# fpu_issue_ctrl_flat

File: config.mk
export PLATFORM = sky130hd
export DESIGN_NAME = fpu_issue_ctrl_flat
export DESIGN_NICKNAME = d
export VERILOG_FILES = /design/src/rtl/fpu_issue_ctrl_if.sv /design/src/rtl/fpu_issue_ctrl.sv /design/src/flat_wrapper.sv
export SDC_FILE = /design/constraint.sdc
export NUM_CORES = 1
export LEC_CHECK = 0
export CELL_PAD_IN_SITES_DETAIL_PLACEMENT = 2
export CELL_PAD_IN_SITES_GLOBAL_PLACEMENT = 2
export CORE_ASPECT_RATIO = 1.1
export CORE_MARGIN = 2
export CORE_UTILIZATION = 47
export CTS_BUF_LIST = sky130_fd_sc_hd__clkbuf_2
export CTS_CLUSTER_SIZE = 30
export DETAILED_ROUTE_END_ITERATION = 12
export PLACE_DENSITY = 0.86
export SETUP_SLACK_MARGIN = 0.1
export SYNTH_ARGS = -nofsm -noshare
export SYNTH_HDL_FRONTEND = slang
export SYNTH_SLANG_ARGS = --single-unit
export TNS_END_PERCENT = 5
File: constraint.sdc
create_clock -name FPUCLK -period 6.7 [get_ports FPUCLK]
set_clock_uncertainty 0.05 [all_clocks]
set_input_delay 0.67 -clock FPUCLK [delete_from_list [all_inputs] [get_ports FPUCLK]]
set_output_delay 0.67 -clock FPUCLK [all_outputs]
set_load 0.03 [all_outputs]
File: src/rtl/fpu_issue_ctrl_if.sv
`default_nettype none
// ============================================================================
//  Module   : fpu_issue_ctrl_if
//  Purpose  : Bundles the op-request, ALU drive/return and result handshake
//             signals of the FP add/sub issue controller.
//  Modports : slave  - the issue controller (fpu_issue_ctrl)
//             master - the surrounding system (op source, ALU, result sink)
//  Signals  : IN_*      op request (valid/ready) with operands, opcode, tag
//             ALU_*     registered operands/opcode to the ALU, ALU_OUT back
//             RES_*     in-order result FIFO head (valid/ready) with tag
//             ILLEGAL*  one-cycle pulse + tag for a dropped illegal opcode
//             BUSY      any op anywhere in the block
//  Revision : 1.0  initial release
// ============================================================================
interface fpu_issue_ctrl_if #(
    parameter int TAG_W = 4
);
    logic             IN_VALID;
    logic             IN_READY;
    logic [31:0]      IN_A;
    logic [31:0]      IN_B;
    logic [2:0]       IN_CTRL;
    logic [TAG_W-1:0] IN_TAG;
    logic [31:0]      ALU_A;
    logic [31:0]      ALU_B;
    logic [2:0]       ALU_CTRL;
    logic [31:0]      ALU_OUT;
    logic             RES_VALID;
    logic             RES_READY;
    logic [31:0]      RES_DATA;
    logic [TAG_W-1:0] RES_TAG;
    logic             ILLEGAL;
    logic [TAG_W-1:0] ILLEGAL_TAG;
    logic             BUSY;

    modport slave (
        input  IN_VALID, IN_A, IN_B, IN_CTRL, IN_TAG, ALU_OUT, RES_READY,
        output IN_READY, ALU_A, ALU_B, ALU_CTRL, RES_VALID, RES_DATA, RES_TAG,
               ILLEGAL, ILLEGAL_TAG, BUSY
    );

    modport master (
        output IN_VALID, IN_A, IN_B, IN_CTRL, IN_TAG, ALU_OUT, RES_READY,
        input  IN_READY, ALU_A, ALU_B, ALU_CTRL, RES_VALID, RES_DATA, RES_TAG,
               ILLEGAL, ILLEGAL_TAG, BUSY
    );
endinterface
`default_nettype wire

File: src/rtl/fpu_issue_ctrl.sv
`default_nettype none
// ============================================================================
//  Module   : fpu_issue_ctrl
//  Purpose  : Issue stage for a pipelined, non-stallable FP add/sub ALU.
//             Buffers ops, issues them with a mandatory one-cycle operand
//             hold, tracks in-flight ops over the fixed ALU latency and
//             captures ALU results with their tags into an in-order FIFO.
//             Credit-based issue keeps in-flight + stored results within
//             the result FIFO depth, so a result always has a slot.
//  Ports    : FPUCLK  clock (rising edge)
//             RST     synchronous reset, active high
//             bus     fpu_issue_ctrl_if.slave (op in, ALU drive/return,
//                     result out, illegal-op report, busy)
//  Revision : 1.0  initial release
// ============================================================================
module fpu_issue_ctrl #(
    parameter int IN_DEPTH  = 4,
    parameter int RES_DEPTH = 4,
    parameter int ALU_LAT   = 4,
    parameter int TAG_W     = 4
) (
    input  logic                   FPUCLK,
    input  logic                   RST,
    fpu_issue_ctrl_if.slave        bus
);

    localparam int IN_AW  = $clog2(IN_DEPTH);
    localparam int RES_AW = $clog2(RES_DEPTH);
    localparam int INF_W  = $clog2(ALU_LAT + 1);
    localparam int SUM_W  = 8;
    localparam int ENT_W  = 1 + 32 + 32 + TAG_W;   // {sub, a, b, tag}
    localparam int RENT_W = 32 + TAG_W;            // {data, tag}

    localparam logic [2:0] C_OP_ADD = 3'b000;
    localparam logic [2:0] C_OP_SUB = 3'b001;
    localparam logic [2:0] C_OP_NOP = 3'b111;

    typedef enum logic [1:0] {
        S_IDLE  = 2'd0,
        S_ISSUE = 2'd1,
        S_HOLD  = 2'd2
    } state_t;

    // ------------------------------------------------------------------
    // Input FIFO
    // ------------------------------------------------------------------
    logic [ENT_W-1:0]  r_in_mem [IN_DEPTH];
    logic [IN_AW-1:0]  r_in_wr;
    logic [IN_AW-1:0]  r_in_rd;
    logic [IN_AW:0]    r_in_count;

    logic              w_in_ready;
    logic              w_in_fire;
    logic              w_in_legal;
    logic              w_in_push;
    logic              w_in_pop;
    logic [ENT_W-1:0]  w_in_head;

    // Ready is deliberately not pop-aware: a full FIFO refuses even when
    // the head is leaving this cycle.
    assign w_in_ready = !RST && (r_in_count < (IN_AW+1)'(IN_DEPTH));
    assign w_in_fire  = bus.IN_VALID && w_in_ready;
    assign w_in_legal = (bus.IN_CTRL == C_OP_ADD) || (bus.IN_CTRL == C_OP_SUB);
    assign w_in_push  = w_in_fire && w_in_legal;
    assign w_in_head  = r_in_mem[r_in_rd];

    always_ff @(posedge FPUCLK) begin
        if (w_in_push) begin
            r_in_mem[r_in_wr] <= {bus.IN_CTRL[0], bus.IN_A, bus.IN_B, bus.IN_TAG};
        end
    end

    always_ff @(posedge FPUCLK) begin
        if (RST) begin
            r_in_wr    <= '0;
            r_in_rd    <= '0;
            r_in_count <= '0;
        end else begin
            if (w_in_push) r_in_wr <= r_in_wr + IN_AW'(1);
            if (w_in_pop)  r_in_rd <= r_in_rd + IN_AW'(1);
            case ({w_in_push, w_in_pop})
                2'b10:   r_in_count <= r_in_count + (IN_AW+1)'(1);
                2'b01:   r_in_count <= r_in_count - (IN_AW+1)'(1);
                default: r_in_count <= r_in_count;
            endcase
        end
    end

    // ------------------------------------------------------------------
    // Credit check and issue FSM
    // ------------------------------------------------------------------
    state_t              r_state;
    logic [2:0]          r_alu_ctrl;
    logic [31:0]         r_alu_a;
    logic [31:0]         r_alu_b;
    logic [TAG_W-1:0]    r_iss_tag;
    logic [ALU_LAT-1:0]  r_infl;
    logic [RES_AW:0]     r_res_count;

    logic [INF_W-1:0]    w_infl_cnt;
    logic                w_credit_ok;
    logic                w_issue;

    always_comb begin
        w_infl_cnt = '0;
        for (int i = 0; i < ALU_LAT; i++) begin
            w_infl_cnt = w_infl_cnt + INF_W'(r_infl[i]);
        end
    end

    // A pop of the result FIFO this cycle is not credited back until the
    // next cycle, keeping the decision purely registered-state based.
    assign w_credit_ok = (SUM_W'(r_res_count) + SUM_W'(w_infl_cnt)) < SUM_W'(RES_DEPTH);

    // ISSUE is always followed by HOLD, so an op is never issued in the
    // cycle right after another: the ALU re-reads A/B in its 2nd stage.
    assign w_issue  = (r_state != S_ISSUE) && (r_in_count != '0) && w_credit_ok;
    assign w_in_pop = w_issue;

    always_ff @(posedge FPUCLK) begin
        if (RST) begin
            r_state    <= S_IDLE;
            r_alu_ctrl <= C_OP_NOP;
            r_alu_a    <= '0;
            r_alu_b    <= '0;
            r_iss_tag  <= '0;
        end else begin
            case (r_state)
                S_ISSUE: begin
                    r_state    <= S_HOLD;
                    r_alu_ctrl <= C_OP_NOP;
                end
                default: begin
                    if (w_issue) begin
                        r_state    <= S_ISSUE;
                        r_alu_ctrl <= {2'b00, w_in_head[ENT_W-1]};
                        r_alu_a    <= w_in_head[ENT_W-2 -: 32];
                        r_alu_b    <= w_in_head[TAG_W+31 -: 32];
                        r_iss_tag  <= w_in_head[TAG_W-1:0];
                    end else begin
                        r_state    <= S_IDLE;
                        r_alu_ctrl <= C_OP_NOP;
                    end
                end
            endcase
        end
    end

    // ------------------------------------------------------------------
    // In-flight tracking: bit 0 is loaded at the end of the issue cycle,
    // so the top bit marks the cycle whose ALU_OUT belongs to that op.
    // ------------------------------------------------------------------
    logic [TAG_W-1:0] r_infl_tag [ALU_LAT];

    always_ff @(posedge FPUCLK) begin
        if (RST) begin
            r_infl <= '0;
        end else begin
            r_infl <= {r_infl[ALU_LAT-2:0], (r_state == S_ISSUE)};
        end
    end

    always_ff @(posedge FPUCLK) begin
        r_infl_tag[0] <= r_iss_tag;
        for (int i = 1; i < ALU_LAT; i++) begin
            r_infl_tag[i] <= r_infl_tag[i-1];
        end
    end

    // ------------------------------------------------------------------
    // Result FIFO (fall-through head)
    // ------------------------------------------------------------------
    logic [RENT_W-1:0] r_res_mem [RES_DEPTH];
    logic [RES_AW-1:0] r_res_wr;
    logic [RES_AW-1:0] r_res_rd;

    logic              w_res_push;
    logic              w_res_valid;
    logic              w_res_pop;
    logic [RENT_W-1:0] w_res_head;

    assign w_res_push  = r_infl[ALU_LAT-1] && !RST;
    assign w_res_valid = (r_res_count != '0);
    assign w_res_pop   = w_res_valid && bus.RES_READY;
    assign w_res_head  = r_res_mem[r_res_rd];

    always_ff @(posedge FPUCLK) begin
        if (w_res_push) begin
            r_res_mem[r_res_wr] <= {bus.ALU_OUT, r_infl_tag[ALU_LAT-1]};
        end
    end

    always_ff @(posedge FPUCLK) begin
        if (RST) begin
            r_res_wr    <= '0;
            r_res_rd    <= '0;
            r_res_count <= '0;
        end else begin
            if (w_res_push) r_res_wr <= r_res_wr + RES_AW'(1);
            if (w_res_pop)  r_res_rd <= r_res_rd + RES_AW'(1);
            case ({w_res_push, w_res_pop})
                2'b10:   r_res_count <= r_res_count + (RES_AW+1)'(1);
                2'b01:   r_res_count <= r_res_count - (RES_AW+1)'(1);
                default: r_res_count <= r_res_count;
            endcase
        end
    end

    // ------------------------------------------------------------------
    // Illegal-op report
    // ------------------------------------------------------------------
    logic             r_illegal;
    logic [TAG_W-1:0] r_ill_tag;

    always_ff @(posedge FPUCLK) begin
        if (RST) begin
            r_illegal <= 1'b0;
            r_ill_tag <= '0;
        end else begin
            r_illegal <= w_in_fire && !w_in_legal;
            if (w_in_fire && !w_in_legal) r_ill_tag <= bus.IN_TAG;
        end
    end

    // ------------------------------------------------------------------
    // Outputs
    // ------------------------------------------------------------------
    assign bus.IN_READY    = w_in_ready;
    assign bus.ALU_CTRL    = r_alu_ctrl;
    assign bus.ALU_A       = r_alu_a;
    assign bus.ALU_B       = r_alu_b;
    assign bus.RES_VALID   = w_res_valid;
    assign bus.RES_DATA    = w_res_head[RENT_W-1 -: 32];
    assign bus.RES_TAG     = w_res_head[TAG_W-1:0];
    assign bus.ILLEGAL     = r_illegal;
    assign bus.ILLEGAL_TAG = r_ill_tag;
    assign bus.BUSY        = (r_in_count != '0) || (r_state != S_IDLE) ||
                             (|r_infl) || (r_res_count != '0);

endmodule
`default_nettype wire

File: src/flat_wrapper.sv
// flat-port wrapper written by rule: the top's interface ports become plain ports
module fpu_issue_ctrl_flat 
#(
    parameter int IN_DEPTH  = 4,
    parameter int RES_DEPTH = 4,
    parameter int ALU_LAT   = 4,
    parameter int TAG_W     = 4
)
  (FPUCLK, RST, bus_IN_VALID, bus_IN_A, bus_IN_B, bus_IN_CTRL, bus_IN_TAG, bus_ALU_OUT, bus_RES_READY, bus_IN_READY, bus_ALU_A, bus_ALU_B, bus_ALU_CTRL, bus_RES_VALID, bus_RES_DATA, bus_RES_TAG, bus_ILLEGAL, bus_ILLEGAL_TAG, bus_BUSY);
  fpu_issue_ctrl_if #(.TAG_W(TAG_W)) bus_i ();
  input  logic FPUCLK;
  input  logic RST;
  input wire logic [$bits(bus_i.IN_VALID)-1:0] bus_IN_VALID;
  input wire logic [$bits(bus_i.IN_A)-1:0] bus_IN_A;
  input wire logic [$bits(bus_i.IN_B)-1:0] bus_IN_B;
  input wire logic [$bits(bus_i.IN_CTRL)-1:0] bus_IN_CTRL;
  input wire logic [$bits(bus_i.IN_TAG)-1:0] bus_IN_TAG;
  input wire logic [$bits(bus_i.ALU_OUT)-1:0] bus_ALU_OUT;
  input wire logic [$bits(bus_i.RES_READY)-1:0] bus_RES_READY;
  output wire logic [$bits(bus_i.IN_READY)-1:0] bus_IN_READY;
  output wire logic [$bits(bus_i.ALU_A)-1:0] bus_ALU_A;
  output wire logic [$bits(bus_i.ALU_B)-1:0] bus_ALU_B;
  output wire logic [$bits(bus_i.ALU_CTRL)-1:0] bus_ALU_CTRL;
  output wire logic [$bits(bus_i.RES_VALID)-1:0] bus_RES_VALID;
  output wire logic [$bits(bus_i.RES_DATA)-1:0] bus_RES_DATA;
  output wire logic [$bits(bus_i.RES_TAG)-1:0] bus_RES_TAG;
  output wire logic [$bits(bus_i.ILLEGAL)-1:0] bus_ILLEGAL;
  output wire logic [$bits(bus_i.ILLEGAL_TAG)-1:0] bus_ILLEGAL_TAG;
  output wire logic [$bits(bus_i.BUSY)-1:0] bus_BUSY;
  assign bus_i.IN_VALID = bus_IN_VALID;
  assign bus_i.IN_A = bus_IN_A;
  assign bus_i.IN_B = bus_IN_B;
  assign bus_i.IN_CTRL = bus_IN_CTRL;
  assign bus_i.IN_TAG = bus_IN_TAG;
  assign bus_i.ALU_OUT = bus_ALU_OUT;
  assign bus_i.RES_READY = bus_RES_READY;
  assign bus_IN_READY = bus_i.IN_READY;
  assign bus_ALU_A = bus_i.ALU_A;
  assign bus_ALU_B = bus_i.ALU_B;
  assign bus_ALU_CTRL = bus_i.ALU_CTRL;
  assign bus_RES_VALID = bus_i.RES_VALID;
  assign bus_RES_DATA = bus_i.RES_DATA;
  assign bus_RES_TAG = bus_i.RES_TAG;
  assign bus_ILLEGAL = bus_i.ILLEGAL;
  assign bus_ILLEGAL_TAG = bus_i.ILLEGAL_TAG;
  assign bus_BUSY = bus_i.BUSY;
  fpu_issue_ctrl #(.IN_DEPTH(IN_DEPTH), .RES_DEPTH(RES_DEPTH), .ALU_LAT(ALU_LAT), .TAG_W(TAG_W)) u_core (.FPUCLK(FPUCLK), .RST(RST), .bus(bus_i));
endmodule
Figure 1. Drive-strength map (fpu_issue_ctrl_flat).
Scale bar: 50 µm.
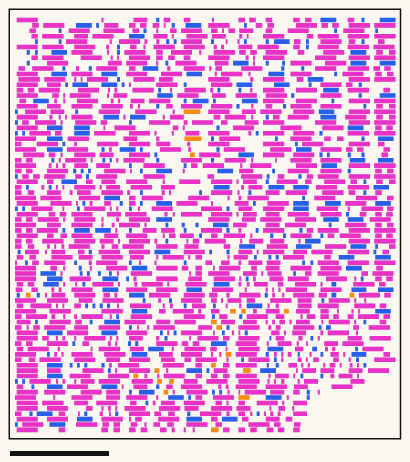
size	colour	cells	most used
drive 3 to 4	orange	20	buf_4
drive 2	blue	327	clkbuf_2
drive 1 or less	magenta	1072	edfxtp_1

Figure 2. Clock network drawn from the DEF (fpu_issue_ctrl_flat).
Scale bar: 50 µm.
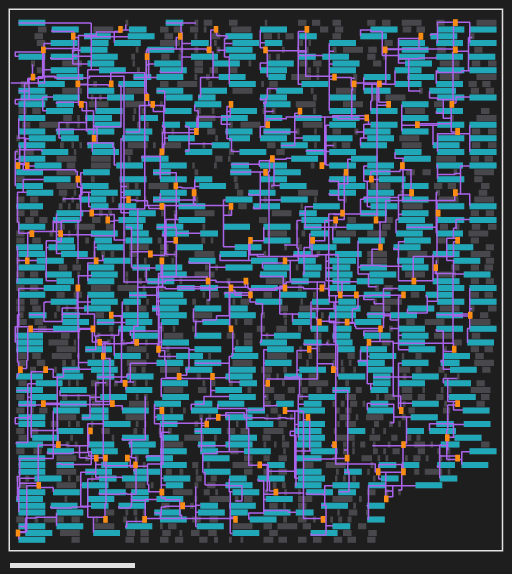
[cells driving clock nets] orange | count: 134
[flip-flops] cyan | count: 534
[clock wires] purple | length: 7620 µm
flops lie	widely spread

==> Slide: Implementation Results <==
Flow Results at a Glance

Logic synthesis
  • Fraction of registers with async set/reset: 0%
  • Yosys Instances: 1010
  • Synth Flop Type: edfxtp_1
  • Leading cell type by number of instances after synthesis: edfxtp_1
  • Cell taking the most area after synthesis: edfxtp_1
  • Cells after synthesis: 1010
  • Post-Syn Nets: 1135
  • Cell area leaders: edfxtp_1 (66%), mux4_2 (12%), dfxtp_1 (12%), nand2_1 (2.7%), a21oi_1 (1.9%)

Cells and area
  • Non-clk bufs: 228
  • Most flops, register: u_core.r_in_mem
  • Seq area share: 64.9%
  • Layout filler cell count: 3465
  • Diodes inserted: 5
  • Max reg flops: 276
  • Final clock-cell share: 4.95%

Route
  • Post-DRT Antenna Nets: 0
  • Metal3 WL: 2930 µm
  • DRT met1 WL: 18700 µm
  • Met2 wire len: 26700 µm
  • Top layer used by detailed routing: met5
  • Post-DR vias/cell: 5.36

Clock tree
  • Clock transition at path regs: 0.11 ns
  • Hold buffer count at CTS: 1
  • Cts repair resizes: 0

Critical path
  • CP startpoint: u_core.r_infl[0]
  • Slowest CP cell: inv_2
  • R2R Path End: u_core.r_in_count[2]
  • Startpoint type of the worst setup path: register
  • Arrival time at the worst endpoint: 4.90 ns
  • Critical Setup Path Class: register to register

Hold path
  • Hold crit path type: primary input to register

Global route
  • Initial antenna violation count: 7
  • First-pass GRT wire length: 75300 µm
  • M1 GR Usage: 27.3%

Floorplanning
  • Chip height: 216 µm
  • Die width: 197 µm
  • Row count: 77
  • Core Util at FP: 47.6%
  • Core Area: 40300 µm²

Run status
  • Status: complete, no violations

Power and ir drop
  • Lkg Pwr: 7.62 nW

Placement
  • Final HPWL DP: 29800 µm

STA
  • Max frequency: 253 MHz
==> worst register-to-register path: stages (launching register included) <==
cell and delay, ns:
dfxtp_1 0.38, inv_1 0.08, ha_1 0.27, inv_1 0.05, fa_1 0.41, inv_1 0.06, ha_1 0.22, ha_1 0.29
nand3b_1 0.08, nand4b_1 0.15, inv_2 0.43, ha_1 0.30, inv_1 0.08, fa_1 0.38, xor2_1 0.17, or3_1 0.33
a21oi_1 0.19
==> per-stage QoR <==
stage               cell area [µm²]  instances  hold slack, ns
floorplan                     19200       1010           0.260
global placement              21800       1699           0.261
detailed placement            21800       1699           0.266
CTS                           23000       1932          0.0146
global route                  23000       1936          0.0502
finish                        23000       1937           0.188
==> cells by family (layout without fill, tap and decap cells) <==
family / count (synthesis) / in the layout / share of synthesized area (%)
flops: 534 / 534 / 77.7
simple gates: 188 / 188 / 4.08
mux: 110 / 110 / 12.6
compound gates: 78 / 78 / 2.06
buf+inv: 73 / 482 / 1.90
fa+ha+maj: 18 / 18 / 1.29
xor+xnor: 9 / 9 / 0.411
other cells: 0 / 5 / 0
==> power breakdown <==
group          internal (W)  switching (W)
logic              0.000740        0.00116
registers           0.00385       0.000251
clock network      0.000819        0.00130
total               0.00541        0.00271

# axi_rd_arbiter_2m

Figure 3. Sequential cells grouped by signal name (axi_rd_arbiter_2m).
Other sequential cells in the stronger grey, the rest of the logic in the fainter grey.
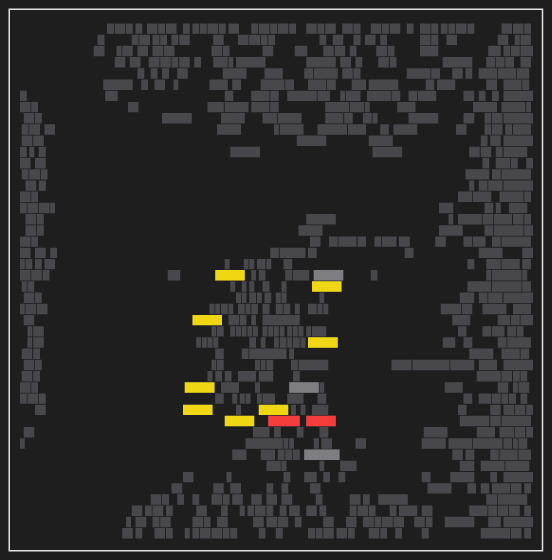
Figure 4. Clock nets (axi_rd_arbiter_2m).
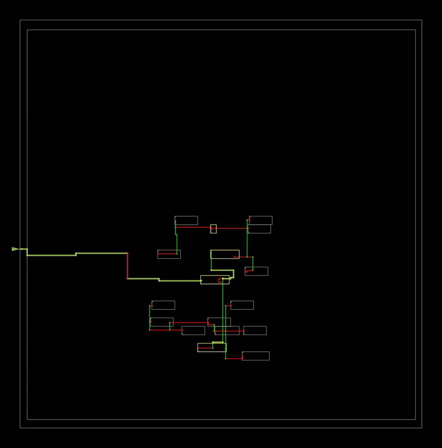
Figure 5. Clock network drawn from the DEF (axi_rd_arbiter_2m).
Scale bar: 50 µm.
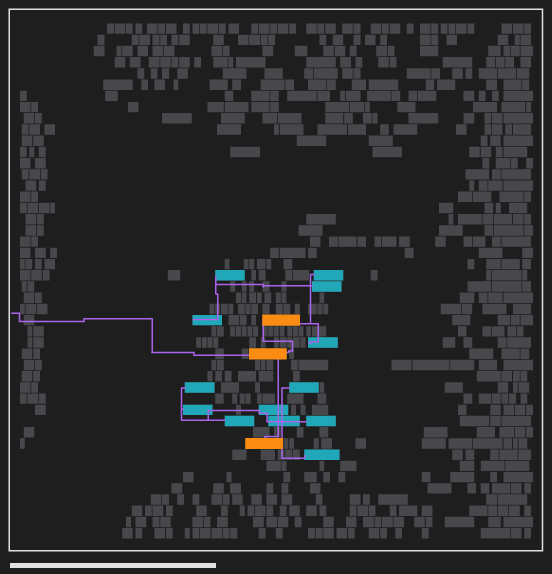
## src/rtl/axi_rd_arbiter_2m_pkg.sv

```systemverilog
// Shared definitions for the two-master AXI read arbiter: FSM encoding and
// the fixed burst attributes of the instruction-SRAM refill.
package axi_rd_arbiter_2m_pkg;

   typedef enum logic [1:0] {
      IDLE = 2'd0,
      ADDR = 2'd1,
      DATA = 2'd2
   } state_e;

   localparam logic [2:0] AR_SIZE_8B    = 3'd3;
   localparam logic [1:0] AR_BURST_INCR = 2'b01;

   // Refills are whole 16-byte lines, so the low address bits are dropped.
   localparam int LINE_OFF_W = 4;

endpackage

```

## src/rtl/axi_rd_arbiter_2m_rr_arb2.sv

```systemverilog
// Two-way round-robin picker: a lone requester wins outright, and a tie is
// settled by the priority pointer.
module rr_arb2 (
   input  logic [1:0] req,
   input  logic       prio,
   output logic       gnt
);

   always_comb begin
      // NOTE: give every always_comb output a value before the case so that no
      // path leaves it unassigned, which would otherwise infer a latch.
      gnt = 1'b0;
      case (req)
         2'b10:   gnt = 1'b1;
         2'b11:   gnt = prio;
         default: gnt = 1'b0;
      endcase
   end

endmodule

```

## src/rtl/axi_rd_arbiter_2m.sv

```systemverilog
// Shares one AXI read-only slave between the I-cache (m0) and the D-cache (m1).
// Round-robin, one outstanding burst, grant held until the last beat.
module axi_rd_arbiter_2m
   import axi_rd_arbiter_2m_pkg::*;
#(
   parameter int ADDR_W = 32,
   parameter int DATA_W = 64,
   parameter int BEATS  = 2
) (
   input  logic              clk,
   input  logic              rst,

   input  logic [ADDR_W-1:0] m0_araddr,
   input  logic              m0_arvalid,
   output logic              m0_arready,
   output logic [DATA_W-1:0] m0_rdata,
   output logic [1:0]        m0_rresp,
   output logic              m0_rvalid,
   output logic              m0_rlast,
   input  logic              m0_rready,

   input  logic [ADDR_W-1:0] m1_araddr,
   input  logic              m1_arvalid,
   output logic              m1_arready,
   output logic [DATA_W-1:0] m1_rdata,
   output logic [1:0]        m1_rresp,
   output logic              m1_rvalid,
   output logic              m1_rlast,
   input  logic              m1_rready,

   output logic [ADDR_W-1:0] s_araddr,
   output logic              s_arvalid,
   input  logic              s_arready,
   output logic [7:0]        s_arlen,
   output logic [2:0]        s_arsize,
   output logic [1:0]        s_arburst,
   input  logic [DATA_W-1:0] s_rdata,
   input  logic [1:0]        s_rresp,
   input  logic              s_rvalid,
   input  logic              s_rlast,
   output logic              s_rready,

   output logic              gnt,
   output logic              busy,
   output logic              err_len
);

   localparam logic [7:0]        LAST_IDX  = 8'(BEATS - 1);
   localparam logic [ADDR_W-1:0] LINE_MASK = ~ADDR_W'((1 << LINE_OFF_W) - 1);

   state_e            state, state_nxt;
   logic              gnt_nxt, prio, prio_nxt, pick;
   logic [7:0]        cnt, cnt_nxt;
   logic              err_len_nxt;
   logic              in_data, r_hs;
   logic [ADDR_W-1:0] sel_addr;

   rr_arb2 u_rr_arb2 (
      .req  ({m1_arvalid, m0_arvalid}),
      .prio (prio),
      .gnt  (pick)
   );

   always_ff @(posedge clk) begin
      if (rst) begin
         // NOTE: sequential state uses non-blocking assignments so every flop
         // samples the pre-edge values regardless of statement order.
         state   <= IDLE;
         gnt     <= 1'b0;
         prio    <= 1'b0;
         cnt     <= '0;
         err_len <= 1'b0;
      end else begin
         state   <= state_nxt;
         gnt     <= gnt_nxt;
         prio    <= prio_nxt;
         cnt     <= cnt_nxt;
         err_len <= err_len_nxt;
      end
   end

   always_comb begin
      state_nxt   = state;
      gnt_nxt     = gnt;
      prio_nxt    = prio;
      cnt_nxt     = cnt;
      err_len_nxt = 1'b0;
      case (state)
         IDLE: begin
            if (m0_arvalid || m1_arvalid) begin
               gnt_nxt   = pick;
               state_nxt = ADDR;
            end
         end
         ADDR: begin
            if (s_arready) begin
               cnt_nxt   = '0;
               state_nxt = DATA;
            end
         end
         DATA: begin
            if (r_hs) begin
               cnt_nxt = cnt + 8'd1;
               // Flag both a short burst (rlast early) and a long one (no rlast
               // on the expected final beat); a long burst flags again at rlast.
               if (s_rlast) begin
                  state_nxt   = IDLE;
                  prio_nxt    = ~gnt;
                  err_len_nxt = (cnt != LAST_IDX);
               end else begin
                  err_len_nxt = (cnt == LAST_IDX);
               end
            end
         end
         default: state_nxt = IDLE;
      endcase
   end

   assign busy      = (state != IDLE);
   assign in_data   = (state == DATA);
   assign sel_addr  = gnt ? m1_araddr : m0_araddr;

   assign s_arvalid = (state == ADDR);
   assign s_araddr  = s_arvalid ? (sel_addr & LINE_MASK) : '0;
   assign s_arlen   = LAST_IDX;
   assign s_arsize  = AR_SIZE_8B;
   assign s_arburst = AR_BURST_INCR;

   assign m0_arready = s_arvalid & ~gnt & s_arready;
   assign m1_arready = s_arvalid &  gnt & s_arready;

   assign s_rready  = in_data & (gnt ? m1_rready : m0_rready);
   assign r_hs      = s_rvalid & s_rready;

   // Data and response are broadcast; only valid and last are steered.
   assign m0_rdata  = s_rdata;
   assign m1_rdata  = s_rdata;
   assign m0_rresp  = s_rresp;
   assign m1_rresp  = s_rresp;
   assign m0_rvalid = in_data & ~gnt & s_rvalid;
   assign m1_rvalid = in_data &  gnt & s_rvalid;
   assign m0_rlast  = in_data & ~gnt & s_rlast;
   assign m1_rlast  = in_data &  gnt & s_rlast;

endmodule

```

## config.mk

```make
export PLATFORM = sky130hd
export DESIGN_NAME = axi_rd_arbiter_2m
export DESIGN_NICKNAME = d
export VERILOG_FILES = /design/src/rtl/axi_rd_arbiter_2m_pkg.sv /design/src/rtl/axi_rd_arbiter_2m_rr_arb2.sv /design/src/rtl/axi_rd_arbiter_2m.sv
export SDC_FILE = /design/constraint.sdc
export NUM_CORES = 1
export LEC_CHECK = 0
export ABC_AREA = 1
export CAP_MARGIN = 0
export CORE_AREA = 2 2 127 129
export CTS_CLUSTER_SIZE = 10
export DETAILED_ROUTE_END_ITERATION = 10
export DIE_AREA = 0 0 129 131
export GPL_TIMING_DRIVEN = 0
export PLACE_DENSITY = 0.63
export SLEW_MARGIN = 40
export SYNTH_ARGS = -nofsm -noshare
export SYNTH_HDL_FRONTEND = slang
export SYNTH_SLANG_ARGS = --single-unit
```

## constraint.sdc

```tcl
create_clock -name clk -period 2.55 [get_ports clk]
set_clock_uncertainty 0.1 [all_clocks]
set_input_delay 0.765 -clock clk [delete_from_list [all_inputs] [get_ports clk]]
set_output_delay 0.765 -clock clk [all_outputs]
set_load 0.1 [all_outputs]
```

==> Slide: Implementation Results <==
Flow Results at a Glance

Route
  • Metal3 WL: 854 µm
  • Via Count: 3021
  • DRT met1 WL: 3630 µm
  • Routed WL: 10000 µm
  • DRC viols: 0
  • Post-DRT Antenna Nets: 0

Critical path
  • Reg2reg path depth: 11
  • RR Startpoint: gnt
  • R2R Setup Slk: 0.96 ns
  • Slowest CP cell: clkdlybuf4s50_1
  • CP delay by family, top: buffers and inverters
  • CP Cell Sequence: clkdlybuf4s50_1 -> nand2_2 -> a21oi_4 -> buf_12
  • CP startpoint: m0_araddr[19]
  • CP Capture Type: output port
  • Arrival time at the worst endpoint: 1.67 ns

Logic synthesis
  • Yosys cell types: 25
  • Leading cell type by number of instances after synthesis: buf_4
  • Cell area leaders: buf_4 (47%), nand2_1 (13%), dfxtp_1 (11%), a21oi_1 (7.1%), inv_1 (3.3%)
  • Flops out of synthesis: 13
  • Post-synth top cells: buf_4 (149), nand2_1 (86), a21oi_1 (34)
  • Synthesized area: 2400 µm²
  • Synth Seq Share: 10.8%
  • Fraction of registers with async set/reset: 0%
  • Flip-flops with a built-in enable: 0
  • Synth Flop Type: dfxtp_1

Power and ir drop
  • Switching power: 0.00169 W
  • Power per cell area: 487 nW/µm²
  • Sw Share: 63.5%
  • VDD IR max: 0.156 mV
  • Int Pwr: 0.000972 W
  • Combinational group share of total power: 80.4%

Hold path
  • Hold endpoint: prio
  • Hold Path Stages: 2
  • Hold Startpoint: prio

Clock tree
  • Post-CTS Setup Inserts: 1
  • Hold buffer count at CTS: 0
  • Root buf cell: clkbuf_16
  • H-tree depth: 1
  • Clock transition at path regs: 0.05 ns

STA
  • Hold Vio Cnt, Final: 0
  • RSZ-0062 raised after global routing: true
  • Worst Max-Slew Pin Slew: 0.516 ns

Run status
  • Status: complete, no violations

Cells and area
  • Commonest non-fill, non-tap cell in the layout: buf_4
  • Biggest regs: cnt: 8 flops, state: 2 flops
  • Final instance area: 5470 µm²
  • Syn-to-layout area delta: 127%
  • Max reg flops: 8

Floorplanning
  • Die width: 129 µm
  • Core Area: 15600 µm²
  • Row count: 46

Placement
  • IO Port Bufs: 235
  • Placed cells: 847

Run
  • Max-Cap Viols: 0
  • Tool Warnings: 38

Global route
  • M3 GR Usage: 2.20%
  • Congestion Overflow GR: 0
## Picture notes: Figure 3
name in the netlist	colour	placed flops
state	red	2
cnt	yellow	8
Util after Layout: 35.0%
Flop area: 265 µm²
seq pwr: 0.000220 W
Seq area share: 4.85%

## Picture notes: Figure 4
CTS Sinks: 13
CLK BUF: 3
Num CTS Buffers: 3
Latency at later pin: 0.24 ns

## Picture notes: Figure 5
[clock wires] purple | length: 263 µm
[cells driving clock nets] orange | count: 3
[flip-flops] cyan | count: 13
routed clock nets	4
Clk power: 0.000301 W
share of total power in the clock network: 11.3%

## final cells by class
cell class / instances / area, µm²
fill: 1591 / 10100
buffer: 161 / 1250
inverter: 25 / 101
clock buffer: 3 / 75.1
multi-input combinational: 197 / 1420
clock inverter: 1 / 5.00
tap: 216 / 270
timing repair buffer: 237 / 2070
sequential: 13 / 265
## cells by family after synthesis
family,synth area share (%)
and+or+nand+nor,25.8
buffers and inverters,53.8
adders and majority gates,1.04
AOI/OAI and AO/OA,8.27
other,0.312
DFF,10.8
## through the flow
step / power, W / hold slack (ns) / TNS, ns
floorplan: 0.00193 / 0.329 / -4.99
global placement: 0.00236 / 0.366 / -70.77
detailed placement: 0.00222 / 0.366 / -9.02
CTS: 0.00266 / 0.373 / -0.0549
global route: 0.00274 / 0.435 / -0.0194
finish: 0.00266 / 0.381 / 0
## power groups by stage
stage / Clock [W] / Combinational (W) / Sequential (W)
final: 0.000301 / 0.00214 / 0.000220
after global routing: 0.000312 / 0.00221 / 0.000221
after CTS: 0.000308 / 0.00213 / 0.000220
after detailed placement: 0 / 0.00199 / 0.000224
after global placement: 0 / 0.00214 / 0.000223
after floorplan: 0 / 0.00170 / 0.000231

# jump_target_encoder

Figure 6. Clock network drawn from the DEF (jump_target_encoder).
Scale bar: 20 µm.
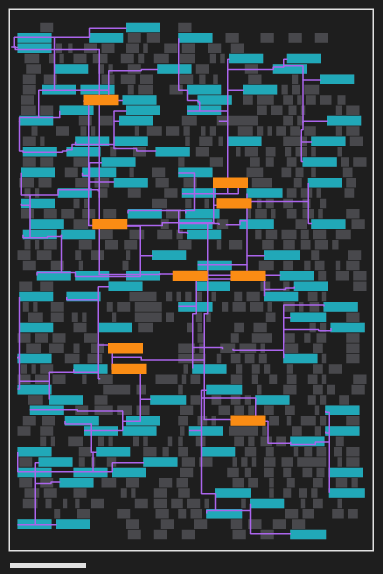
Figure 7. Clock nets (jump_target_encoder).
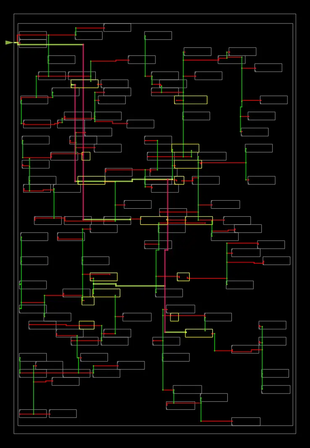
[src/rtl/jump_pkg.sv]
// jump_pkg: shared J-format field widths, opcodes, error-bit layout and error rule
package jump_pkg;
  localparam int OPCODE_W = 6;
  localparam int JIDX_W = 26;
  localparam int REGION_W = 4;
  localparam int ERR_W = 3;
  localparam int ERR_MISALIGNED = 0;
  localparam int ERR_REGION = 1;
  localparam int ERR_OPCODE = 2;
  localparam int PAYLOAD_W = 32 + ERR_W;
  localparam logic [OPCODE_W-1:0] OP_J = 6'h02;
  localparam logic [OPCODE_W-1:0] OP_JAL = 6'h03;
  function automatic logic [ERR_W-1:0] jump_errs(
    input logic [OPCODE_W-1:0] op,
    input logic [31:0] target,
    input logic [31:0] pc4
  );
    logic [ERR_W-1:0] e;
    e = '0;
    e[ERR_MISALIGNED] = |target[1:0];
    e[ERR_REGION] = target[31 -: REGION_W] != pc4[31 -: REGION_W];
    e[ERR_OPCODE] = op != OP_J && op != OP_JAL;
    return e;
  endfunction
endpackage

[src/rtl/jenc_skid.sv]
// jenc_skid: registered primary output stage plus one skid entry, strict FIFO
module jenc_skid #(
  parameter int W = 35
) (
  input  logic         clk,
  input  logic         rst_n,
  input  logic         in_valid,
  output logic         in_ready,
  input  logic [W-1:0] in_data,
  output logic         out_valid,
  input  logic         out_ready,
  output logic [W-1:0] out_data
);
  logic [W-1:0] pri_q, skid_q;
  logic pri_v, skid_v, take, load;
  assign in_ready = !skid_v;
  assign out_valid = pri_v;
  assign out_data = pri_q;
  assign take = in_valid && !skid_v;
  assign load = !pri_v || out_ready;
  always_ff @(posedge clk or negedge rst_n)
    if (!rst_n) begin
      pri_q <= '0;
      skid_q <= '0;
      pri_v <= 1'b0;
      skid_v <= 1'b0;
    end else if (load) begin
      pri_v <= skid_v || take;
      if (skid_v || take) pri_q <= skid_v ? skid_q : in_data;
      skid_v <= 1'b0;
    end else if (take) begin
      skid_q <= in_data;
      skid_v <= 1'b1;
    end
endmodule

[src/rtl/jump_target_encoder.sv]
// jump_target_encoder: packs byte jump targets into J-type words with error flags and stats
module jump_target_encoder
  import jump_pkg::*;
(
  input  logic                clk,
  input  logic                rst_n,
  input  logic                in_valid,
  output logic                in_ready,
  input  logic [OPCODE_W-1:0] in_opcode,
  input  logic [31:0]         in_target,
  input  logic [31:0]         in_pc4,
  output logic                out_valid,
  input  logic                out_ready,
  output logic [31:0]         out_instr,
  output logic [ERR_W-1:0]    out_err,
  input  logic                clr_counts,
  output logic [15:0]         jump_count,
  output logic [15:0]         err_count
);
  logic [PAYLOAD_W-1:0] enc, payload;
  logic xfer;
  assign enc = {jump_errs(in_opcode, in_target, in_pc4), in_opcode, in_target[JIDX_W+1:2]};
  assign {out_err, out_instr} = payload;
  assign xfer = out_valid && out_ready;
  jenc_skid #(.W(PAYLOAD_W)) u_skid (
    .clk(clk),
    .rst_n(rst_n),
    .in_valid(in_valid),
    .in_ready(in_ready),
    .in_data(enc),
    .out_valid(out_valid),
    .out_ready(out_ready),
    .out_data(payload)
  );
  always_ff @(posedge clk or negedge rst_n)
    if (!rst_n) begin
      jump_count <= '0;
      err_count <= '0;
    end else if (clr_counts) begin
      jump_count <= '0;
      err_count <= '0;
    end else if (xfer) begin
      if (out_err == '0) jump_count <= jump_count + 16'(jump_count != 16'hFFFF);
      else err_count <= err_count + 16'(err_count != 16'hFFFF);
    end
endmodule

[config.mk]
export PLATFORM = sky130hd
export DESIGN_NAME = jump_target_encoder
export DESIGN_NICKNAME = d
export VERILOG_FILES = /design/src/rtl/jump_pkg.sv /design/src/rtl/jenc_skid.sv /design/src/rtl/jump_target_encoder.sv
export SDC_FILE = /design/constraint.sdc
export NUM_CORES = 1
export LEC_CHECK = 0
export CAP_MARGIN = 20
export CELL_PAD_IN_SITES_DETAIL_PLACEMENT = 1
export CELL_PAD_IN_SITES_GLOBAL_PLACEMENT = 1
export CORE_ASPECT_RATIO = 1.5
export CORE_UTILIZATION = 36
export DETAILED_ROUTE_END_ITERATION = 16
export PLACE_DENSITY_LB_ADDON = 0.12
export SETUP_SLACK_MARGIN = 0.15
export SKIP_LAST_GASP = 1
export SLEW_MARGIN = 20
export SYNTH_ARGS = -nofsm -noshare
export SYNTH_HDL_FRONTEND = slang
export SYNTH_SLANG_ARGS = --single-unit
[constraint.sdc]
create_clock -name clk -period 2.2 [get_ports clk]
set_input_delay 0.55 -clock clk [delete_from_list [all_inputs] [get_ports clk]]
set_output_delay 0.55 -clock clk [all_outputs]
set_load 0.02 [all_outputs]
==> Slide: Implementation Results <==
Flow Results at a Glance

Cells and area
  • Util after Layout: 53.9%
  • Signal buffers share of area: 23.2%
  • CLK BUF: 10
  • Fin nets: 660
  • Syn-to-layout area delta: 44.9%

STA
  • Crit share post-route: 91.1%
  • Max frequency: 499 MHz
  • Period minus WS final: 2.00 ns

Logic synthesis
  • Cell area leaders: dfrtp_1 (55%), mux2_2 (7.7%), mux2i_1 (7.2%), o21ai_0 (4.3%), nand2_1 (3.5%)
  • Synth Area in XOR/XNOR: 3.73%
  • Post-Syn Nets: 506
  • Cell taking the most area after synthesis: dfrtp_1
  • Yosys cell types: 36

Critical path
  • CP startpoint: err_count[2]
  • CP Cell Sequence: buf_4 -> clkdlybuf4s50_1
  • RR Startpoint: err_count[3]

Run
  • Tool Warnings: 58

Floorplanning
  • Chip height: 142 µm
  • Tapcell count: 156

Run status
  • Status: complete, no violations

Clock tree
  • CTS Sinks: 104

Placement
  • Post-Place Cell Area: 6330 µm²

Route
  • Drt first pass iters: 4
## Picture notes: Figure 6
[cells driving clock nets] orange | count: 9
[flip-flops] cyan | count: 104
[clock wires] purple | length: 1390 µm
routed clock nets	10
flops lie	widely spread
Latency at later pin: 0.34 ns
Worst Skew: 0.00638 ns

## Picture notes: Figure 7
seq_cells: 104
Num CTS Buffers: 9

## power by group through the flow
stage / logic (W) / registers, W / clock network, W
2_1_floorplan: 0.000404 / 0.00253 / 0
3_3_place_gp: 0.00112 / 0.00237 / 0
3_5_place_dp: 0.00116 / 0.00240 / 0
4_1_cts: 0.00116 / 0.00236 / 0.00175
5_1_grt: 0.00124 / 0.00240 / 0.00182
6_report: 0.00114 / 0.00236 / 0.00170
## registers in the layout, indices dropped and copies added (netlist names)
signal	flops
err_count	16
u_skid.out_valid	1
u_skid.out_data	35
jump_count	16
u_skid.skid_v	1
u_skid.skid_q	35
## metal layers
metal | GRT usage, % | vias to the layer above | wire length (µm)
li1 | - | 1818 | -
met1 | 21.8 | 1885 | 4900
met2 | 35.3 | 71 | 6870
met3 | 3.95 | 10 | 444
met4 | 5.98 | 0 | 160
met5 | 0 | - | 0
## per-stage QoR
step	setup WS, ns	power, W	hold slack (ns)
floorplan	0.153	0.00293	0.254
global placement	-0.108	0.00349	0.463
detailed placement	-0.142	0.00356	0.473
CTS	0.139	0.00528	0.185
global route	0.105	0.00546	0.207
finish	0.196	0.00520	0.180

# accum_ctrl32

Figure 8. Clock nets (accum_ctrl32).
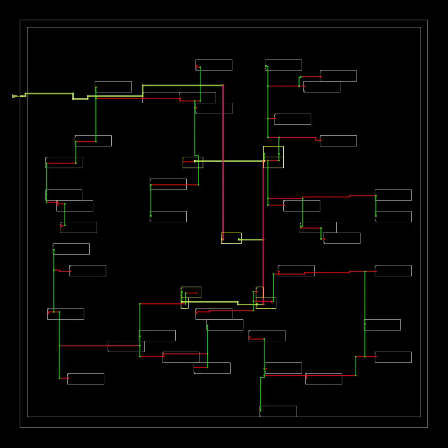
Figure 9. Sequential cells grouped by signal name (accum_ctrl32).
Other sequential cells in the stronger grey, the rest of the logic in the fainter grey.
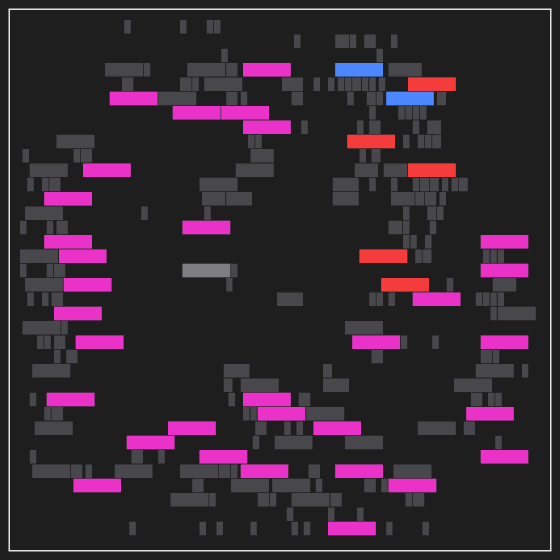
### config.mk
export PLATFORM = sky130hd
export DESIGN_NAME = accum_ctrl32
export DESIGN_NICKNAME = d
export VERILOG_FILES = /design/src/rtl/accum_pkg.sv /design/src/rtl/ripple_carry_gatelevel32.sv /design/src/rtl/accum_ctrl32.sv
export SDC_FILE = /design/constraint.sdc
export NUM_CORES = 1
export LEC_CHECK = 0
export ABC_AREA = 1
export CAP_MARGIN = 20
export CORE_MARGIN = 1.5
export CORE_UTILIZATION = 25
export CTS_CLUSTER_SIZE = 20
export DETAILED_ROUTE_END_ITERATION = 12
export DONT_BUFFER_PORTS = 1
export PLACE_DENSITY = 0.5
export SLEW_MARGIN = 20
export SYNTH_ARGS = -nofsm -noshare
export SYNTH_HDL_FRONTEND = slang
export SYNTH_SLANG_ARGS = --single-unit
### constraint.sdc
create_clock -name clk -period 20.3 [get_ports clk]
set_input_delay 2.03 -clock clk [delete_from_list [all_inputs] [get_ports clk]]
set_output_delay 2.03 -clock clk [all_outputs]
set_load 0.05 [all_outputs]
### src/rtl/accum_pkg.sv
// Shared definitions for the accumulate controller: FSM encoding and datapath width.
package accum_pkg;

  localparam int DATA_W = 32;

  typedef enum logic [1:0] {
    IDLE  = 2'd0,
    ACCUM = 2'd1,
    DONE  = 2'd2
  } state_t;

endpackage

### src/rtl/ripple_carry_gatelevel32.sv
// 32-bit ripple-carry adder built from gate primitives; carry-in is tied to zero.
module ripple_carry_gatelevel32
  import accum_pkg::*;
(
  output logic [DATA_W-1:0] s,
  output logic              cout,
  input  logic [DATA_W-1:0] a,
  input  logic [DATA_W-1:0] b
);

  wire [DATA_W:0]   c;
  wire [DATA_W-1:0] sum_w;

  assign c[0] = 1'b0;

  for (genvar i = 0; i < DATA_W; i++) begin : g_fa
    wire p, g, t;
    xor u_p (p, a[i], b[i]);
    xor u_s (sum_w[i], p, c[i]);
    and u_g (g, a[i], b[i]);
    and u_t (t, p, c[i]);
    or  u_c (c[i+1], g, t);
  end

  assign s    = sum_w;
  assign cout = c[DATA_W];

endmodule

### src/rtl/accum_ctrl32.sv
// Accumulates a requested number of 32-bit operands over a valid/ready stream
// and presents the wrapped sum plus a sticky carry-out flag until accepted.
module accum_ctrl32
  import accum_pkg::*;
#(
  parameter int CNT_W = 5
) (
  input  logic              clk,
  input  logic              rst_n,
  input  logic              start,
  input  logic [CNT_W-1:0]  count,
  input  logic              in_valid,
  output logic              in_ready,
  input  logic [DATA_W-1:0] in_data,
  output logic              out_valid,
  input  logic              out_ready,
  output logic [DATA_W-1:0] sum,
  output logic              ovf,
  output logic              busy
);

  localparam logic [CNT_W-1:0] REM_ONE = {{(CNT_W-1){1'b0}}, 1'b1};

  state_t            state, state_nx;
  logic [DATA_W-1:0] acc;
  logic [CNT_W-1:0]  remaining;
  logic [DATA_W-1:0] add_s;
  logic              add_cout;
  logic              accept_start;
  logic              xfer;

  ripple_carry_gatelevel32 u_add (
    .s    (add_s),
    .cout (add_cout),
    .a    (acc),
    .b    (in_data)
  );

  assign accept_start = (state == IDLE) && start;
  assign xfer         = (state == ACCUM) && in_valid;

  // NOTE: sequential state uses non-blocking assignments so every register
  // samples pre-edge values regardless of block ordering.
  always_ff @(posedge clk or negedge rst_n) begin
    if (!rst_n) begin
      state <= IDLE;
    end else begin
      state <= state_nx;
    end
  end

  always_ff @(posedge clk or negedge rst_n) begin
    if (!rst_n) begin
      acc       <= '0;
      ovf       <= 1'b0;
      remaining <= '0;
    end else if (accept_start) begin
      acc       <= '0;
      ovf       <= 1'b0;
      remaining <= count;
    end else if (xfer) begin
      acc       <= add_s;
      ovf       <= ovf | add_cout;
      remaining <= remaining - REM_ONE;
    end
  end

  // NOTE: every output of this block is defaulted first so no path can
  // leave a signal unassigned and infer a latch.
  always_comb begin
    state_nx  = state;
    in_ready  = 1'b0;
    out_valid = 1'b0;
    busy      = (state != IDLE);
    unique case (state)
      IDLE: begin
        if (start) state_nx = (count == '0) ? DONE : ACCUM;
      end
      ACCUM: begin
        // Handshake ready depends on state only, never on in_valid.
        in_ready = 1'b1;
        if (in_valid && (remaining == REM_ONE)) state_nx = DONE;
      end
      DONE: begin
        out_valid = 1'b1;
        if (out_ready) state_nx = IDLE;
      end
      default: state_nx = IDLE;
    endcase
  end

  assign sum = acc;

endmodule

==> Slide: Implementation Results <==
Flow Results at a Glance

Run status
  • Status: complete, no violations

Clock tree
  • Cts repair resizes: 0
  • CTS Sinks: 40
  • Root buf cell: clkbuf_8
  • CTS tree: yes
  • Num CTS Buffers: 5
  • H-tree depth: 2
  • Max Root-Sink Buffers: 2
  • Clock transition at path regs: 0.08 ns

STA
  • Hold Vio Cnt, Final: 0
  • Endpoints failing setup: 0
  • Crit share post-route: 70.0%
  • Setup TNS: 0 ns
  • Worst Skew: 0.00811 ns
  • Worst Max-Slew Pin Slew: 0.877 ns
  • RSZ-0062 raised after global routing: false
  • Hold_ws: 0.516 ns
  • Final worst setup slack: 6.08 ns

Route
  • Drt wl/cell: 14.3 µm
  • Post-DRT Antenna Nets: 0
  • Routed WL: 5430 µm
  • Top layer used by detailed routing: met4
  • Met2 wire len: 2700 µm
  • DRT met1 WL: 2280 µm
  • Post-DR vias/cell: 4.29

Floorplanning
  • Core Area: 9680 µm²
  • DIE AREA: 10500 µm²
  • # IOs: 78

Critical path
  • Arrival time at the worst endpoint: 14.45 ns
  • Worst Path Buf+Inv: 3
  • R2R Setup Slk: 7.02 ns
  • CP delay by family, top: adder cells
  • CP dominant cell by count: fa_1

Cells and area
  • Most numerous logic cells after layout: inv_1 (74), dfrtp_1 (40), nand2_1 (31), fa_1 (31), o22ai_1 (27)
  • Syn-to-layout area delta: 8.50%
  • Flop area: 1000 µm²
  • Commonest non-fill, non-tap cell in the layout: inv_1
  • Layout filler cell count: 1044
  • Fin nets: 321
  • Diodes inserted: 0
  • Layout Cells excl Fill: 379

Global route
  • M1 GR Usage: 13.5%
  • Congestion Overflow GR: 0
  • M3 GR Usage: 4.04%
  • Largest net degree at the start of global routing: 41
  • Initial antenna violation count: 0
  • GRT Max-Usage Layer: met2
  • First-pass GRT wire length: 9050 µm
  • Vias in the first global route: 1826

Hold path
  • Hold crit path type: register to register
  • Hold Startpoint: remaining[2]

Logic synthesis
  • Syn_area_per_cell: 10.1 µm²
  • YS chip area: 2470 µm²
  • Area leader share: 40.5%
  • Synth Flop Type: dfrtp_1
  • Yosys Instances: 244
  • Synthesized area: 2470 µm²

Run
  • Tool Warnings: 27
  • Max-Cap Viols: 0

Power and ir drop
  • Power consumption: 0.000447 W
  • Lkg Pwr: 1.27 nW

Placement
  • GP Congestion: 0.725
  • Post-Place Cell Area: 2590 µm²
  • Placed cells: 371
Notes on Figure 8 above:
Latency at later pin: 0.30 ns
Clk power: 0.0000577 W

Notes on Figure 9 above:
name in the netlist	colour	placed flops
sum	magenta	32
remaining	red	5
state	blue	2

## worst max path at each step
stage                     from  endpoint  slack (ns)  cells past startpoint
finish              in_data[0]       ovf        6.08                     38
CTS                 in_data[0]       ovf        6.00                     38
global route        in_data[0]       ovf        5.53                     38
detailed placement  in_data[0]       ovf        5.73                     38
global placement    in_data[0]       ovf        5.72                     38
floorplan           in_data[0]   sum[31]        6.42                     36
## cells by family (layout without fill, tap and decap cells)
group	count (synthesis)	after routing	share of synthesized area, %
buf+inv	81	83	13.4
simple gates	54	54	10.0
flops	40	40	40.5
compound gates	35	35	9.56
fa+ha+maj	34	34	26.6
## layout make-up
cell class,count,area share (%)
multi-input combinational,123,42.6
sequential,40,37.3
inverter,75,10.5
tap,133,6.20
clock buffer,6,3.08
clock inverter,2,0.373
## flip-flops by register name, indices dropped and copies added, names as in the netlist
register	count
ovf	1
state	2
remaining	5
sum	32
## power by group
part           internal [W]  switching, W  leakage, nW
sequential         0.000110      0.000109        0.517
combinational     0.0000631      0.000107        0.702
clock             0.0000272     0.0000305       0.0510
total              0.000200      0.000247         1.27

# alu_ctrl

Figure 10. Clock nets (alu_ctrl).
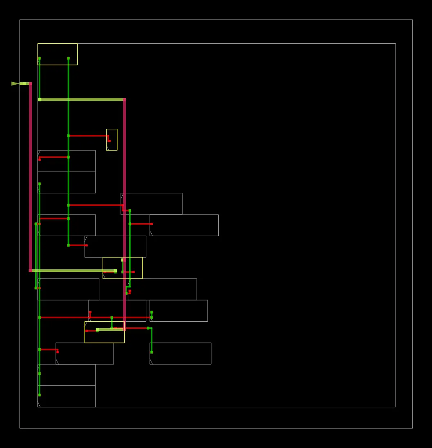
Figure 11. Clock network drawn from the DEF (alu_ctrl).
Scale bar: 20 µm.
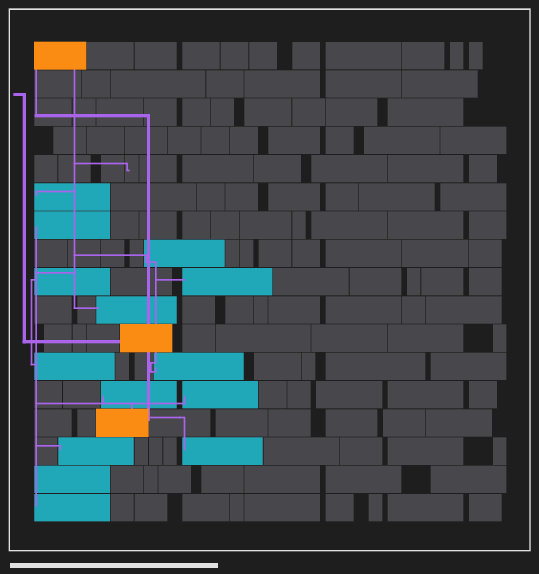
### config.mk
export PLATFORM = sky130hd
export DESIGN_NAME = alu_ctrl
export DESIGN_NICKNAME = d
export VERILOG_FILES = /design/src/rtl/alu_pkg.sv /design/src/rtl/alu_div_counter.sv /design/src/rtl/alu_ctrl.sv
export SDC_FILE = /design/constraint.sdc
export NUM_CORES = 1
export LEC_CHECK = 0
export CAP_MARGIN = 20
export CORE_AREA = 2 2 48 50
export CTS_BUF_LIST = sky130_fd_sc_hd__clkbuf_8
export DETAILED_ROUTE_END_ITERATION = 8
export DIE_AREA = 0 0 50 52
export HOLD_SLACK_MARGIN = 0.15
export PLACE_DENSITY = 0.8
export SYNTH_ARGS = -nofsm -noshare
export SYNTH_HDL_FRONTEND = slang
export SYNTH_SLANG_ARGS = --single-unit
### constraint.sdc
create_clock -name clk -period 1.5 [get_ports clk]
set_clock_uncertainty 0.2 [all_clocks]
set_input_delay 0.15 -clock clk [delete_from_list [all_inputs] [get_ports clk]]
set_output_delay 0.15 -clock clk [all_outputs]
set_load 0.1 [all_outputs]
### src/rtl/alu_pkg.sv
// ---------------------------------------------------------------------------
// alu_pkg
// Shared definitions for the ALU controller slice: the function codes the
// controller understands, the all-ones idle code that selects nothing, the
// controller state type and two small helpers for decoding function codes.
// ---------------------------------------------------------------------------
package alu_pkg;

   localparam logic [5:0] FN_AND    = 6'b100100;
   localparam logic [5:0] FN_OR     = 6'b100101;
   localparam logic [5:0] FN_ADD    = 6'b100000;
   localparam logic [5:0] FN_SUB    = 6'b100010;
   localparam logic [5:0] FN_SLT    = 6'b101010;
   localparam logic [5:0] FN_SLL    = 6'b000000;
   localparam logic [5:0] FN_DIVU   = 6'b011011;
   localparam logic [5:0] FN_MFHI   = 6'b010000;
   localparam logic [5:0] FN_MFLO   = 6'b010010;

   // All-ones is not a legal function code, so driving it onto a unit's
   // function input tells that unit nothing is being asked of it.
   localparam logic [5:0] IDLE_CODE = 6'b111111;

   typedef enum logic [1:0] {
      ST_IDLE,
      ST_EXEC,
      ST_DIV_WAIT,
      ST_DONE
   } state_t;

   // Operations that are carried out by the ALU proper
   function automatic logic is_alu_op(input logic [5:0] f);
      case (f)
         FN_AND, FN_OR, FN_ADD, FN_SUB, FN_SLT: is_alu_op = 1'b1;
         default:                               is_alu_op = 1'b0;
      endcase
   endfunction

   // Every code the controller knows how to sequence
   function automatic logic is_supported(input logic [5:0] f);
      case (f)
         FN_AND, FN_OR, FN_ADD, FN_SUB, FN_SLT,
         FN_SLL, FN_DIVU, FN_MFHI, FN_MFLO:    is_supported = 1'b1;
         default:                              is_supported = 1'b0;
      endcase
   endfunction

endpackage

### src/rtl/alu_div_counter.sv
// ---------------------------------------------------------------------------
// alu_div_counter
// Six-bit cycle counter used to time the multi-cycle divider.
// Ports:
//   clk    - clock, rising edge
//   reset  - synchronous active-high reset, clears the count
//   clear  - synchronous clear, has priority over en
//   en     - increment the count this cycle
//   count  - current count value
//   tc     - high while count equals TERMINAL
// ---------------------------------------------------------------------------
module alu_div_counter #(
   parameter int TERMINAL = 31
) (
   input  logic       clk,
   input  logic       reset,
   input  logic       clear,
   input  logic       en,
   output logic [5:0] count,
   output logic       tc
);

   localparam logic [5:0] TC_VALUE = 6'(TERMINAL);

   // The count restarts from zero whenever the controller is not waiting on
   // the divider, so every divide starts counting from a clean zero.
   always_ff @(posedge clk) begin
      if (reset) begin
         count <= 6'd0;
      end else if (clear) begin
         count <= 6'd0;
      end else if (en) begin
         count <= count + 6'd1;
      end
   end

   // Terminal-count flag is decoded straight from the registered count
   assign tc = (count == TC_VALUE);

endmodule

### src/rtl/alu_ctrl.sv
// ---------------------------------------------------------------------------
// alu_ctrl
// Sequencing controller for the ALU, shifter and multi-cycle divider.
// A request is latched in IDLE; single-cycle operations complete in one EXEC
// cycle, DIVU waits DIV_CYCLES cycles for the divider and then writes HI/LO
// in a DONE cycle. Every output is decoded from registered state only.
// Ports:
//   clk        - clock, rising edge
//   reset      - synchronous active-high reset
//   start      - request valid, only looked at in IDLE
//   funct      - function code of the request
//   busy       - high whenever the controller is not IDLE
//   done       - one-cycle completion pulse
//   err        - one-cycle pulse alongside done for an unsupported code
//   alu_sig    - function code to the ALU (idle code when unused)
//   sht_sig    - function code to the shifter (idle code when unused)
//   div_sig    - function code to the divider (idle code when unused)
//   mux_sig    - result mux select (idle code when nothing is selected)
//   div_start  - one-cycle pulse that launches the divider
//   hilo_we    - one-cycle write enable for the HI/LO pair
// ---------------------------------------------------------------------------
module alu_ctrl
   import alu_pkg::*;
#(
   parameter int DIV_CYCLES = 32
) (
   input  logic       clk,
   input  logic       reset,
   input  logic       start,
   input  logic [5:0] funct,
   output logic       busy,
   output logic       done,
   output logic       err,
   output logic [5:0] alu_sig,
   output logic [5:0] sht_sig,
   output logic [5:0] div_sig,
   output logic [5:0] mux_sig,
   output logic       div_start,
   output logic       hilo_we
);

   state_t     state;
   state_t     state_nxt;
   logic [5:0] op_q;
   logic [5:0] div_count;
   logic       div_tc;

   // The divide timer only runs while waiting on the divider and is held at
   // zero otherwise, so it reads zero in the first DIV_WAIT cycle.
   alu_div_counter #(
      .TERMINAL (DIV_CYCLES - 1)
   ) u_div_counter (
      .clk   (clk),
      .reset (reset),
      .clear (state != ST_DIV_WAIT),
      .en    (state == ST_DIV_WAIT),
      .count (div_count),
      .tc    (div_tc)
   );

   // State and latched opcode. The opcode is only captured when a request
   // is accepted in IDLE, so a start while busy leaves it untouched.
   always_ff @(posedge clk) begin
      if (reset) begin
         state <= ST_IDLE;
         op_q  <= IDLE_CODE;
      end else begin
         state <= state_nxt;
         if (state == ST_IDLE && start) begin
            op_q <= funct;
         end
      end
   end

   // Next-state logic. Unsupported codes still take the EXEC path so the
   // requester gets a done/err handshake instead of a hang.
   always_comb begin
      state_nxt = state;
      case (state)
         ST_IDLE: begin
            if (start) begin
               state_nxt = (funct == FN_DIVU) ? ST_DIV_WAIT : ST_EXEC;
            end
         end
         ST_EXEC:     state_nxt = ST_IDLE;
         ST_DIV_WAIT: begin
            if (div_tc) begin
               state_nxt = ST_DONE;
            end
         end
         ST_DONE:     state_nxt = ST_IDLE;
         default:     state_nxt = ST_IDLE;
      endcase
   end

   // Output decode from state and the latched opcode. Every unit sees the
   // idle code unless the current operation is meant for it. The divide
   // result lands in HI/LO, so DONE selects nothing on the result mux.
   always_comb begin
      done      = 1'b0;
      err       = 1'b0;
      alu_sig   = IDLE_CODE;
      sht_sig   = IDLE_CODE;
      div_sig   = IDLE_CODE;
      mux_sig   = IDLE_CODE;
      div_start = 1'b0;
      hilo_we   = 1'b0;
      case (state)
         ST_EXEC: begin
            done    = 1'b1;
            mux_sig = op_q;
            if (!is_supported(op_q)) begin
               err = 1'b1;
            end else if (is_alu_op(op_q)) begin
               alu_sig = op_q;
            end else if (op_q == FN_SLL) begin
               sht_sig = op_q;
            end
         end
         ST_DIV_WAIT: begin
            div_sig   = FN_DIVU;
            div_start = (div_count == 6'd0);
         end
         ST_DONE: begin
            done    = 1'b1;
            hilo_we = 1'b1;
         end
         default: begin
         end
      endcase
   end

   assign busy = (state != ST_IDLE);

endmodule

==> Slide: Implementation Results <==
Flow Results at a Glance

Logic synthesis
  • Yosys simple share: 35.7%
  • Top logic family: simple AND/OR/NAND/NOR gates
  • Area leader share: 32.4%
  • Area fraction in compound gates: 14.2%
  • Cell area leaders: dfxtp_1 (32%), buf_4 (6.1%), a211o_1 (6.1%), nand2b_1 (5.8%), nor2b_1 (5.1%)
  • Multiplexer share of the synthesized area: 1.16%
  • YS warnings: 0
  • Fraction of registers with async set/reset: 0%
  • Synthesized area: 865 µm²

Critical path
  • Crit path max fanout: 6
  • Critical Path RT: 1.15 ns
  • Worst Setup EP: sht_sig[5]
  • Arrival time at the worst endpoint: 1.68 ns
  • Critical Setup Path Class: register to output port

STA
  • Endpoints failing setup: 28
  • Max frequency: 494 MHz
  • Final worst setup slack: -0.526 ns

Cells and area
  • Combinational Area: 732 µm²
  • Syn-to-layout area delta: 129%
  • Most numerous logic cells after layout: buf_12 (26), buf_4 (18), nand2b_4 (8), dfxtp_1 (8)
  • Final instance area: 1980 µm²
  • Diodes inserted: 0

Power and ir drop
  • Lkg Pwr: 0.870 nW

Run status
  • Failing checks: setup timing
  • Status: complete, but fails checks

Floorplanning
  • Row count: 17
  • # IOs: 38
  • Core Util at FP: 41.1%
  • Chip height: 52 µm

Hold path
  • Hold Startpoint: funct[5]
  • Hold endpoint: op_q[5]

Clock tree
  • Root buf cell: clkbuf_8
  • CTS Sinks: 14
  • Clock transition at path regs: 0.06 ns
  • H-tree depth: 1

Run
  • Tool Warnings: 30
  • Max-Cap Viols: 0

Route
  • DR iter-0 viols: 30
  • Post-DRT Antenna Nets: 0
  • Drt wl/cell: 21.1 µm

Global route
  • Initial antenna violation count: 0
  • Vias in the first global route: 925

Placement
  • Placement Setup Slack: -0.247 ns
  • IO Port Bufs: 32
## Picture notes: Figure 10
seq_cells: 14
Num CTS Buffers: 3

## Picture notes: Figure 11
[clock wires] purple | length: 218 µm
[cells driving clock nets] orange | count: 3
[flip-flops] cyan | count: 14
routed clock nets	4
share of total power in the clock network: 27.8%
Clk power: 0.000328 W
Latency at later pin: 0.26 ns

## power by group
part | internal, W | switching (W)
Clock | 0.000182 | 0.000146
Combinational | 0.000184 | 0.000254
Sequential | 0.000388 | 0.0000240
## final cells by class
| class | instances | share of cell area (%) |
|---|---|---|
| clock buffers | 3 | 2.09 |
| clock inverters | 1 | 0.190 |
| inverters | 5 | 0.949 |
| multi-input cells | 75 | 37.0 |
| flip-flops and latches | 14 | 14.8 |
| well taps | 28 | 1.77 |
| repair buffers | 62 | 43.2 |
## critical path: stages, from the launching register on
cell	delay, ns
dfxtp_4	0.37
buf_4	0.14
nor4_2	0.32
buf_4	0.28
nand3_2	0.13
buf_12	0.18
## state kept, by name (all words and copies together), names as in the netlist
signal               count
op_q                     6
u_div_counter.count      6
state                    2
## per-layer routing
metal  vias to the layer above  GRT usage [%]  wire length, µm
met5                         -              0                0
li1                        461              -                -
met2                        59           45.8             2120
met4                         0           14.4               97
met1                       536           27.4             1500
met3                        11           3.74              254
## timing repair
item                                   in CTS  in global routing
cloned                                      0                  1
pin swaps                                   5                  6
setup endpoints to repair                  23                 32
endpoints found under the hold margin       0                  3
resized                                    15                 22
hold buffers                                0                  3
buffers inserted                            2                  5

# spi_slave

===== config.mk =====
export PLATFORM = sky130hd
export DESIGN_NAME = spi_slave
export DESIGN_NICKNAME = d
export VERILOG_FILES = /design/src/rtl/spi_pkg.sv /design/src/rtl/spi_sync_edge.sv /design/src/rtl/spi_slave.sv
export SDC_FILE = /design/constraint.sdc
export NUM_CORES = 1
export LEC_CHECK = 0
export CORE_MARGIN = 4
export CORE_UTILIZATION = 60
export CTS_CLUSTER_DIAMETER = 80
export DETAILED_ROUTE_END_ITERATION = 10
export DONT_BUFFER_PORTS = 1
export HOLD_SLACK_MARGIN = 0.03
export PLACE_DENSITY = 0.76
export REMOVE_ABC_BUFFERS = 1
export SETUP_SLACK_MARGIN = 0.3
export SLEW_MARGIN = 20
export SYNTH_ARGS = -nofsm -noshare
export SYNTH_HDL_FRONTEND = slang
export SYNTH_SLANG_ARGS = --single-unit
export TNS_END_PERCENT = 1

===== constraint.sdc =====
create_clock -name clk -period 2.3 [get_ports clk]
set_clock_uncertainty 0.2 [all_clocks]
set_input_delay 0.69 -clock clk [delete_from_list [all_inputs] [get_ports clk]]
set_output_delay 0.69 -clock clk [all_outputs]
set_load 0.005 [all_outputs]

===== src/rtl/spi_pkg.sv =====
// Shared SPI definitions: FSM encoding, default word width and mode helpers.
package spi_pkg;

  localparam int unsigned DEFAULT_DATA_WIDTH = 8;

  typedef enum logic [1:0] {
    WAIT_IDLE = 2'd0,
    IDLE      = 2'd1,
    ACTIVE    = 2'd2
  } spi_state_e;

  // Data is sampled on the leading sclk edge when CPHA = 0.
  function automatic logic sample_on_leading(input logic cpha);
    return ~cpha;
  endfunction

endpackage


===== src/rtl/spi_sync_edge.sv =====
// Two-flop synchronizer for one asynchronous pin, with a third stage for edge detection.
module spi_sync_edge #(
  parameter bit RESET_VAL = 1'b0
) (
  input  logic clk,
  input  logic reset,
  input  logic d,
  output logic q,
  output logic rise_c,
  output logic fall_c
);

  logic [2:0] sync_q;
  logic [2:0] sync_d;

  always_comb begin
    sync_d = {sync_q[1:0], d};
  end

  always_ff @(posedge clk) begin
    if (reset) begin
      sync_q <= {3{RESET_VAL}};
    end else begin
      sync_q <= sync_d;
    end
  end

  assign q      = sync_q[1];
  assign rise_c = sync_q[1] & ~sync_q[2];
  assign fall_c = ~sync_q[1] & sync_q[2];

endmodule


===== src/rtl/spi_slave.sv =====
// Byte-oriented SPI slave oversampled in clk: receives MSB-first words on mosi,
// returns tx_data on miso, and strobes rx_done/tx_done at each word boundary.
module spi_slave
  import spi_pkg::*;
#(
  parameter int unsigned DATA_WIDTH = DEFAULT_DATA_WIDTH,
  parameter bit          CPOL       = 1'b0,
  parameter bit          CPHA       = 1'b0
) (
  input  logic                  clk,
  input  logic                  reset,
  input  logic                  sclk,
  input  logic                  cs,
  input  logic                  mosi,
  output logic                  miso,
  output logic                  miso_oe,
  input  logic [DATA_WIDTH-1:0] tx_data,
  output logic [DATA_WIDTH-1:0] rx_data,
  output logic                  rx_done,
  output logic                  tx_done,
  output logic                  busy
);

  localparam int unsigned CNT_W       = (DATA_WIDTH > 1) ? $clog2(DATA_WIDTH) : 1;
  localparam bit          SAMPLE_LEAD = sample_on_leading(CPHA);
  localparam logic [CNT_W-1:0] LAST_BIT = CNT_W'(DATA_WIDTH - 1);

  logic sclk_level_unused, mosi_rise_unused, mosi_fall_unused;
  logic sclk_rise, sclk_fall, cs_s, cs_rise, cs_fall, mosi_s;
  logic lead_ev, trail_ev, sample_ev, shift_ev;

  spi_state_e                state_q, state_d;
  logic [CNT_W-1:0]          bit_cnt_q, bit_cnt_d;
  logic [1:0]                settle_cnt_q, settle_cnt_d;
  logic [DATA_WIDTH-2:0]     rx_shift_q, rx_shift_d;
  logic [DATA_WIDTH-1:0]     tx_shift_q, tx_shift_d;
  logic [DATA_WIDTH-1:0]     rx_data_q, rx_data_d;
  logic                      miso_q, miso_d, miso_oe_q, miso_oe_d;
  logic                      rx_done_q, rx_done_d, tx_done_q, tx_done_d;
  logic                      busy_q, busy_d;

  spi_sync_edge #(.RESET_VAL(CPOL)) u_sync_sclk (
    .clk(clk), .reset(reset), .d(sclk),
    .q(sclk_level_unused), .rise_c(sclk_rise), .fall_c(sclk_fall)
  );

  spi_sync_edge #(.RESET_VAL(1'b1)) u_sync_cs (
    .clk(clk), .reset(reset), .d(cs),
    .q(cs_s), .rise_c(cs_rise), .fall_c(cs_fall)
  );

  spi_sync_edge #(.RESET_VAL(1'b0)) u_sync_mosi (
    .clk(clk), .reset(reset), .d(mosi),
    .q(mosi_s), .rise_c(mosi_rise_unused), .fall_c(mosi_fall_unused)
  );

  assign lead_ev   = CPOL ? sclk_fall : sclk_rise;
  assign trail_ev  = CPOL ? sclk_rise : sclk_fall;
  assign sample_ev = SAMPLE_LEAD ? lead_ev : trail_ev;
  assign shift_ev  = SAMPLE_LEAD ? trail_ev : lead_ev;

  always_ff @(posedge clk) begin
    if (reset) begin
      state_q      <= WAIT_IDLE;
      bit_cnt_q    <= '0;
      settle_cnt_q <= '0;
      rx_shift_q   <= '0;
      tx_shift_q   <= '0;
      rx_data_q    <= '0;
      miso_q       <= 1'b0;
      miso_oe_q    <= 1'b0;
      rx_done_q    <= 1'b0;
      tx_done_q    <= 1'b0;
      busy_q       <= 1'b0;
    end else begin
      state_q      <= state_d;
      bit_cnt_q    <= bit_cnt_d;
      settle_cnt_q <= settle_cnt_d;
      rx_shift_q   <= rx_shift_d;
      tx_shift_q   <= tx_shift_d;
      rx_data_q    <= rx_data_d;
      miso_q       <= miso_d;
      miso_oe_q    <= miso_oe_d;
      rx_done_q    <= rx_done_d;
      tx_done_q    <= tx_done_d;
      busy_q       <= busy_d;
    end
  end

  always_comb begin
    state_d      = state_q;
    bit_cnt_d    = bit_cnt_q;
    settle_cnt_d = settle_cnt_q;
    rx_shift_d   = rx_shift_q;
    tx_shift_d   = tx_shift_q;
    rx_data_d    = rx_data_q;
    miso_d       = miso_q;
    miso_oe_d    = miso_oe_q;
    rx_done_d    = 1'b0;
    tx_done_d    = 1'b0;

    unique case (state_q)
      // Synchronizers still hold reset values for two cycles; only trust cs afterwards.
      WAIT_IDLE: begin
        if (settle_cnt_q != 2'd2) begin
          settle_cnt_d = settle_cnt_q + 2'd1;
        end else if (cs_s) begin
          state_d = IDLE;
        end
      end
      IDLE: begin
        if (cs_fall) begin
          tx_shift_d = tx_data;
          bit_cnt_d  = '0;
          tx_done_d  = 1'b1;
          miso_oe_d  = 1'b1;
          state_d    = ACTIVE;
          if (!CPHA) begin
            miso_d = tx_data[DATA_WIDTH-1];
          end
        end
      end
      ACTIVE: begin
        // With CPHA = 0 the MSB is already out, so a shift edge at bit_cnt 0 is the stale one.
        if (shift_ev && (CPHA || (bit_cnt_q != '0))) begin
          miso_d     = CPHA ? tx_shift_q[DATA_WIDTH-1] : tx_shift_q[DATA_WIDTH-2];
          tx_shift_d = tx_shift_q << 1;
        end
        if (sample_ev) begin
          rx_shift_d = {rx_shift_q[DATA_WIDTH-3:0], mosi_s};
          if (bit_cnt_q == LAST_BIT) begin
            bit_cnt_d  = '0;
            rx_data_d  = {rx_shift_q, mosi_s};
            rx_done_d  = 1'b1;
            tx_shift_d = tx_data;
            tx_done_d  = 1'b1;
            if (!CPHA) begin
              miso_d = tx_data[DATA_WIDTH-1];
            end
          end else begin
            bit_cnt_d = bit_cnt_q + CNT_W'(1);
          end
        end
        if (cs_rise) begin
          state_d   = IDLE;
          miso_oe_d = 1'b0;
          miso_d    = 1'b0;
        end
      end
      default: state_d = WAIT_IDLE;
    endcase

    busy_d = (state_d == ACTIVE);
  end

  assign miso    = miso_q;
  assign miso_oe = miso_oe_q;
  assign rx_data = rx_data_q;
  assign rx_done = rx_done_q;
  assign tx_done = tx_done_q;
  assign busy    = busy_q;

endmodule


==> Slide: Implementation Results <==
Flow Results at a Glance

Placement
  • Placement Setup Slack: 0.305 ns
  • Post-Place Cell Area: 1820 µm²
  • Placed cells: 218
  • Final HPWL DP: 2270 µm
  • GP Congestion: 0.826

Power and ir drop
  • Clk power: 0.000462 W
  • VDD IR max: 0.529 mV
  • Sw Share: 28.5%
  • Lkg Pwr: 0.751 nW
  • Power per cell area: 858 nW/µm²

Logic synthesis
  • Fraction of registers with async set/reset: 0%
  • Post-synth top cells: dfxtp_1 (42), nand2_1 (23), inv_1 (15)
  • Cell taking the most area after synthesis: dfxtp_1
  • YS warnings: 0
  • Leading cell type by number of instances after synthesis: dfxtp_1
  • Yosys cell types: 41
  • Flip-flops with a built-in enable: 0
  • Area leader share: 46.6%
  • Yosys Instances: 193
  • Flops out of synthesis: 42

STA
  • RSZ-0062 raised after global routing: true
  • Hold_ws: 0.198 ns
  • Period minus WS final: 1.93 ns
  • Hold Vio Cnt, Final: 0
  • Final slew viol count: 0
  • Setup TNS: 0 ns
  • Rel. slew slack: 76.3%

Hold path
  • Hold Startpoint: reset
  • Hold crit path type: primary input to register
  • Hold Path Stages: 1

Floorplanning
  • Core Area: 2810 µm²
  • DIE AREA: 3950 µm²
  • Core Util at FP: 64.3%

Route
  • DR iter-0 viols: 92
  • Drt first pass iters: 4
  • Post-DR vias/cell: 5.85
  • Post-DRT Antenna Nets: 0

Critical path
  • Worst Setup EP: busy
  • Arrival time at the worst endpoint: 2.02 ns
  • CP startpoint: state_q[0]
  • RR Startpoint: state_q[0]
  • Crit path max fanout: 10
  • Reg2reg path depth: 6
  • Startpoint type of the worst setup path: register

Cells and area
  • Commonest non-fill, non-tap cell in the layout: dfxtp_1
  • Syn-to-layout area delta: 7.35%
  • Max reg flops: 8

Clock tree
  • Root buf cell: clkbuf_4
  • Num CTS Buffers: 5
  • H-tree depth: 2

Global route
  • Largest net degree at the start of global routing: 42
  • First-pass GRT wire length: 5840 µm

Run
  • Tool Warnings: 31

Run status
  • Status: complete, no violations
==> final cells by class <==
type	instances	area [µm²]	area share (%)
multi-input combinational	127	896	46.3
sequential	42	841	43.4
inverter	16	60.1	3.10
clock buffer	6	41.3	2.13
tap	31	38.8	2.00
clock inverter	2	37.5	1.94
timing repair buffer	3	22.5	1.16
==> timing repair <==
action | CTS | global route
setup buffers | 0 | 1
pin swaps | 0 | 3
resized | 1 | 3
hold endpoints to repair | 0 | 0
setup endpoints to repair | 8 | 15
==> kinds of logic (layout without fill, tap and decap cells) <==
logic type	after synthesis	count (layout)	synth area share (%)
buffers and inverters	24	27	5.41
AND/OR/NAND/NOR	70	70	19.7
adder cells (fa/ha/maj)	8	8	5.55
multiplexers	10	10	5.62
XOR/XNOR	1	1	0.486
flip-flops	42	42	46.6
AND-OR/OR-AND	38	38	16.6
==> metal layers <==
layer	up-vias	track usage [%]	share of wire (%)
li1	665	-	-
met5	-	0	0
met4	0	6.06	0.52
met1	637	19.3	42
met2	25	33.3	51
met3	2	7.91	6.0
==> critical path: stages, from the launching register on <==
cell	delay (ns)
dfxtp_1	0.43
inv_1	0.10
ha_2	0.26
buf_4	0.17
or2_1	0.22
a221oi_1	0.34
and2_1	0.17
Figure 12. Clock network drawn from the DEF (spi_slave).
Scale bar: 20 µm.
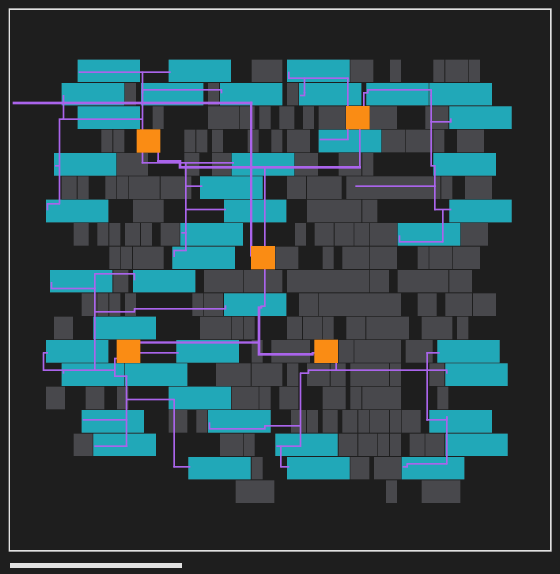
[clock wires] purple | length: 444 µm
[flip-flops] cyan | count: 42
[cells driving clock nets] orange | count: 5
routed clock nets	6
flops lie	widely spread

Figure 13. Sequential cells grouped by signal name (spi_slave).
Other sequential cells in the stronger grey, the rest of the logic in the fainter grey.
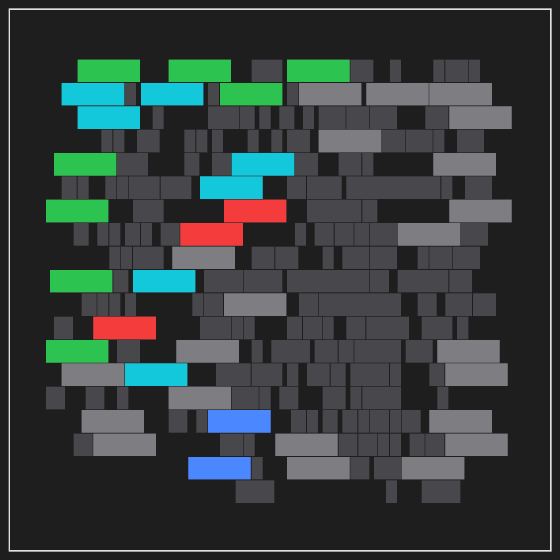
name in the netlist	colour	placed flops
settle_cnt_q	blue	2
rx_shift_q	cyan	7
rx_data	green	8
u_sync_sclk.sync_q	red	3
not coloured	22
seq pwr: 0.000849 W
Seq area share: 43.4%
Util after Layout: 69.0%
Flop area: 841 µm²

Figure 14. Drive-strength map (spi_slave).
Scale bar: 20 µm.
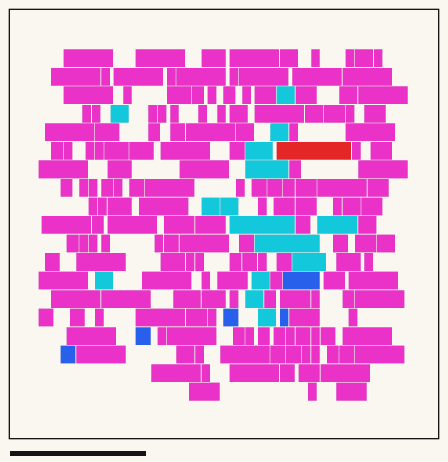
size	colour	cells	most used
drive 1 or less	magenta	175	dfxtp_1
drive 2	blue	5	or2_2
drive 6 and up	red	1	bufinv_16
drive 3 to 4	cyan	15	clkbuf_4


# accum_engine

`src/rtl/accum_pkg.sv`:
```
// Shared types and default widths for the accumulator engine.
// The saturating-overflow option is selected by defining ACCUM_SAT_EN.
package accum_pkg;

  localparam int ACCUM_DATA_W = 32;
  localparam int ACCUM_ACC_W  = 32;
  localparam int ACCUM_CNT_W  = 16;

  typedef enum logic [1:0] {
    ST_IDLE,
    ST_RUN,
    ST_OVFL
  } accum_state_e;

endpackage

```
`src/rtl/accum_add_sat.sv`:
```
// Combinational accumulator adder: adds a zero-extended addend to the
// running sum and reports the carry out of the top bit.
// With ACCUM_SAT_EN defined a carrying add clamps to all-ones;
// otherwise the result wraps modulo 2**ACC_W.
import accum_pkg::*;

module accum_add_sat #(
  parameter int DATA_W = ACCUM_DATA_W,
  parameter int ACC_W  = ACCUM_ACC_W
) (
  input  logic [ACC_W-1:0]  acc_in,
  input  logic [DATA_W-1:0] addend,
  output logic [ACC_W-1:0]  result,
  output logic              carry
);

  logic [ACC_W:0] sum;

  // Widen both operands by one bit so the carry lands in sum[ACC_W].
  always_comb begin
    sum    = {1'b0, acc_in} + {{(ACC_W + 1 - DATA_W){1'b0}}, addend};
    carry  = sum[ACC_W];
`ifdef ACCUM_SAT_EN
    result = carry ? {ACC_W{1'b1}} : sum[ACC_W-1:0];
`else
    result = sum[ACC_W-1:0];
`endif
  end

endmodule

```
`src/rtl/accum_engine.sv`:
```
// Accumulator engine: running sum, saturating sample counter, sticky
// overflow flag and a one-cycle threshold-crossing pulse, sequenced by a
// three-state FSM (IDLE / RUN / OVFL).
// Overflow handling is selected by ACCUM_SAT_EN (see accum_add_sat).
import accum_pkg::*;

module accum_engine #(
  parameter int DATA_W = ACCUM_DATA_W,
  parameter int ACC_W  = ACCUM_ACC_W,
  parameter int CNT_W  = ACCUM_CNT_W
) (
  input  logic              clk,
  input  logic              reset_n,
  input  logic [DATA_W-1:0] data,
  input  logic              enable,
  input  logic              clear,
  input  logic [ACC_W-1:0]  thresh,
  output logic [ACC_W-1:0]  accum,
  output logic [CNT_W-1:0]  count,
  output logic              ovf,
  output logic              thresh_hit,
  output logic              busy
);

  accum_state_e     state;
  accum_state_e     next_state;
  logic [ACC_W-1:0] add_result;
  logic             add_carry;

  accum_add_sat #(
    .DATA_W (DATA_W),
    .ACC_W  (ACC_W)
  ) u_add (
    .acc_in (accum),
    .addend (data),
    .result (add_result),
    .carry  (add_carry)
  );

  // FSM state register; reset drops straight back to IDLE.
  always_ff @(posedge clk or negedge reset_n) begin
    if (!reset_n) begin
      state <= ST_IDLE;
    end else begin
      state <= next_state;
    end
  end

  // Next-state logic: clear wins over everything, a carrying add parks the FSM in OVFL.
  always_comb begin
    next_state = state;
    if (clear) begin
      next_state = ST_IDLE;
    end else if (enable) begin
      case (state)
        ST_IDLE: next_state = add_carry ? ST_OVFL : ST_RUN;
        ST_RUN:  next_state = add_carry ? ST_OVFL : ST_RUN;
        ST_OVFL: next_state = ST_OVFL;
        default: next_state = ST_IDLE;
      endcase
    end
  end

  // Datapath registers: clear discards any simultaneous add; idle cycles hold and drop the pulse.
  always_ff @(posedge clk or negedge reset_n) begin
    if (!reset_n) begin
      accum      <= '0;
      count      <= '0;
      ovf        <= 1'b0;
      thresh_hit <= 1'b0;
    end else if (clear) begin
      accum      <= '0;
      count      <= '0;
      ovf        <= 1'b0;
      thresh_hit <= 1'b0;
    end else if (enable) begin
      accum      <= add_result;
      count      <= (count == {CNT_W{1'b1}}) ? count : count + 1'b1;
      ovf        <= ovf | add_carry;
      thresh_hit <= (accum < thresh) && (add_result >= thresh);
    end else begin
      thresh_hit <= 1'b0;
    end
  end

  assign busy = (state != ST_IDLE);

endmodule

```
`config.mk`:
```
export PLATFORM = sky130hd
export DESIGN_NAME = accum_engine
export DESIGN_NICKNAME = d
export VERILOG_FILES = /design/src/rtl/accum_pkg.sv /design/src/rtl/accum_add_sat.sv /design/src/rtl/accum_engine.sv
export SDC_FILE = /design/constraint.sdc
export NUM_CORES = 1
export LEC_CHECK = 0
export CORE_ASPECT_RATIO = 0.8
export CORE_UTILIZATION = 53
export DETAILED_ROUTE_END_ITERATION = 12
export PLACE_DENSITY = 0.86
export SLEW_MARGIN = 20
export SYNTH_ARGS = -nofsm -noshare
export SYNTH_HDL_FRONTEND = slang
export SYNTH_SLANG_ARGS = --single-unit
```
`constraint.sdc`:
```
create_clock -name clk -period 5.3 [get_ports clk]
set_input_delay 1.06 -clock clk [delete_from_list [all_inputs] [get_ports clk]]
set_output_delay 1.06 -clock clk [all_outputs]
set_load 0.02 [all_outputs]
```
Figure 15. Drive-strength map (accum_engine).
Scale bar: 20 µm.
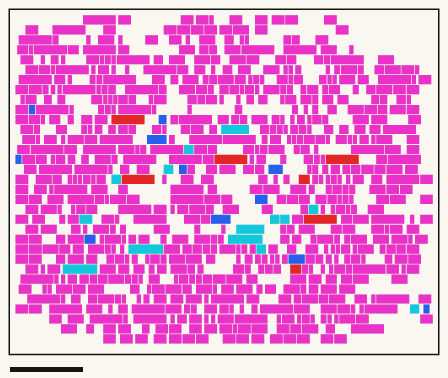
size	colour	cells	most used
drive 3 to 4	cyan	14	buf_4
drive 6 and up	red	7	clkbuf_16
drive 2	blue	11	buf_2
drive 1 or less	magenta	722	clkdlybuf4s50_1

Figure 16. Clock nets (accum_engine).
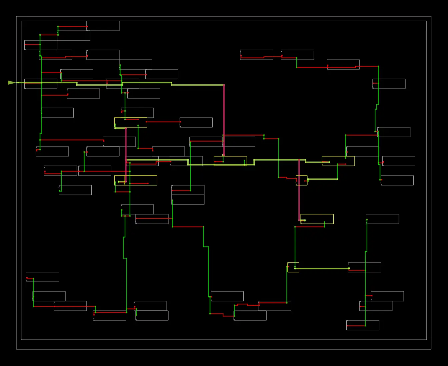
Latency at later pin: 0.31 ns
Num CTS Buffers: 5
CLK BUF: 5
seq_cells: 52

==> Slide: Implementation Results <==
Flow Results at a Glance

Run status
  • Status: complete, no violations

Critical path
  • Startpoint type of the worst setup path: primary input
  • CP delay by family, top: AND-OR/OR-AND gates
  • Worst Path Buf+Inv: 2

Floorplanning
  • Core Area: 10200 µm²
  • Chip height: 93.8 µm

STA
  • RSZ-0062 raised after global routing: false
  • Final slew viol count: 0
  • Max frequency: 202 MHz
  • Hold Vio Cnt, Final: 0

Cells and area
  • Util after Layout: 68.6%
  • Signal buffers share of area: 17.3%
  • Non-clk bufs: 125
  • Combinational Area: 4010 µm²
  • Comb area share: 57.1%
  • Final instance area: 7030 µm²
  • Diodes inserted: 0

Clock tree
  • Hold buffer count at CTS: 0
  • Post-CTS Setup Inserts: 0
  • CTS Sinks: 52

Route
  • DR iter-0 viols: 248

Logic synthesis
  • YS warnings: 0
  • Area fraction in compound gates: 23.8%

Power and ir drop
  • Lkg Pwr: 3.49 nW
  • Seq pwr: 0.000504 W
  • Sw Share: 43.3%
  • Clk power: 0.000360 W
## registers in the layout (all words and copies together), names as in the netlist
name        count
state           2
accum          32
ovf             1
count          16
thresh_hit      1
## cells in the final DEF (no fill, tap or decap), types with 21 or more instances in the layout
cell	synthesis	routed
ha_1	96	96
nand4_1	24	24
nor2_1	65	64
a21oi_1	52	52
nand2_1	36	36
dfrtp_1	52	52
a21o_1	42	42
xor2_1	21	21
inv_1	46	46
xnor2_1	22	22
clkdlybuf4s50_1	0	115
## layer usage
layer | wire [µm] | vias up | GRT usage, %
li1 | - | 2574 | -
met1 | 7120 | 2486 | 40.8
met2 | 7040 | 185 | 48.1
met3 | 1110 | 21 | 5.35
met4 | 159 | 0 | 5.38
met5 | 0 | - | 0
## path summary, 6_finish.rpt
kind | slack (ns) | end | from | cells past startpoint
worst max-delay path | 0.36 | thresh_hit | data[0] | 18
worst min-delay path | 0.50 | ovf | ovf | 2
worst max register to register | 1.12 | thresh_hit | accum[2] | 16
worst min register to register | 0.50 | ovf | ovf | 2
max in group asynchronous | 3.96 | accum[0] | reset_n | 2
min in group asynchronous | 0.87 | accum[19] | reset_n | 2

# alu_issue_ctrl

===== src/rtl/alu_issue_ctrl.sv =====
`default_nettype none
// ============================================================================
// Module   : alu_issue_ctrl
// Purpose  : Initiator side of the 32-bit ALU interface. Accepts a decoded
//            operation over a valid/ready request channel, translates
//            ALUOp/funct3/funct7[5] into the 4-bit ALU control code, holds the
//            ALU inputs stable for a settle window, captures result and zero
//            flag, and returns result/zero/branch decision/error over a
//            valid/ready response channel.
// Ports    : clk, reset (async, active-high)
//            req_valid/req_ready, req_aluop, req_funct3, req_funct7b5,
//            req_a, req_b                      -- request channel
//            alu_a, alu_b, alu_ctrl            -- to ALU
//            alu_result, alu_zero              -- from ALU
//            rsp_valid/rsp_ready, rsp_result, rsp_zero, rsp_taken, rsp_err
//                                              -- response channel
//            op_count                          -- completed responses (sat.)
// Revision : 1.0 - initial release
// ============================================================================
module alu_issue_ctrl #(
  parameter int WIDTH         = 32,
  parameter int SETTLE_CYCLES = 1,
  parameter int CNT_W         = 16
) (
  input  logic             clk,
  input  logic             reset,
  input  logic             req_valid,
  output logic             req_ready,
  input  logic [1:0]       req_aluop,
  input  logic [2:0]       req_funct3,
  input  logic             req_funct7b5,
  input  logic [WIDTH-1:0] req_a,
  input  logic [WIDTH-1:0] req_b,
  output logic [WIDTH-1:0] alu_a,
  output logic [WIDTH-1:0] alu_b,
  output logic [3:0]       alu_ctrl,
  input  logic [WIDTH-1:0] alu_result,
  input  logic             alu_zero,
  output logic             rsp_valid,
  input  logic             rsp_ready,
  output logic [WIDTH-1:0] rsp_result,
  output logic             rsp_zero,
  output logic             rsp_taken,
  output logic             rsp_err,
  output logic [CNT_W-1:0] op_count
);

  localparam int          SC_W    = (SETTLE_CYCLES > 1) ? $clog2(SETTLE_CYCLES) : 1;
  localparam logic [SC_W-1:0] SC_LOAD = SC_W'(SETTLE_CYCLES - 1);

  localparam logic [3:0] CTRL_AND = 4'b0000;
  localparam logic [3:0] CTRL_OR  = 4'b0001;
  localparam logic [3:0] CTRL_ADD = 4'b0010;
  localparam logic [3:0] CTRL_SUB = 4'b0110;
  localparam logic [3:0] CTRL_BAD = 4'b1111;

  typedef enum logic [1:0] {
    ST_IDLE  = 2'd0,
    ST_ISSUE = 2'd1,
    ST_RESP  = 2'd2
  } state_t;

  state_t          r_state;
  logic [SC_W-1:0] r_settle;
  logic            r_err;
  logic [1:0]      r_aluop;
  logic [2:0]      r_funct3;

  logic [3:0]      w_ctrl;
  logic            w_err;
  logic            w_taken;

  // Control decode of the incoming request; only consumed on accept.
  always_comb begin
    w_ctrl = CTRL_BAD;
    w_err  = 1'b1;
    case (req_aluop)
      2'b00: begin
        w_ctrl = CTRL_ADD;
        w_err  = 1'b0;
      end
      2'b01: begin
        // Branches always subtract; only BEQ/BNE are legal conditions.
        w_ctrl = CTRL_SUB;
        w_err  = !((req_funct3 == 3'b000) || (req_funct3 == 3'b001));
      end
      2'b10: begin
        w_err = 1'b0;
        case (req_funct3)
          3'b000:  w_ctrl = req_funct7b5 ? CTRL_SUB : CTRL_ADD;
          3'b111:  w_ctrl = CTRL_AND;
          3'b110:  w_ctrl = CTRL_OR;
          default: begin
            w_ctrl = CTRL_BAD;
            w_err  = 1'b1;
          end
        endcase
      end
      default: begin
        w_ctrl = CTRL_BAD;
        w_err  = 1'b1;
      end
    endcase
  end

  // Branch decision uses the live zero flag at the capture edge.
  assign w_taken = (r_aluop == 2'b01) &&
                   (((r_funct3 == 3'b000) &&  alu_zero) ||
                    ((r_funct3 == 3'b001) && !alu_zero));

  always_ff @(posedge clk or posedge reset) begin
    if (reset) begin
      r_state    <= ST_IDLE;
      r_settle   <= '0;
      r_err      <= 1'b0;
      r_aluop    <= 2'b00;
      r_funct3   <= 3'b000;
      req_ready  <= 1'b1;
      rsp_valid  <= 1'b0;
      rsp_result <= '0;
      rsp_zero   <= 1'b0;
      rsp_taken  <= 1'b0;
      rsp_err    <= 1'b0;
      alu_a      <= '0;
      alu_b      <= '0;
      alu_ctrl   <= CTRL_BAD;
      op_count   <= '0;
    end else begin
      case (r_state)
        ST_IDLE: begin
          if (req_valid) begin
            alu_a     <= req_a;
            alu_b     <= req_b;
            alu_ctrl  <= w_ctrl;
            r_err     <= w_err;
            r_aluop   <= req_aluop;
            r_funct3  <= req_funct3;
            r_settle  <= SC_LOAD;
            req_ready <= 1'b0;
            r_state   <= ST_ISSUE;
          end
        end
        ST_ISSUE: begin
          if (r_settle == '0) begin
            rsp_result <= alu_result;
            rsp_zero   <= alu_zero;
            rsp_taken  <= w_taken;
            rsp_err    <= r_err;
            rsp_valid  <= 1'b1;
            r_state    <= ST_RESP;
          end else begin
            r_settle <= r_settle - 1'b1;
          end
        end
        ST_RESP: begin
          // req_ready returns only on the following cycle, so a request
          // can never be accepted on the response handshake edge.
          if (rsp_ready) begin
            rsp_valid <= 1'b0;
            req_ready <= 1'b1;
            if (op_count != {CNT_W{1'b1}}) begin
              op_count <= op_count + 1'b1;
            end
            r_state <= ST_IDLE;
          end
        end
        default: begin
          r_state   <= ST_IDLE;
          req_ready <= 1'b1;
          rsp_valid <= 1'b0;
        end
      endcase
    end
  end

endmodule
`default_nettype wire


===== config.mk =====
export PLATFORM = sky130hd
export DESIGN_NAME = alu_issue_ctrl
export DESIGN_NICKNAME = d
export VERILOG_FILES = /design/src/rtl/alu_issue_ctrl.sv
export SDC_FILE = /design/constraint.sdc
export NUM_CORES = 1
export LEC_CHECK = 0
export CORE_MARGIN = 4
export CORE_UTILIZATION = 38
export DETAILED_ROUTE_END_ITERATION = 12
export GPL_TIMING_DRIVEN = 0
export PLACE_DENSITY = 0.79
export SLEW_MARGIN = 20
export SYNTH_ARGS = -nofsm -noshare
export SYNTH_HDL_FRONTEND = slang
export SYNTH_SLANG_ARGS = --single-unit

===== constraint.sdc =====
create_clock -name clk -period 5.33 [get_ports clk]
set_input_delay 1.3325 -clock clk [delete_from_list [all_inputs] [get_ports clk]]
set_output_delay 1.3325 -clock clk [all_outputs]
set_load 0.03 [all_outputs]

Figure 17. Drive-strength map (alu_issue_ctrl).
Scale bar: 20 µm.
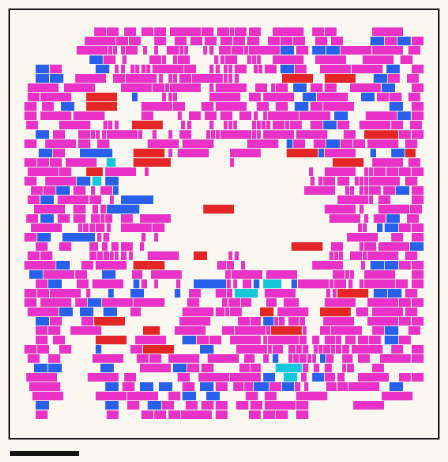
size	colour	cells	most used
drive 3 to 4	cyan	6	buf_4
drive 1 or less	magenta	556	clkdlybuf4s50_1
drive 6 and up	red	24	clkbuf_16
drive 2	blue	93	mux2_2
Syn-to-layout area delta: 59.0%
final worst setup slack: 2.36 ns

==> Slide: Implementation Results <==
Flow Results at a Glance

STA
  • Period minus WS final: 2.97 ns

Floorplanning
  • Chip height: 125 µm
  • Core Util at FP: 38.9%

Cells and area
  • Seq_cells: 129
  • Signal buffers share of area: 29.2%
  • Commonest non-fill, non-tap cell in the layout: clkdlybuf4s50_1
  • Non-clk bufs: 246
  • CLK BUF: 21

Logic synthesis
  • Adder-cell share of the synthesized area: 0.242%
  • Flip-flops with a built-in enable: 0
  • Flops out of synthesis: 129

Global route
  • Vias in the first global route: 4302

Power and ir drop
  • Int Pwr: 0.00324 W

Critical path
  • Worst Path Buf+Inv: 1
  • Critical Path RT: 4.00 ns
  • Crit path max fanout: 2

Placement
  • Placement Setup Slack: 2.22 ns

Clock tree
  • Latency at later pin: 0.40 ns
  • Num CTS Buffers: 17

Run status
  • Status: complete, no violations
Figure 18. Signal wires on met4 (alu_issue_ctrl).
Supply wires on this layer in grey.
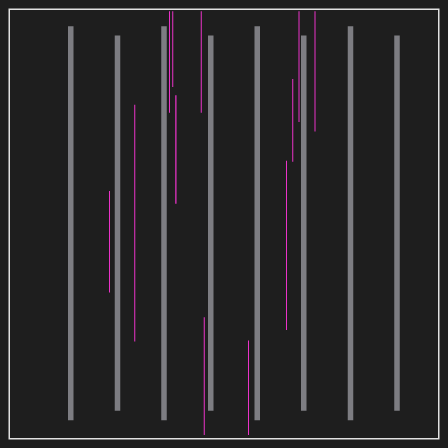
share of all routed wire	3.1%
main direction	vertical
wire length on this layer	410 µm
longest straight run	68.7 µm
Routed WL: 13500 µm
Via Count: 4091

## stage by stage
step	hold slack, ns	power [W]	area, µm²
2_1_floorplan	0.435	0.00316	5170
3_3_place_gp	0.460	0.00423	7660
3_5_place_dp	0.462	0.00430	7690
4_1_cts	0.475	0.00535	8220
5_1_grt	0.488	0.00556	8220
6_report	0.472	0.00529	8220
## per-layer routing
metal	GRT usage (%)	wire (µm)	vias to the layer above
met5	0	0	-
met3	7.16	1280	31
met2	29.2	6570	178
li1	-	-	1913
met4	7.54	410	0
met1	19.7	5200	1969
## worst max path at each step
| stage | to | cells after the start | slack, ns |
|---|---|---|---|
| 6_report | alu_ctrl[3] | 1 | 2.36 |
| 3_3_place_gp | alu_a[20] | 2 | -1.15 |
| 3_5_place_dp | alu_a[5] | 4 | 2.22 |
| 5_1_grt | alu_ctrl[3] | 1 | 2.31 |
| 4_1_cts | req_ready | 1 | 2.34 |
| 2_1_floorplan | alu_a[0] | 1 | 0.56 |
## registers in the layout (all words and copies together) (netlist names), 2 cells and up
register    cells
alu_a          32
alu_b          32
alu_ctrl        4
op_count       16
r_aluop         2
r_funct3        3
r_state         2
rsp_result     32

# hub75_panel_rx

Figure 19. Clock network drawn from the DEF (hub75_panel_rx).
Scale bar: 100 µm.
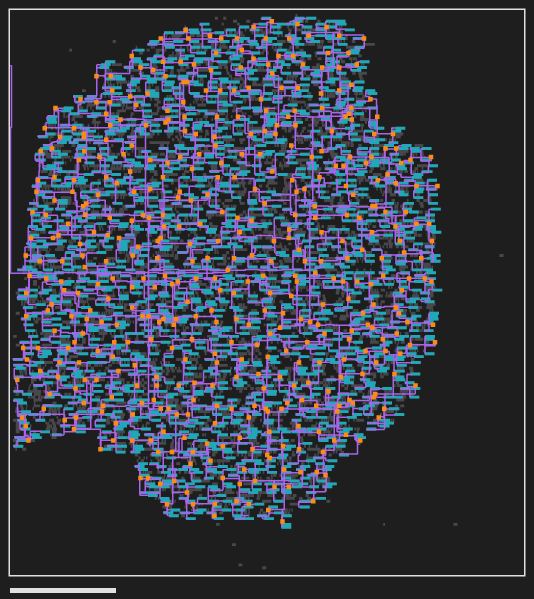
--- config.mk ---
export PLATFORM = sky130hd
export DESIGN_NAME = hub75_panel_rx
export DESIGN_NICKNAME = d
export VERILOG_FILES = /design/src/rtl/hub75_panel_rx.sv
export SDC_FILE = /design/constraint.sdc
export NUM_CORES = 2
export LEC_CHECK = 0
export CAP_MARGIN = 20
export CORE_ASPECT_RATIO = 1.1
export CORE_MARGIN = 2
export CORE_UTILIZATION = 30
export CTS_BUF_LIST = sky130_fd_sc_hd__clkbuf_2
export DETAILED_ROUTE_END_ITERATION = 10
export PLACE_DENSITY_LB_ADDON = 0.3
export RECOVER_POWER = 25
export SYNTH_ARGS = -nofsm -noshare
export SYNTH_HDL_FRONTEND = slang
export SYNTH_SLANG_ARGS = --single-unit
--- constraint.sdc ---
create_clock -name clk -period 5.6 [get_ports clk]
set_input_delay 1.68 -clock clk [delete_from_list [all_inputs] [get_ports clk]]
set_output_delay 1.68 -clock clk [all_outputs]
set_load 0.1 [all_outputs]
--- src/rtl/hub75_panel_rx.sv ---
`default_nettype none
// ============================================================================
// Module  : hub75_panel_rx
// Purpose : HUB75 panel receive model that shifts per-half RGB data, commits
//           rows into a 16-row frame buffer on latch and offers registered
//           readback. Optional macro HUB75_RX_SYNC_EN adds a 2-flop input
//           synchronizer ahead of the input stage.
// Revision: 1.0 - initial release
// ============================================================================
module hub75_panel_rx #(
    parameter int COLS     = 32,
    parameter int ROW_BITS = 3
) (
    input  logic                      clk,
    input  logic                      reset_n,
    input  logic [2:0]                LED1,
    input  logic [2:0]                LED2,
    input  logic [ROW_BITS-1:0]       rowSelect,
    input  logic                      blank,
    input  logic                      latch,
    input  logic                      sclk,
    input  logic [ROW_BITS:0]         rd_row,
    input  logic [$clog2(COLS)-1:0]   rd_col,
    output logic [2:0]                rd_pixel,
    output logic [ROW_BITS-1:0]       active_row,
    output logic                      disp_on,
    output logic                      frame_done,
    output logic [1:0]                err
);

    localparam int c_NROWS = 2 << ROW_BITS;
    localparam int c_NSEL  = 1 << ROW_BITS;
    localparam int c_CNT_W = $clog2(COLS + 2);
    localparam int c_IN_W  = 3 + 3 + ROW_BITS + 3;
    localparam logic [c_CNT_W-1:0] c_CNT_MAX  = c_CNT_W'(COLS + 1);
    localparam logic [c_CNT_W-1:0] c_CNT_FULL = c_CNT_W'(COLS);
    localparam logic [c_NSEL-1:0]  c_ONE_HOT0 = c_NSEL'(1);

    logic [c_IN_W-1:0]          w_in;
    logic [c_IN_W-1:0]          w_stage_in;
    logic [c_IN_W-1:0]          r_in_q;
    logic                       r_sclk_q_d;
    logic                       r_latch_q_d;
    logic [2:0]                 w_led1_q;
    logic [2:0]                 w_led2_q;
    logic [ROW_BITS-1:0]        w_row_q;
    logic                       w_blank_q;
    logic                       w_latch_q;
    logic                       w_sclk_q;
    logic                       w_shift;
    logic                       w_commit;
    logic [COLS-1:0][2:0]       r_top;
    logic [COLS-1:0][2:0]       r_bot;
    logic [COLS-1:0][2:0]       w_top_nxt;
    logic [COLS-1:0][2:0]       w_bot_nxt;
    logic [c_CNT_W-1:0]         r_cnt;
    logic [c_CNT_W-1:0]         w_cnt_nxt;
    logic [COLS-1:0][2:0]       r_buf [c_NROWS];
    logic [c_NSEL-1:0]          r_row_seen;
    logic [c_NSEL-1:0]          w_sel_mask;
    logic                       w_full;
    logic [2:0]                 r_rd_pixel;
    logic [ROW_BITS-1:0]        r_active_row;
    logic                       r_disp_on;
    logic                       r_frame_done;
    logic [1:0]                 r_err;

    assign w_in = {LED1, LED2, rowSelect, blank, latch, sclk};

`ifdef HUB75_RX_SYNC_EN
    logic [c_IN_W-1:0] r_sync1;
    logic [c_IN_W-1:0] r_sync2;

    always_ff @(posedge clk or negedge reset_n) begin
        if (!reset_n) begin
            r_sync1 <= '0;
            r_sync2 <= '0;
        end else begin
            r_sync1 <= w_in;
            r_sync2 <= r_sync1;
        end
    end

    assign w_stage_in = r_sync2;
`else
    assign w_stage_in = w_in;
`endif

    assign w_led1_q  = r_in_q[c_IN_W-1 -: 3];
    assign w_led2_q  = r_in_q[c_IN_W-4 -: 3];
    assign w_row_q   = r_in_q[ROW_BITS+2:3];
    assign w_blank_q = r_in_q[2];
    assign w_latch_q = r_in_q[1];
    assign w_sclk_q  = r_in_q[0];

    assign w_shift    = w_sclk_q & ~r_sclk_q_d;
    assign w_commit   = w_latch_q & ~r_latch_q_d;
    assign w_sel_mask = c_ONE_HOT0 << w_row_q;
    assign w_full     = (r_row_seen == '1);

    // Shift is resolved before commit so a coincident sclk/latch edge lands
    // its pixel in the committed row and in the count check.
    always_comb begin
        w_top_nxt = r_top;
        w_bot_nxt = r_bot;
        w_cnt_nxt = r_cnt;
        if (w_shift) begin
            w_top_nxt = {r_top[COLS-2:0], w_led1_q};
            w_bot_nxt = {r_bot[COLS-2:0], w_led2_q};
            if (r_cnt != c_CNT_MAX) begin
                w_cnt_nxt = r_cnt + 1'b1;
            end
        end
    end

    always_ff @(posedge clk or negedge reset_n) begin
        if (!reset_n) begin
            r_in_q       <= '0;
            r_sclk_q_d   <= 1'b0;
            r_latch_q_d  <= 1'b0;
            r_top        <= '0;
            r_bot        <= '0;
            r_cnt        <= '0;
            r_row_seen   <= '0;
            r_active_row <= '0;
            r_disp_on    <= 1'b0;
            r_frame_done <= 1'b0;
            r_err        <= '0;
        end else begin
            r_in_q       <= w_stage_in;
            r_sclk_q_d   <= w_sclk_q;
            r_latch_q_d  <= w_latch_q;
            r_disp_on    <= ~w_stage_in[2];
            r_top        <= w_top_nxt;
            r_bot        <= w_bot_nxt;
            r_cnt        <= w_commit ? '0 : w_cnt_nxt;
            r_frame_done <= w_full;
            if (w_commit) begin
                r_active_row <= w_row_q;
                if (w_cnt_nxt != c_CNT_FULL) begin
                    r_err[0] <= 1'b1;
                end
                if (!w_blank_q) begin
                    r_err[1] <= 1'b1;
                end
            end
            // A commit in the clearing cycle seeds the next frame's mask.
            if (w_full) begin
                r_row_seen <= w_commit ? w_sel_mask : '0;
            end else if (w_commit) begin
                r_row_seen <= r_row_seen | w_sel_mask;
            end
        end
    end

    always_ff @(posedge clk or negedge reset_n) begin
        if (!reset_n) begin
            for (int i = 0; i < c_NROWS; i++) begin
                r_buf[i] <= '0;
            end
            r_rd_pixel <= '0;
        end else begin
            if (w_commit) begin
                r_buf[{1'b0, w_row_q}] <= w_top_nxt;
                r_buf[{1'b1, w_row_q}] <= w_bot_nxt;
            end
            r_rd_pixel <= r_buf[rd_row][rd_col];
        end
    end

    assign rd_pixel   = r_rd_pixel;
    assign active_row = r_active_row;
    assign disp_on    = r_disp_on;
    assign frame_done = r_frame_done;
    assign err        = r_err;

endmodule
`default_nettype wire

==> Slide: Implementation Results <==
Flow Results at a Glance

STA
  • Final worst setup slack: 0.338 ns
  • Hold Vio Cnt, Final: 0
  • Final slew viol count: 636
  • RSZ-0062 raised after global routing: false

Cells and area
  • Syn-to-layout area delta: 9.75%
  • Biggest regs: r_buf: 1536 flops, r_bot: 96 flops, r_top: 96 flops
  • Non-clk bufs: 207
  • Max reg flops: 1536
  • Layout cells sized above 1: 15.4%
  • Top class by area: sequential cells
  • Util after Layout: 33.1%
  • Fin nets: 7076
  • Layout filler cell count: 25500
  • Comb area share: 33.9%
  • Seq area share: 53.1%
  • Combinational Area: 28200 µm²
  • Seq_cells: 1766

Route
  • Routed WL: 217000 µm
  • Via Count: 53100
  • Post-DRT Antenna Nets: 0
  • Drt first pass iters: 7
  • DR iter-0 viols: 3908

Clock tree
  • Cts repair resizes: 0
  • Num CTS Buffers: 458
  • Max Root-Sink Buffers: 4
  • CTS Sinks: 1766
  • Hold buffer count at CTS: 3

Power and ir drop
  • Switching power: 0.00909 W
  • VDD IR max: 0.224 mV

Critical path
  • CP Cell Sequence: clkdlybuf4s50_1
  • Worst path depth: 1
  • R2R Setup Slk: 2.38 ns
  • Arrival time at the worst endpoint: 3.58 ns
  • Critical Path RT: 3.92 ns
  • Max incr delay on CP: 1.21 ns
  • CP Capture Type: output port
  • RR Startpoint: r_in_q[1]
  • Critical Setup Path Class: register to output port
  • Worst Setup EP: rd_pixel[1]
  • CP delay by family, top: buffers and inverters
  • Worst Path Buf+Inv: 1

Logic synthesis
  • Multiplexer share of the synthesized area: 14.3%
  • Area fraction in compound gates: 13.4%
  • Cells after synthesis: 6908
  • Synthesized area: 75900 µm²
  • YS warnings: 0
  • Top logic family: multiplexers
  • Fraction of registers with async set/reset: 100%
  • Synth Seq Share: 58.3%
  • Yosys cell types: 72

Floorplanning
  • # IOs: 33
  • Chip height: 531 µm
  • Core Util at FP: 30.2%
  • Tapcell count: 3315
  • Row count: 193
  • Die width: 483 µm

Global route
  • Vias in the first global route: 55100
  • Initial antenna violation count: 7
  • Largest net degree at the start of global routing: 161
  • Total GRT Usage: 16.8%
  • M1 GR Usage: 22.5%
  • M3 GR Usage: 3.00%

Run status
  • Status: complete, but fails checks
  • Failing checks: capacitance limit, slew limit

Hold path
  • Hold endpoint: r_in_q[7]

Run
  • Max-Cap Viols: 9

Placement
  • Placed cells: 9902
About Figure 19:
[flip-flops] cyan | count: 1766
[clock wires] purple | length: 25.0 mm
[cells driving clock nets] orange | count: 458
routed clock nets	459
Worst Skew: 0.169 ns
Clk power: 0.00851 W
share of total power in the clock network: 29.9%
Latency at later pin: 1.87 ns

-- cells in the mapped netlist, drive strengths merged (18+ instances only) --
library cell | count | area, µm²
mux4 | 266 | 6120
buf | 120 | 1130
nand2 | 1611 | 6050
a211oi | 18 | 135
dfrtp | 1766 | 44200
nand4 | 20 | 125
a21oi | 54 | 270
o221ai | 112 | 987
inv | 199 | 747
nand3 | 24 | 120
nor3 | 34 | 170
mux2i | 454 | 4540
clkbuf | 403 | 1650
o21ai | 1562 | 7820
nor2 | 50 | 188
o22ai | 58 | 369
-- per-layer routing --
layer  vias to the layer above  wire (µm)
met2                      1365     103000
met3                       361      10200
li1                      24600          -
met5                         -          0
met1                     26700      97800
met4                         0       5790
-- power groups by stage --
stage          registers, W  logic, W  clock network (W)
6_report             0.0156   0.00432            0.00851
3_3_place_gp         0.0158   0.00423                  0
2_1_floorplan        0.0155   0.00290                  0
4_1_cts              0.0156   0.00438            0.00887
5_1_grt              0.0158   0.00490            0.00953
3_5_place_dp         0.0159   0.00438                  0

# piece_stamper

Figure 20. Clock network drawn from the DEF (piece_stamper).
Scale bar: 20 µm.
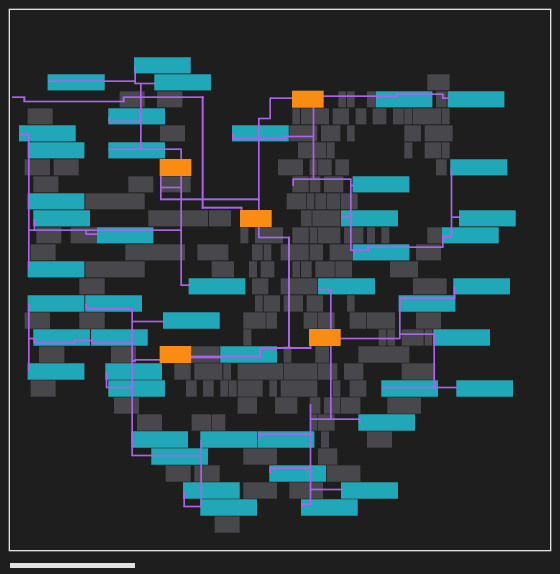
Figure 21. Gate-type map (piece_stamper).
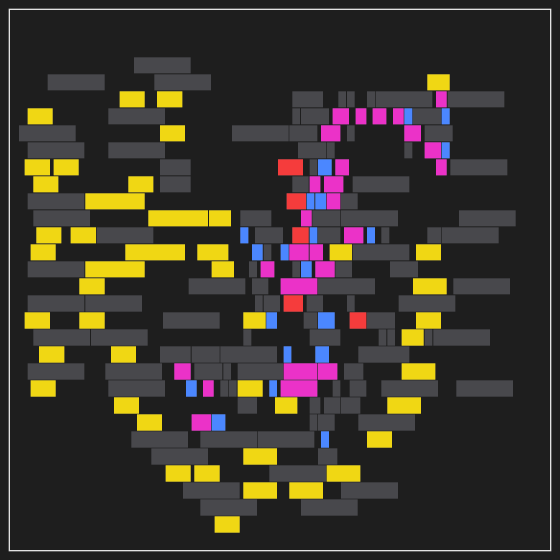
==> src/rtl/piece_stamper_pkg.sv <==
// -----------------------------------------------------------------------------
// piece_stamper_pkg
//   Shared tetris definitions: default playfield size, the stamper FSM state
//   encoding and the 4x4 shape-matrix bit-index convention.
//   No ports (package).
// -----------------------------------------------------------------------------
package piece_stamper_pkg;

  localparam int unsigned BOARD_W_DEF = 10;
  localparam int unsigned BOARD_H_DEF = 20;

  typedef enum logic [1:0] {
    ST_IDLE,
    ST_SCAN,
    ST_WRITE,
    ST_FIN
  } stamp_state_e;

  // Cell index i = 4*row + col maps to matrix bit 15-i (MSB = row 0 / col 0).
  function automatic logic [3:0] cell_bit(input logic [3:0] idx);
    return 4'd15 - idx;
  endfunction

endpackage

==> src/rtl/piece_stamper.sv <==
// -----------------------------------------------------------------------------
// piece_stamper
//   Walks the 16 cells of a latched 4x4 piece shape, one per cycle, and offers a
//   board-memory write (valid/ready) for every set cell that lands on the board.
//   Set cells off the board are skipped and raise a sticky out-of-bounds flag.
//
// Ports
//   clk          : clock, rising edge
//   rst_n        : asynchronous active-low reset
//   start        : one-cycle stamp request, sampled only when idle
//   block_matrix : 4x4 shape, bit 15-4r-c = row r / column c
//   pos_x, pos_y : board column / row of matrix cell (0,0)
//   wr_valid     : cell write offered
//   wr_ready     : board memory accepts the offered write
//   wr_x, wr_y   : board column / row of the offered write
//   busy         : stamp in progress
//   done         : one-cycle completion pulse
//   oob          : valid with done, some set cell fell off the board
//   cell_cnt     : valid with done, number of cells written (saturates at 7)
// -----------------------------------------------------------------------------
module piece_stamper
  import piece_stamper_pkg::*;
#(
  parameter int unsigned BOARD_W = BOARD_W_DEF,
  parameter int unsigned BOARD_H = BOARD_H_DEF
) (
  input  logic        clk,
  input  logic        rst_n,
  input  logic        start,
  input  logic [15:0] block_matrix,
  input  logic [3:0]  pos_x,
  input  logic [4:0]  pos_y,
  output logic        wr_valid,
  input  logic        wr_ready,
  output logic [3:0]  wr_x,
  output logic [4:0]  wr_y,
  output logic        busy,
  output logic        done,
  output logic        oob,
  output logic [2:0]  cell_cnt
);

  localparam logic [4:0] LP_W = 5'(BOARD_W);
  localparam logic [5:0] LP_H = 6'(BOARD_H);

  stamp_state_e r_state;
  stamp_state_e w_next;

  logic [15:0] r_matrix;
  logic [3:0]  r_pos_x;
  logic [4:0]  r_pos_y;
  logic [3:0]  r_idx;
  logic        r_oob_sticky;
  logic [2:0]  r_cnt;
  logic [3:0]  r_wr_x;
  logic [4:0]  r_wr_y;
  logic        r_done;
  logic        r_oob;

  // Sums are one bit wider than the operands so an off-board cell can never
  // wrap around onto the board.
  logic [4:0]  w_sum_x;
  logic [5:0]  w_sum_y;
  logic        w_cell;
  logic        w_in_board;
  logic        w_last;
  logic        w_accept;

  assign w_sum_x    = {1'b0, r_pos_x} + {3'b000, r_idx[1:0]};
  assign w_sum_y    = {1'b0, r_pos_y} + {4'b0000, r_idx[3:2]};
  assign w_cell     = r_matrix[cell_bit(r_idx)];
  assign w_in_board = (w_sum_x < LP_W) && (w_sum_y < LP_H);
  assign w_last     = (r_idx == 4'd15);
  assign w_accept   = (r_state == ST_WRITE) && wr_ready;

  always_ff @(posedge clk or negedge rst_n) begin
    if (!rst_n) r_state <= ST_IDLE;
    else        r_state <= w_next;
  end

  always_comb begin
    w_next = r_state;
    case (r_state)
      ST_IDLE:  if (start) w_next = ST_SCAN;
      ST_SCAN: begin
        if (w_cell && w_in_board) w_next = ST_WRITE;
        else if (w_last)          w_next = ST_FIN;
      end
      ST_WRITE: if (wr_ready) w_next = w_last ? ST_FIN : ST_SCAN;
      ST_FIN:   w_next = ST_IDLE;
      default:  w_next = ST_IDLE;
    endcase
  end

  always_ff @(posedge clk or negedge rst_n) begin
    if (!rst_n) begin
      r_matrix     <= '0;
      r_pos_x      <= '0;
      r_pos_y      <= '0;
      r_idx        <= '0;
      r_oob_sticky <= 1'b0;
      r_cnt        <= '0;
      r_wr_x       <= '0;
      r_wr_y       <= '0;
      r_done       <= 1'b0;
      r_oob        <= 1'b0;
    end else begin
      r_done <= 1'b0;
      r_oob  <= 1'b0;
      case (r_state)
        ST_IDLE: begin
          if (start) begin
            r_matrix     <= block_matrix;
            r_pos_x      <= pos_x;
            r_pos_y      <= pos_y;
            r_idx        <= '0;
            r_oob_sticky <= 1'b0;
            r_cnt        <= '0;
          end
        end
        ST_SCAN: begin
          if (w_cell && w_in_board) begin
            // Index holds here; it advances once the write is accepted.
            r_wr_x <= w_sum_x[3:0];
            r_wr_y <= w_sum_y[4:0];
          end else begin
            if (w_cell) r_oob_sticky <= 1'b1;
            r_idx <= r_idx + 4'd1;
          end
        end
        ST_WRITE: begin
          if (w_accept) begin
            if (r_cnt != 3'd7) r_cnt <= r_cnt + 3'd1;
            r_idx <= r_idx + 4'd1;
          end
        end
        ST_FIN: begin
          r_done <= 1'b1;
          r_oob  <= r_oob_sticky;
        end
        default: ;
      endcase
    end
  end

  assign wr_valid = (r_state == ST_WRITE);
  assign busy     = (r_state != ST_IDLE);
  assign wr_x     = r_wr_x;
  assign wr_y     = r_wr_y;
  assign done     = r_done;
  assign oob      = r_oob;
  assign cell_cnt = r_cnt;

endmodule

==> config.mk <==
export PLATFORM = sky130hd
export DESIGN_NAME = piece_stamper
export DESIGN_NICKNAME = d
export VERILOG_FILES = /design/src/rtl/piece_stamper_pkg.sv /design/src/rtl/piece_stamper.sv
export SDC_FILE = /design/constraint.sdc
export NUM_CORES = 1
export LEC_CHECK = 0
export CORE_UTILIZATION = 34
export DETAILED_ROUTE_END_ITERATION = 8
export DONT_BUFFER_PORTS = 1
export PLACE_DENSITY = 0.58
export SETUP_SLACK_MARGIN = 0.5
export SLEW_MARGIN = 5
export SYNTH_ARGS = -nofsm -noshare
export SYNTH_HDL_FRONTEND = slang
export SYNTH_SLANG_ARGS = --single-unit
export TNS_END_PERCENT = 10
==> constraint.sdc <==
create_clock -name clk -period 2.94 [get_ports clk]
set_input_delay 0.882 -clock clk [delete_from_list [all_inputs] [get_ports clk]]
set_output_delay 0.882 -clock clk [all_outputs]
set_load 0.005 [all_outputs]
==> Slide: Implementation Results <==
Flow Results at a Glance

Run status
  • Status: complete, no violations

Logic synthesis
  • Yosys Instances: 190
  • Adder-cell share of the synthesized area: 7.34%
  • Yosys cell types: 37
  • Cell taking the most area after synthesis: dfrtp_1
  • Synthesized area: 2420 µm²
  • Multiplexer share of the synthesized area: 24.3%
  • YS warnings: 0
  • Syn_area_per_cell: 12.7 µm²

Power and ir drop
  • Sequential share of power: 39.6%
  • Switching power: 0.00110 W
  • Int Pwr: 0.00191 W
  • Sw Share: 36.6%
  • Combinational group share of total power: 46.7%
  • Clk power: 0.000414 W

Global route
  • Congestion Overflow GR: 0
  • Vias in the first global route: 1534
  • First-pass GRT wire length: 7520 µm

Cells and area
  • Nonclk inv count: 18
  • Diodes inserted: 0
  • Combinational Area: 1180 µm²
  • Most flops, register: r_matrix

Route
  • DR iter-0 viols: 120

STA
  • Setup TNS: 0 ns
  • Hold_ws: 0.263 ns
  • Period minus WS final: 2.40 ns
  • Max frequency: 417 MHz

Clock tree
  • Root buf cell: clkbuf_8
  • H-tree depth: 2
  • Hold buffer count at CTS: 0
  • Cts repair resizes: 0

Critical path
  • Max incr delay on CP: 0.38 ns
  • Reg2reg path depth: 9
  • Worst Setup EP: r_idx[0]

Hold path
  • Hold crit path type: primary input to async pin

Run
  • Max-Cap Viols: 0

Floorplanning
  • # IOs: 45
About Figure 20:
[clock wires] purple | length: 624 µm
[flip-flops] cyan | count: 46
[cells driving clock nets] orange | count: 5
routed clock nets	6
Latency at later pin: 0.30 ns
Worst Skew: 0.00529 ns

About Figure 21:
family	colour	cells
NAND gates	blue	20
multiplexers	yellow	45
AND-OR and OR-AND gates	red	5
inverting AOI/OAI gates	magenta	26

-- through the flow --
step | utilization, % | area [µm²] | std cells | total power, W
floorplan | - | 2420 | 190 | 0.00225
global placement | 37.3 | 2550 | 286 | 0.00253
detailed placement | 37.3 | 2550 | 286 | 0.00256
CTS | 38.8 | 2650 | 295 | 0.00298
global route | 39.2 | 2680 | 297 | 0.00325
finish | 39.2 | 2680 | 297 | 0.00301
-- Yosys cell counts --
cell	n
dfrtp_1	46
mux2_2	26
inv_1	18
ha_1	11
nand2_1	11
mux2_4	7
mux2i_1	7
nand3_1	5
nor2_1	5
mux4_1	4
o21ai_0	4
xnor2_1	4
a21oi_1	3
a22oi_1	3
a2bb2oi_1	3
clkbuf_1	3
nand2b_1	3
o22ai_1	3
a21o_1	2
a31o_2	2
a31oi_1	2
buf_6	2
fa_1	2
a21boi_0	1
a221oi_1	1
a221oi_2	1
a311oi_1	1
a41oi_1	1
and2_1	1
and3_1	1
and3b_2	1
mux2i_2	1
nand3b_1	1
o2bb2ai_1	1
o32ai_1	1
o41a_1	1
o41ai_1	1


==> gallery <==
Clock network drawn from the DEF.
Scale bar: 20 µm.
Plate I
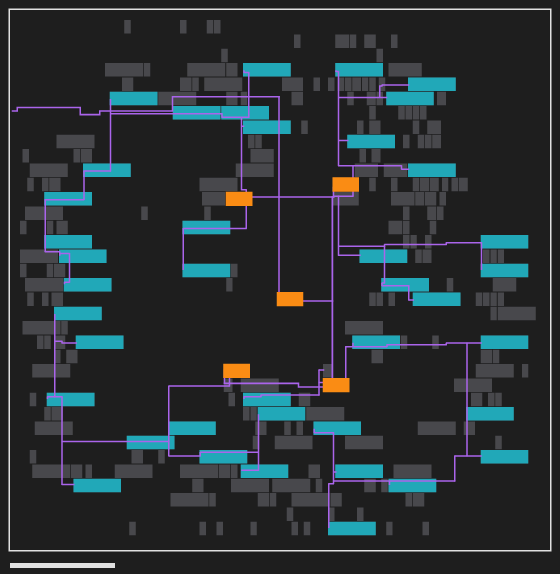
Plate II
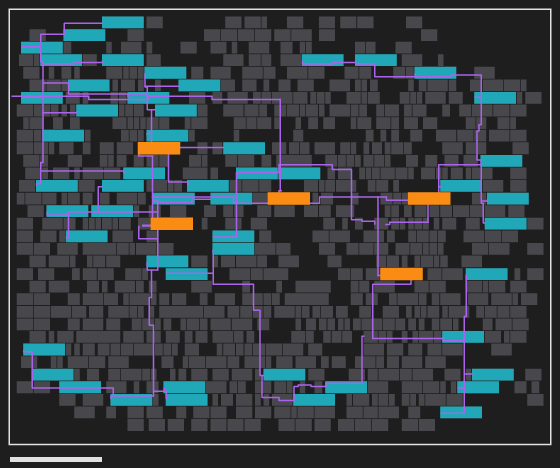
Plate III
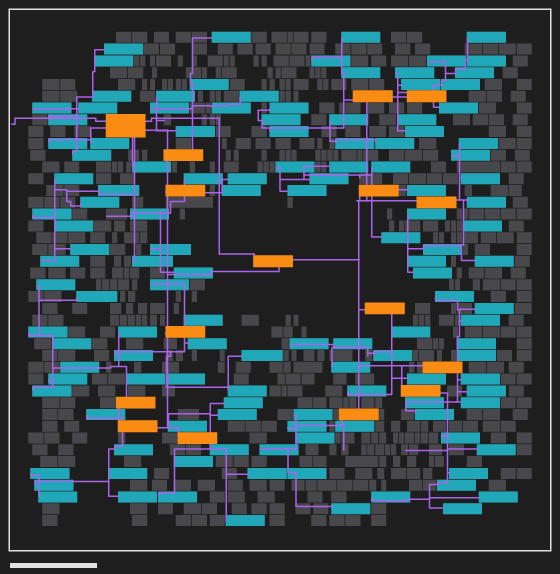
- Plate II = accum_engine
- Plate III = alu_issue_ctrl
- Plate I = accum_ctrl32

Key to Plate III:
[cells driving clock nets] orange | count: 17
[clock wires] purple | length: 1520 µm
[flip-flops] cyan | count: 129
routed clock nets	18
flops lie	widely spread


==> layout pictures side by side <==
Clock nets.
(a)
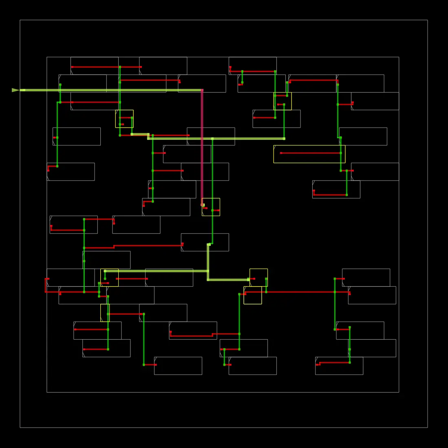
(b)
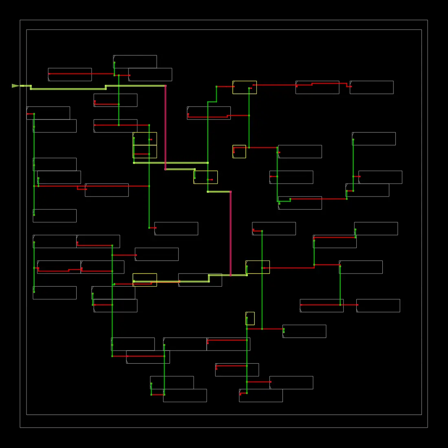
(c)
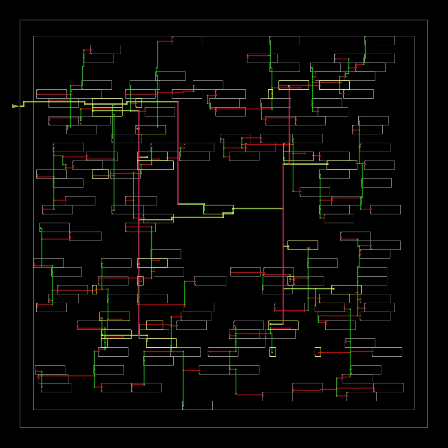
(d)
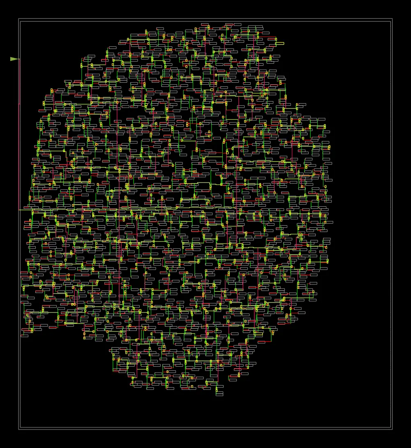
(e)
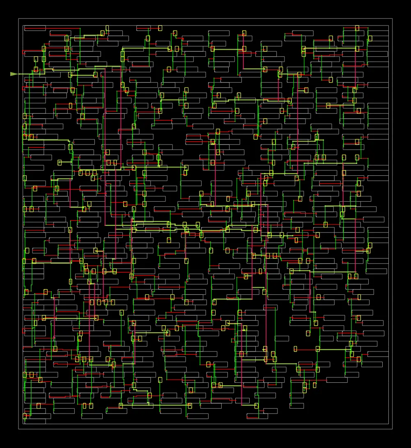
fpu_issue_ctrl_flat -> (e)
piece_stamper -> (b)
alu_issue_ctrl -> (c)
hub75_panel_rx -> (d)
spi_slave -> (a)

No activity file was given, so power comes from the tool's default toggle rates.
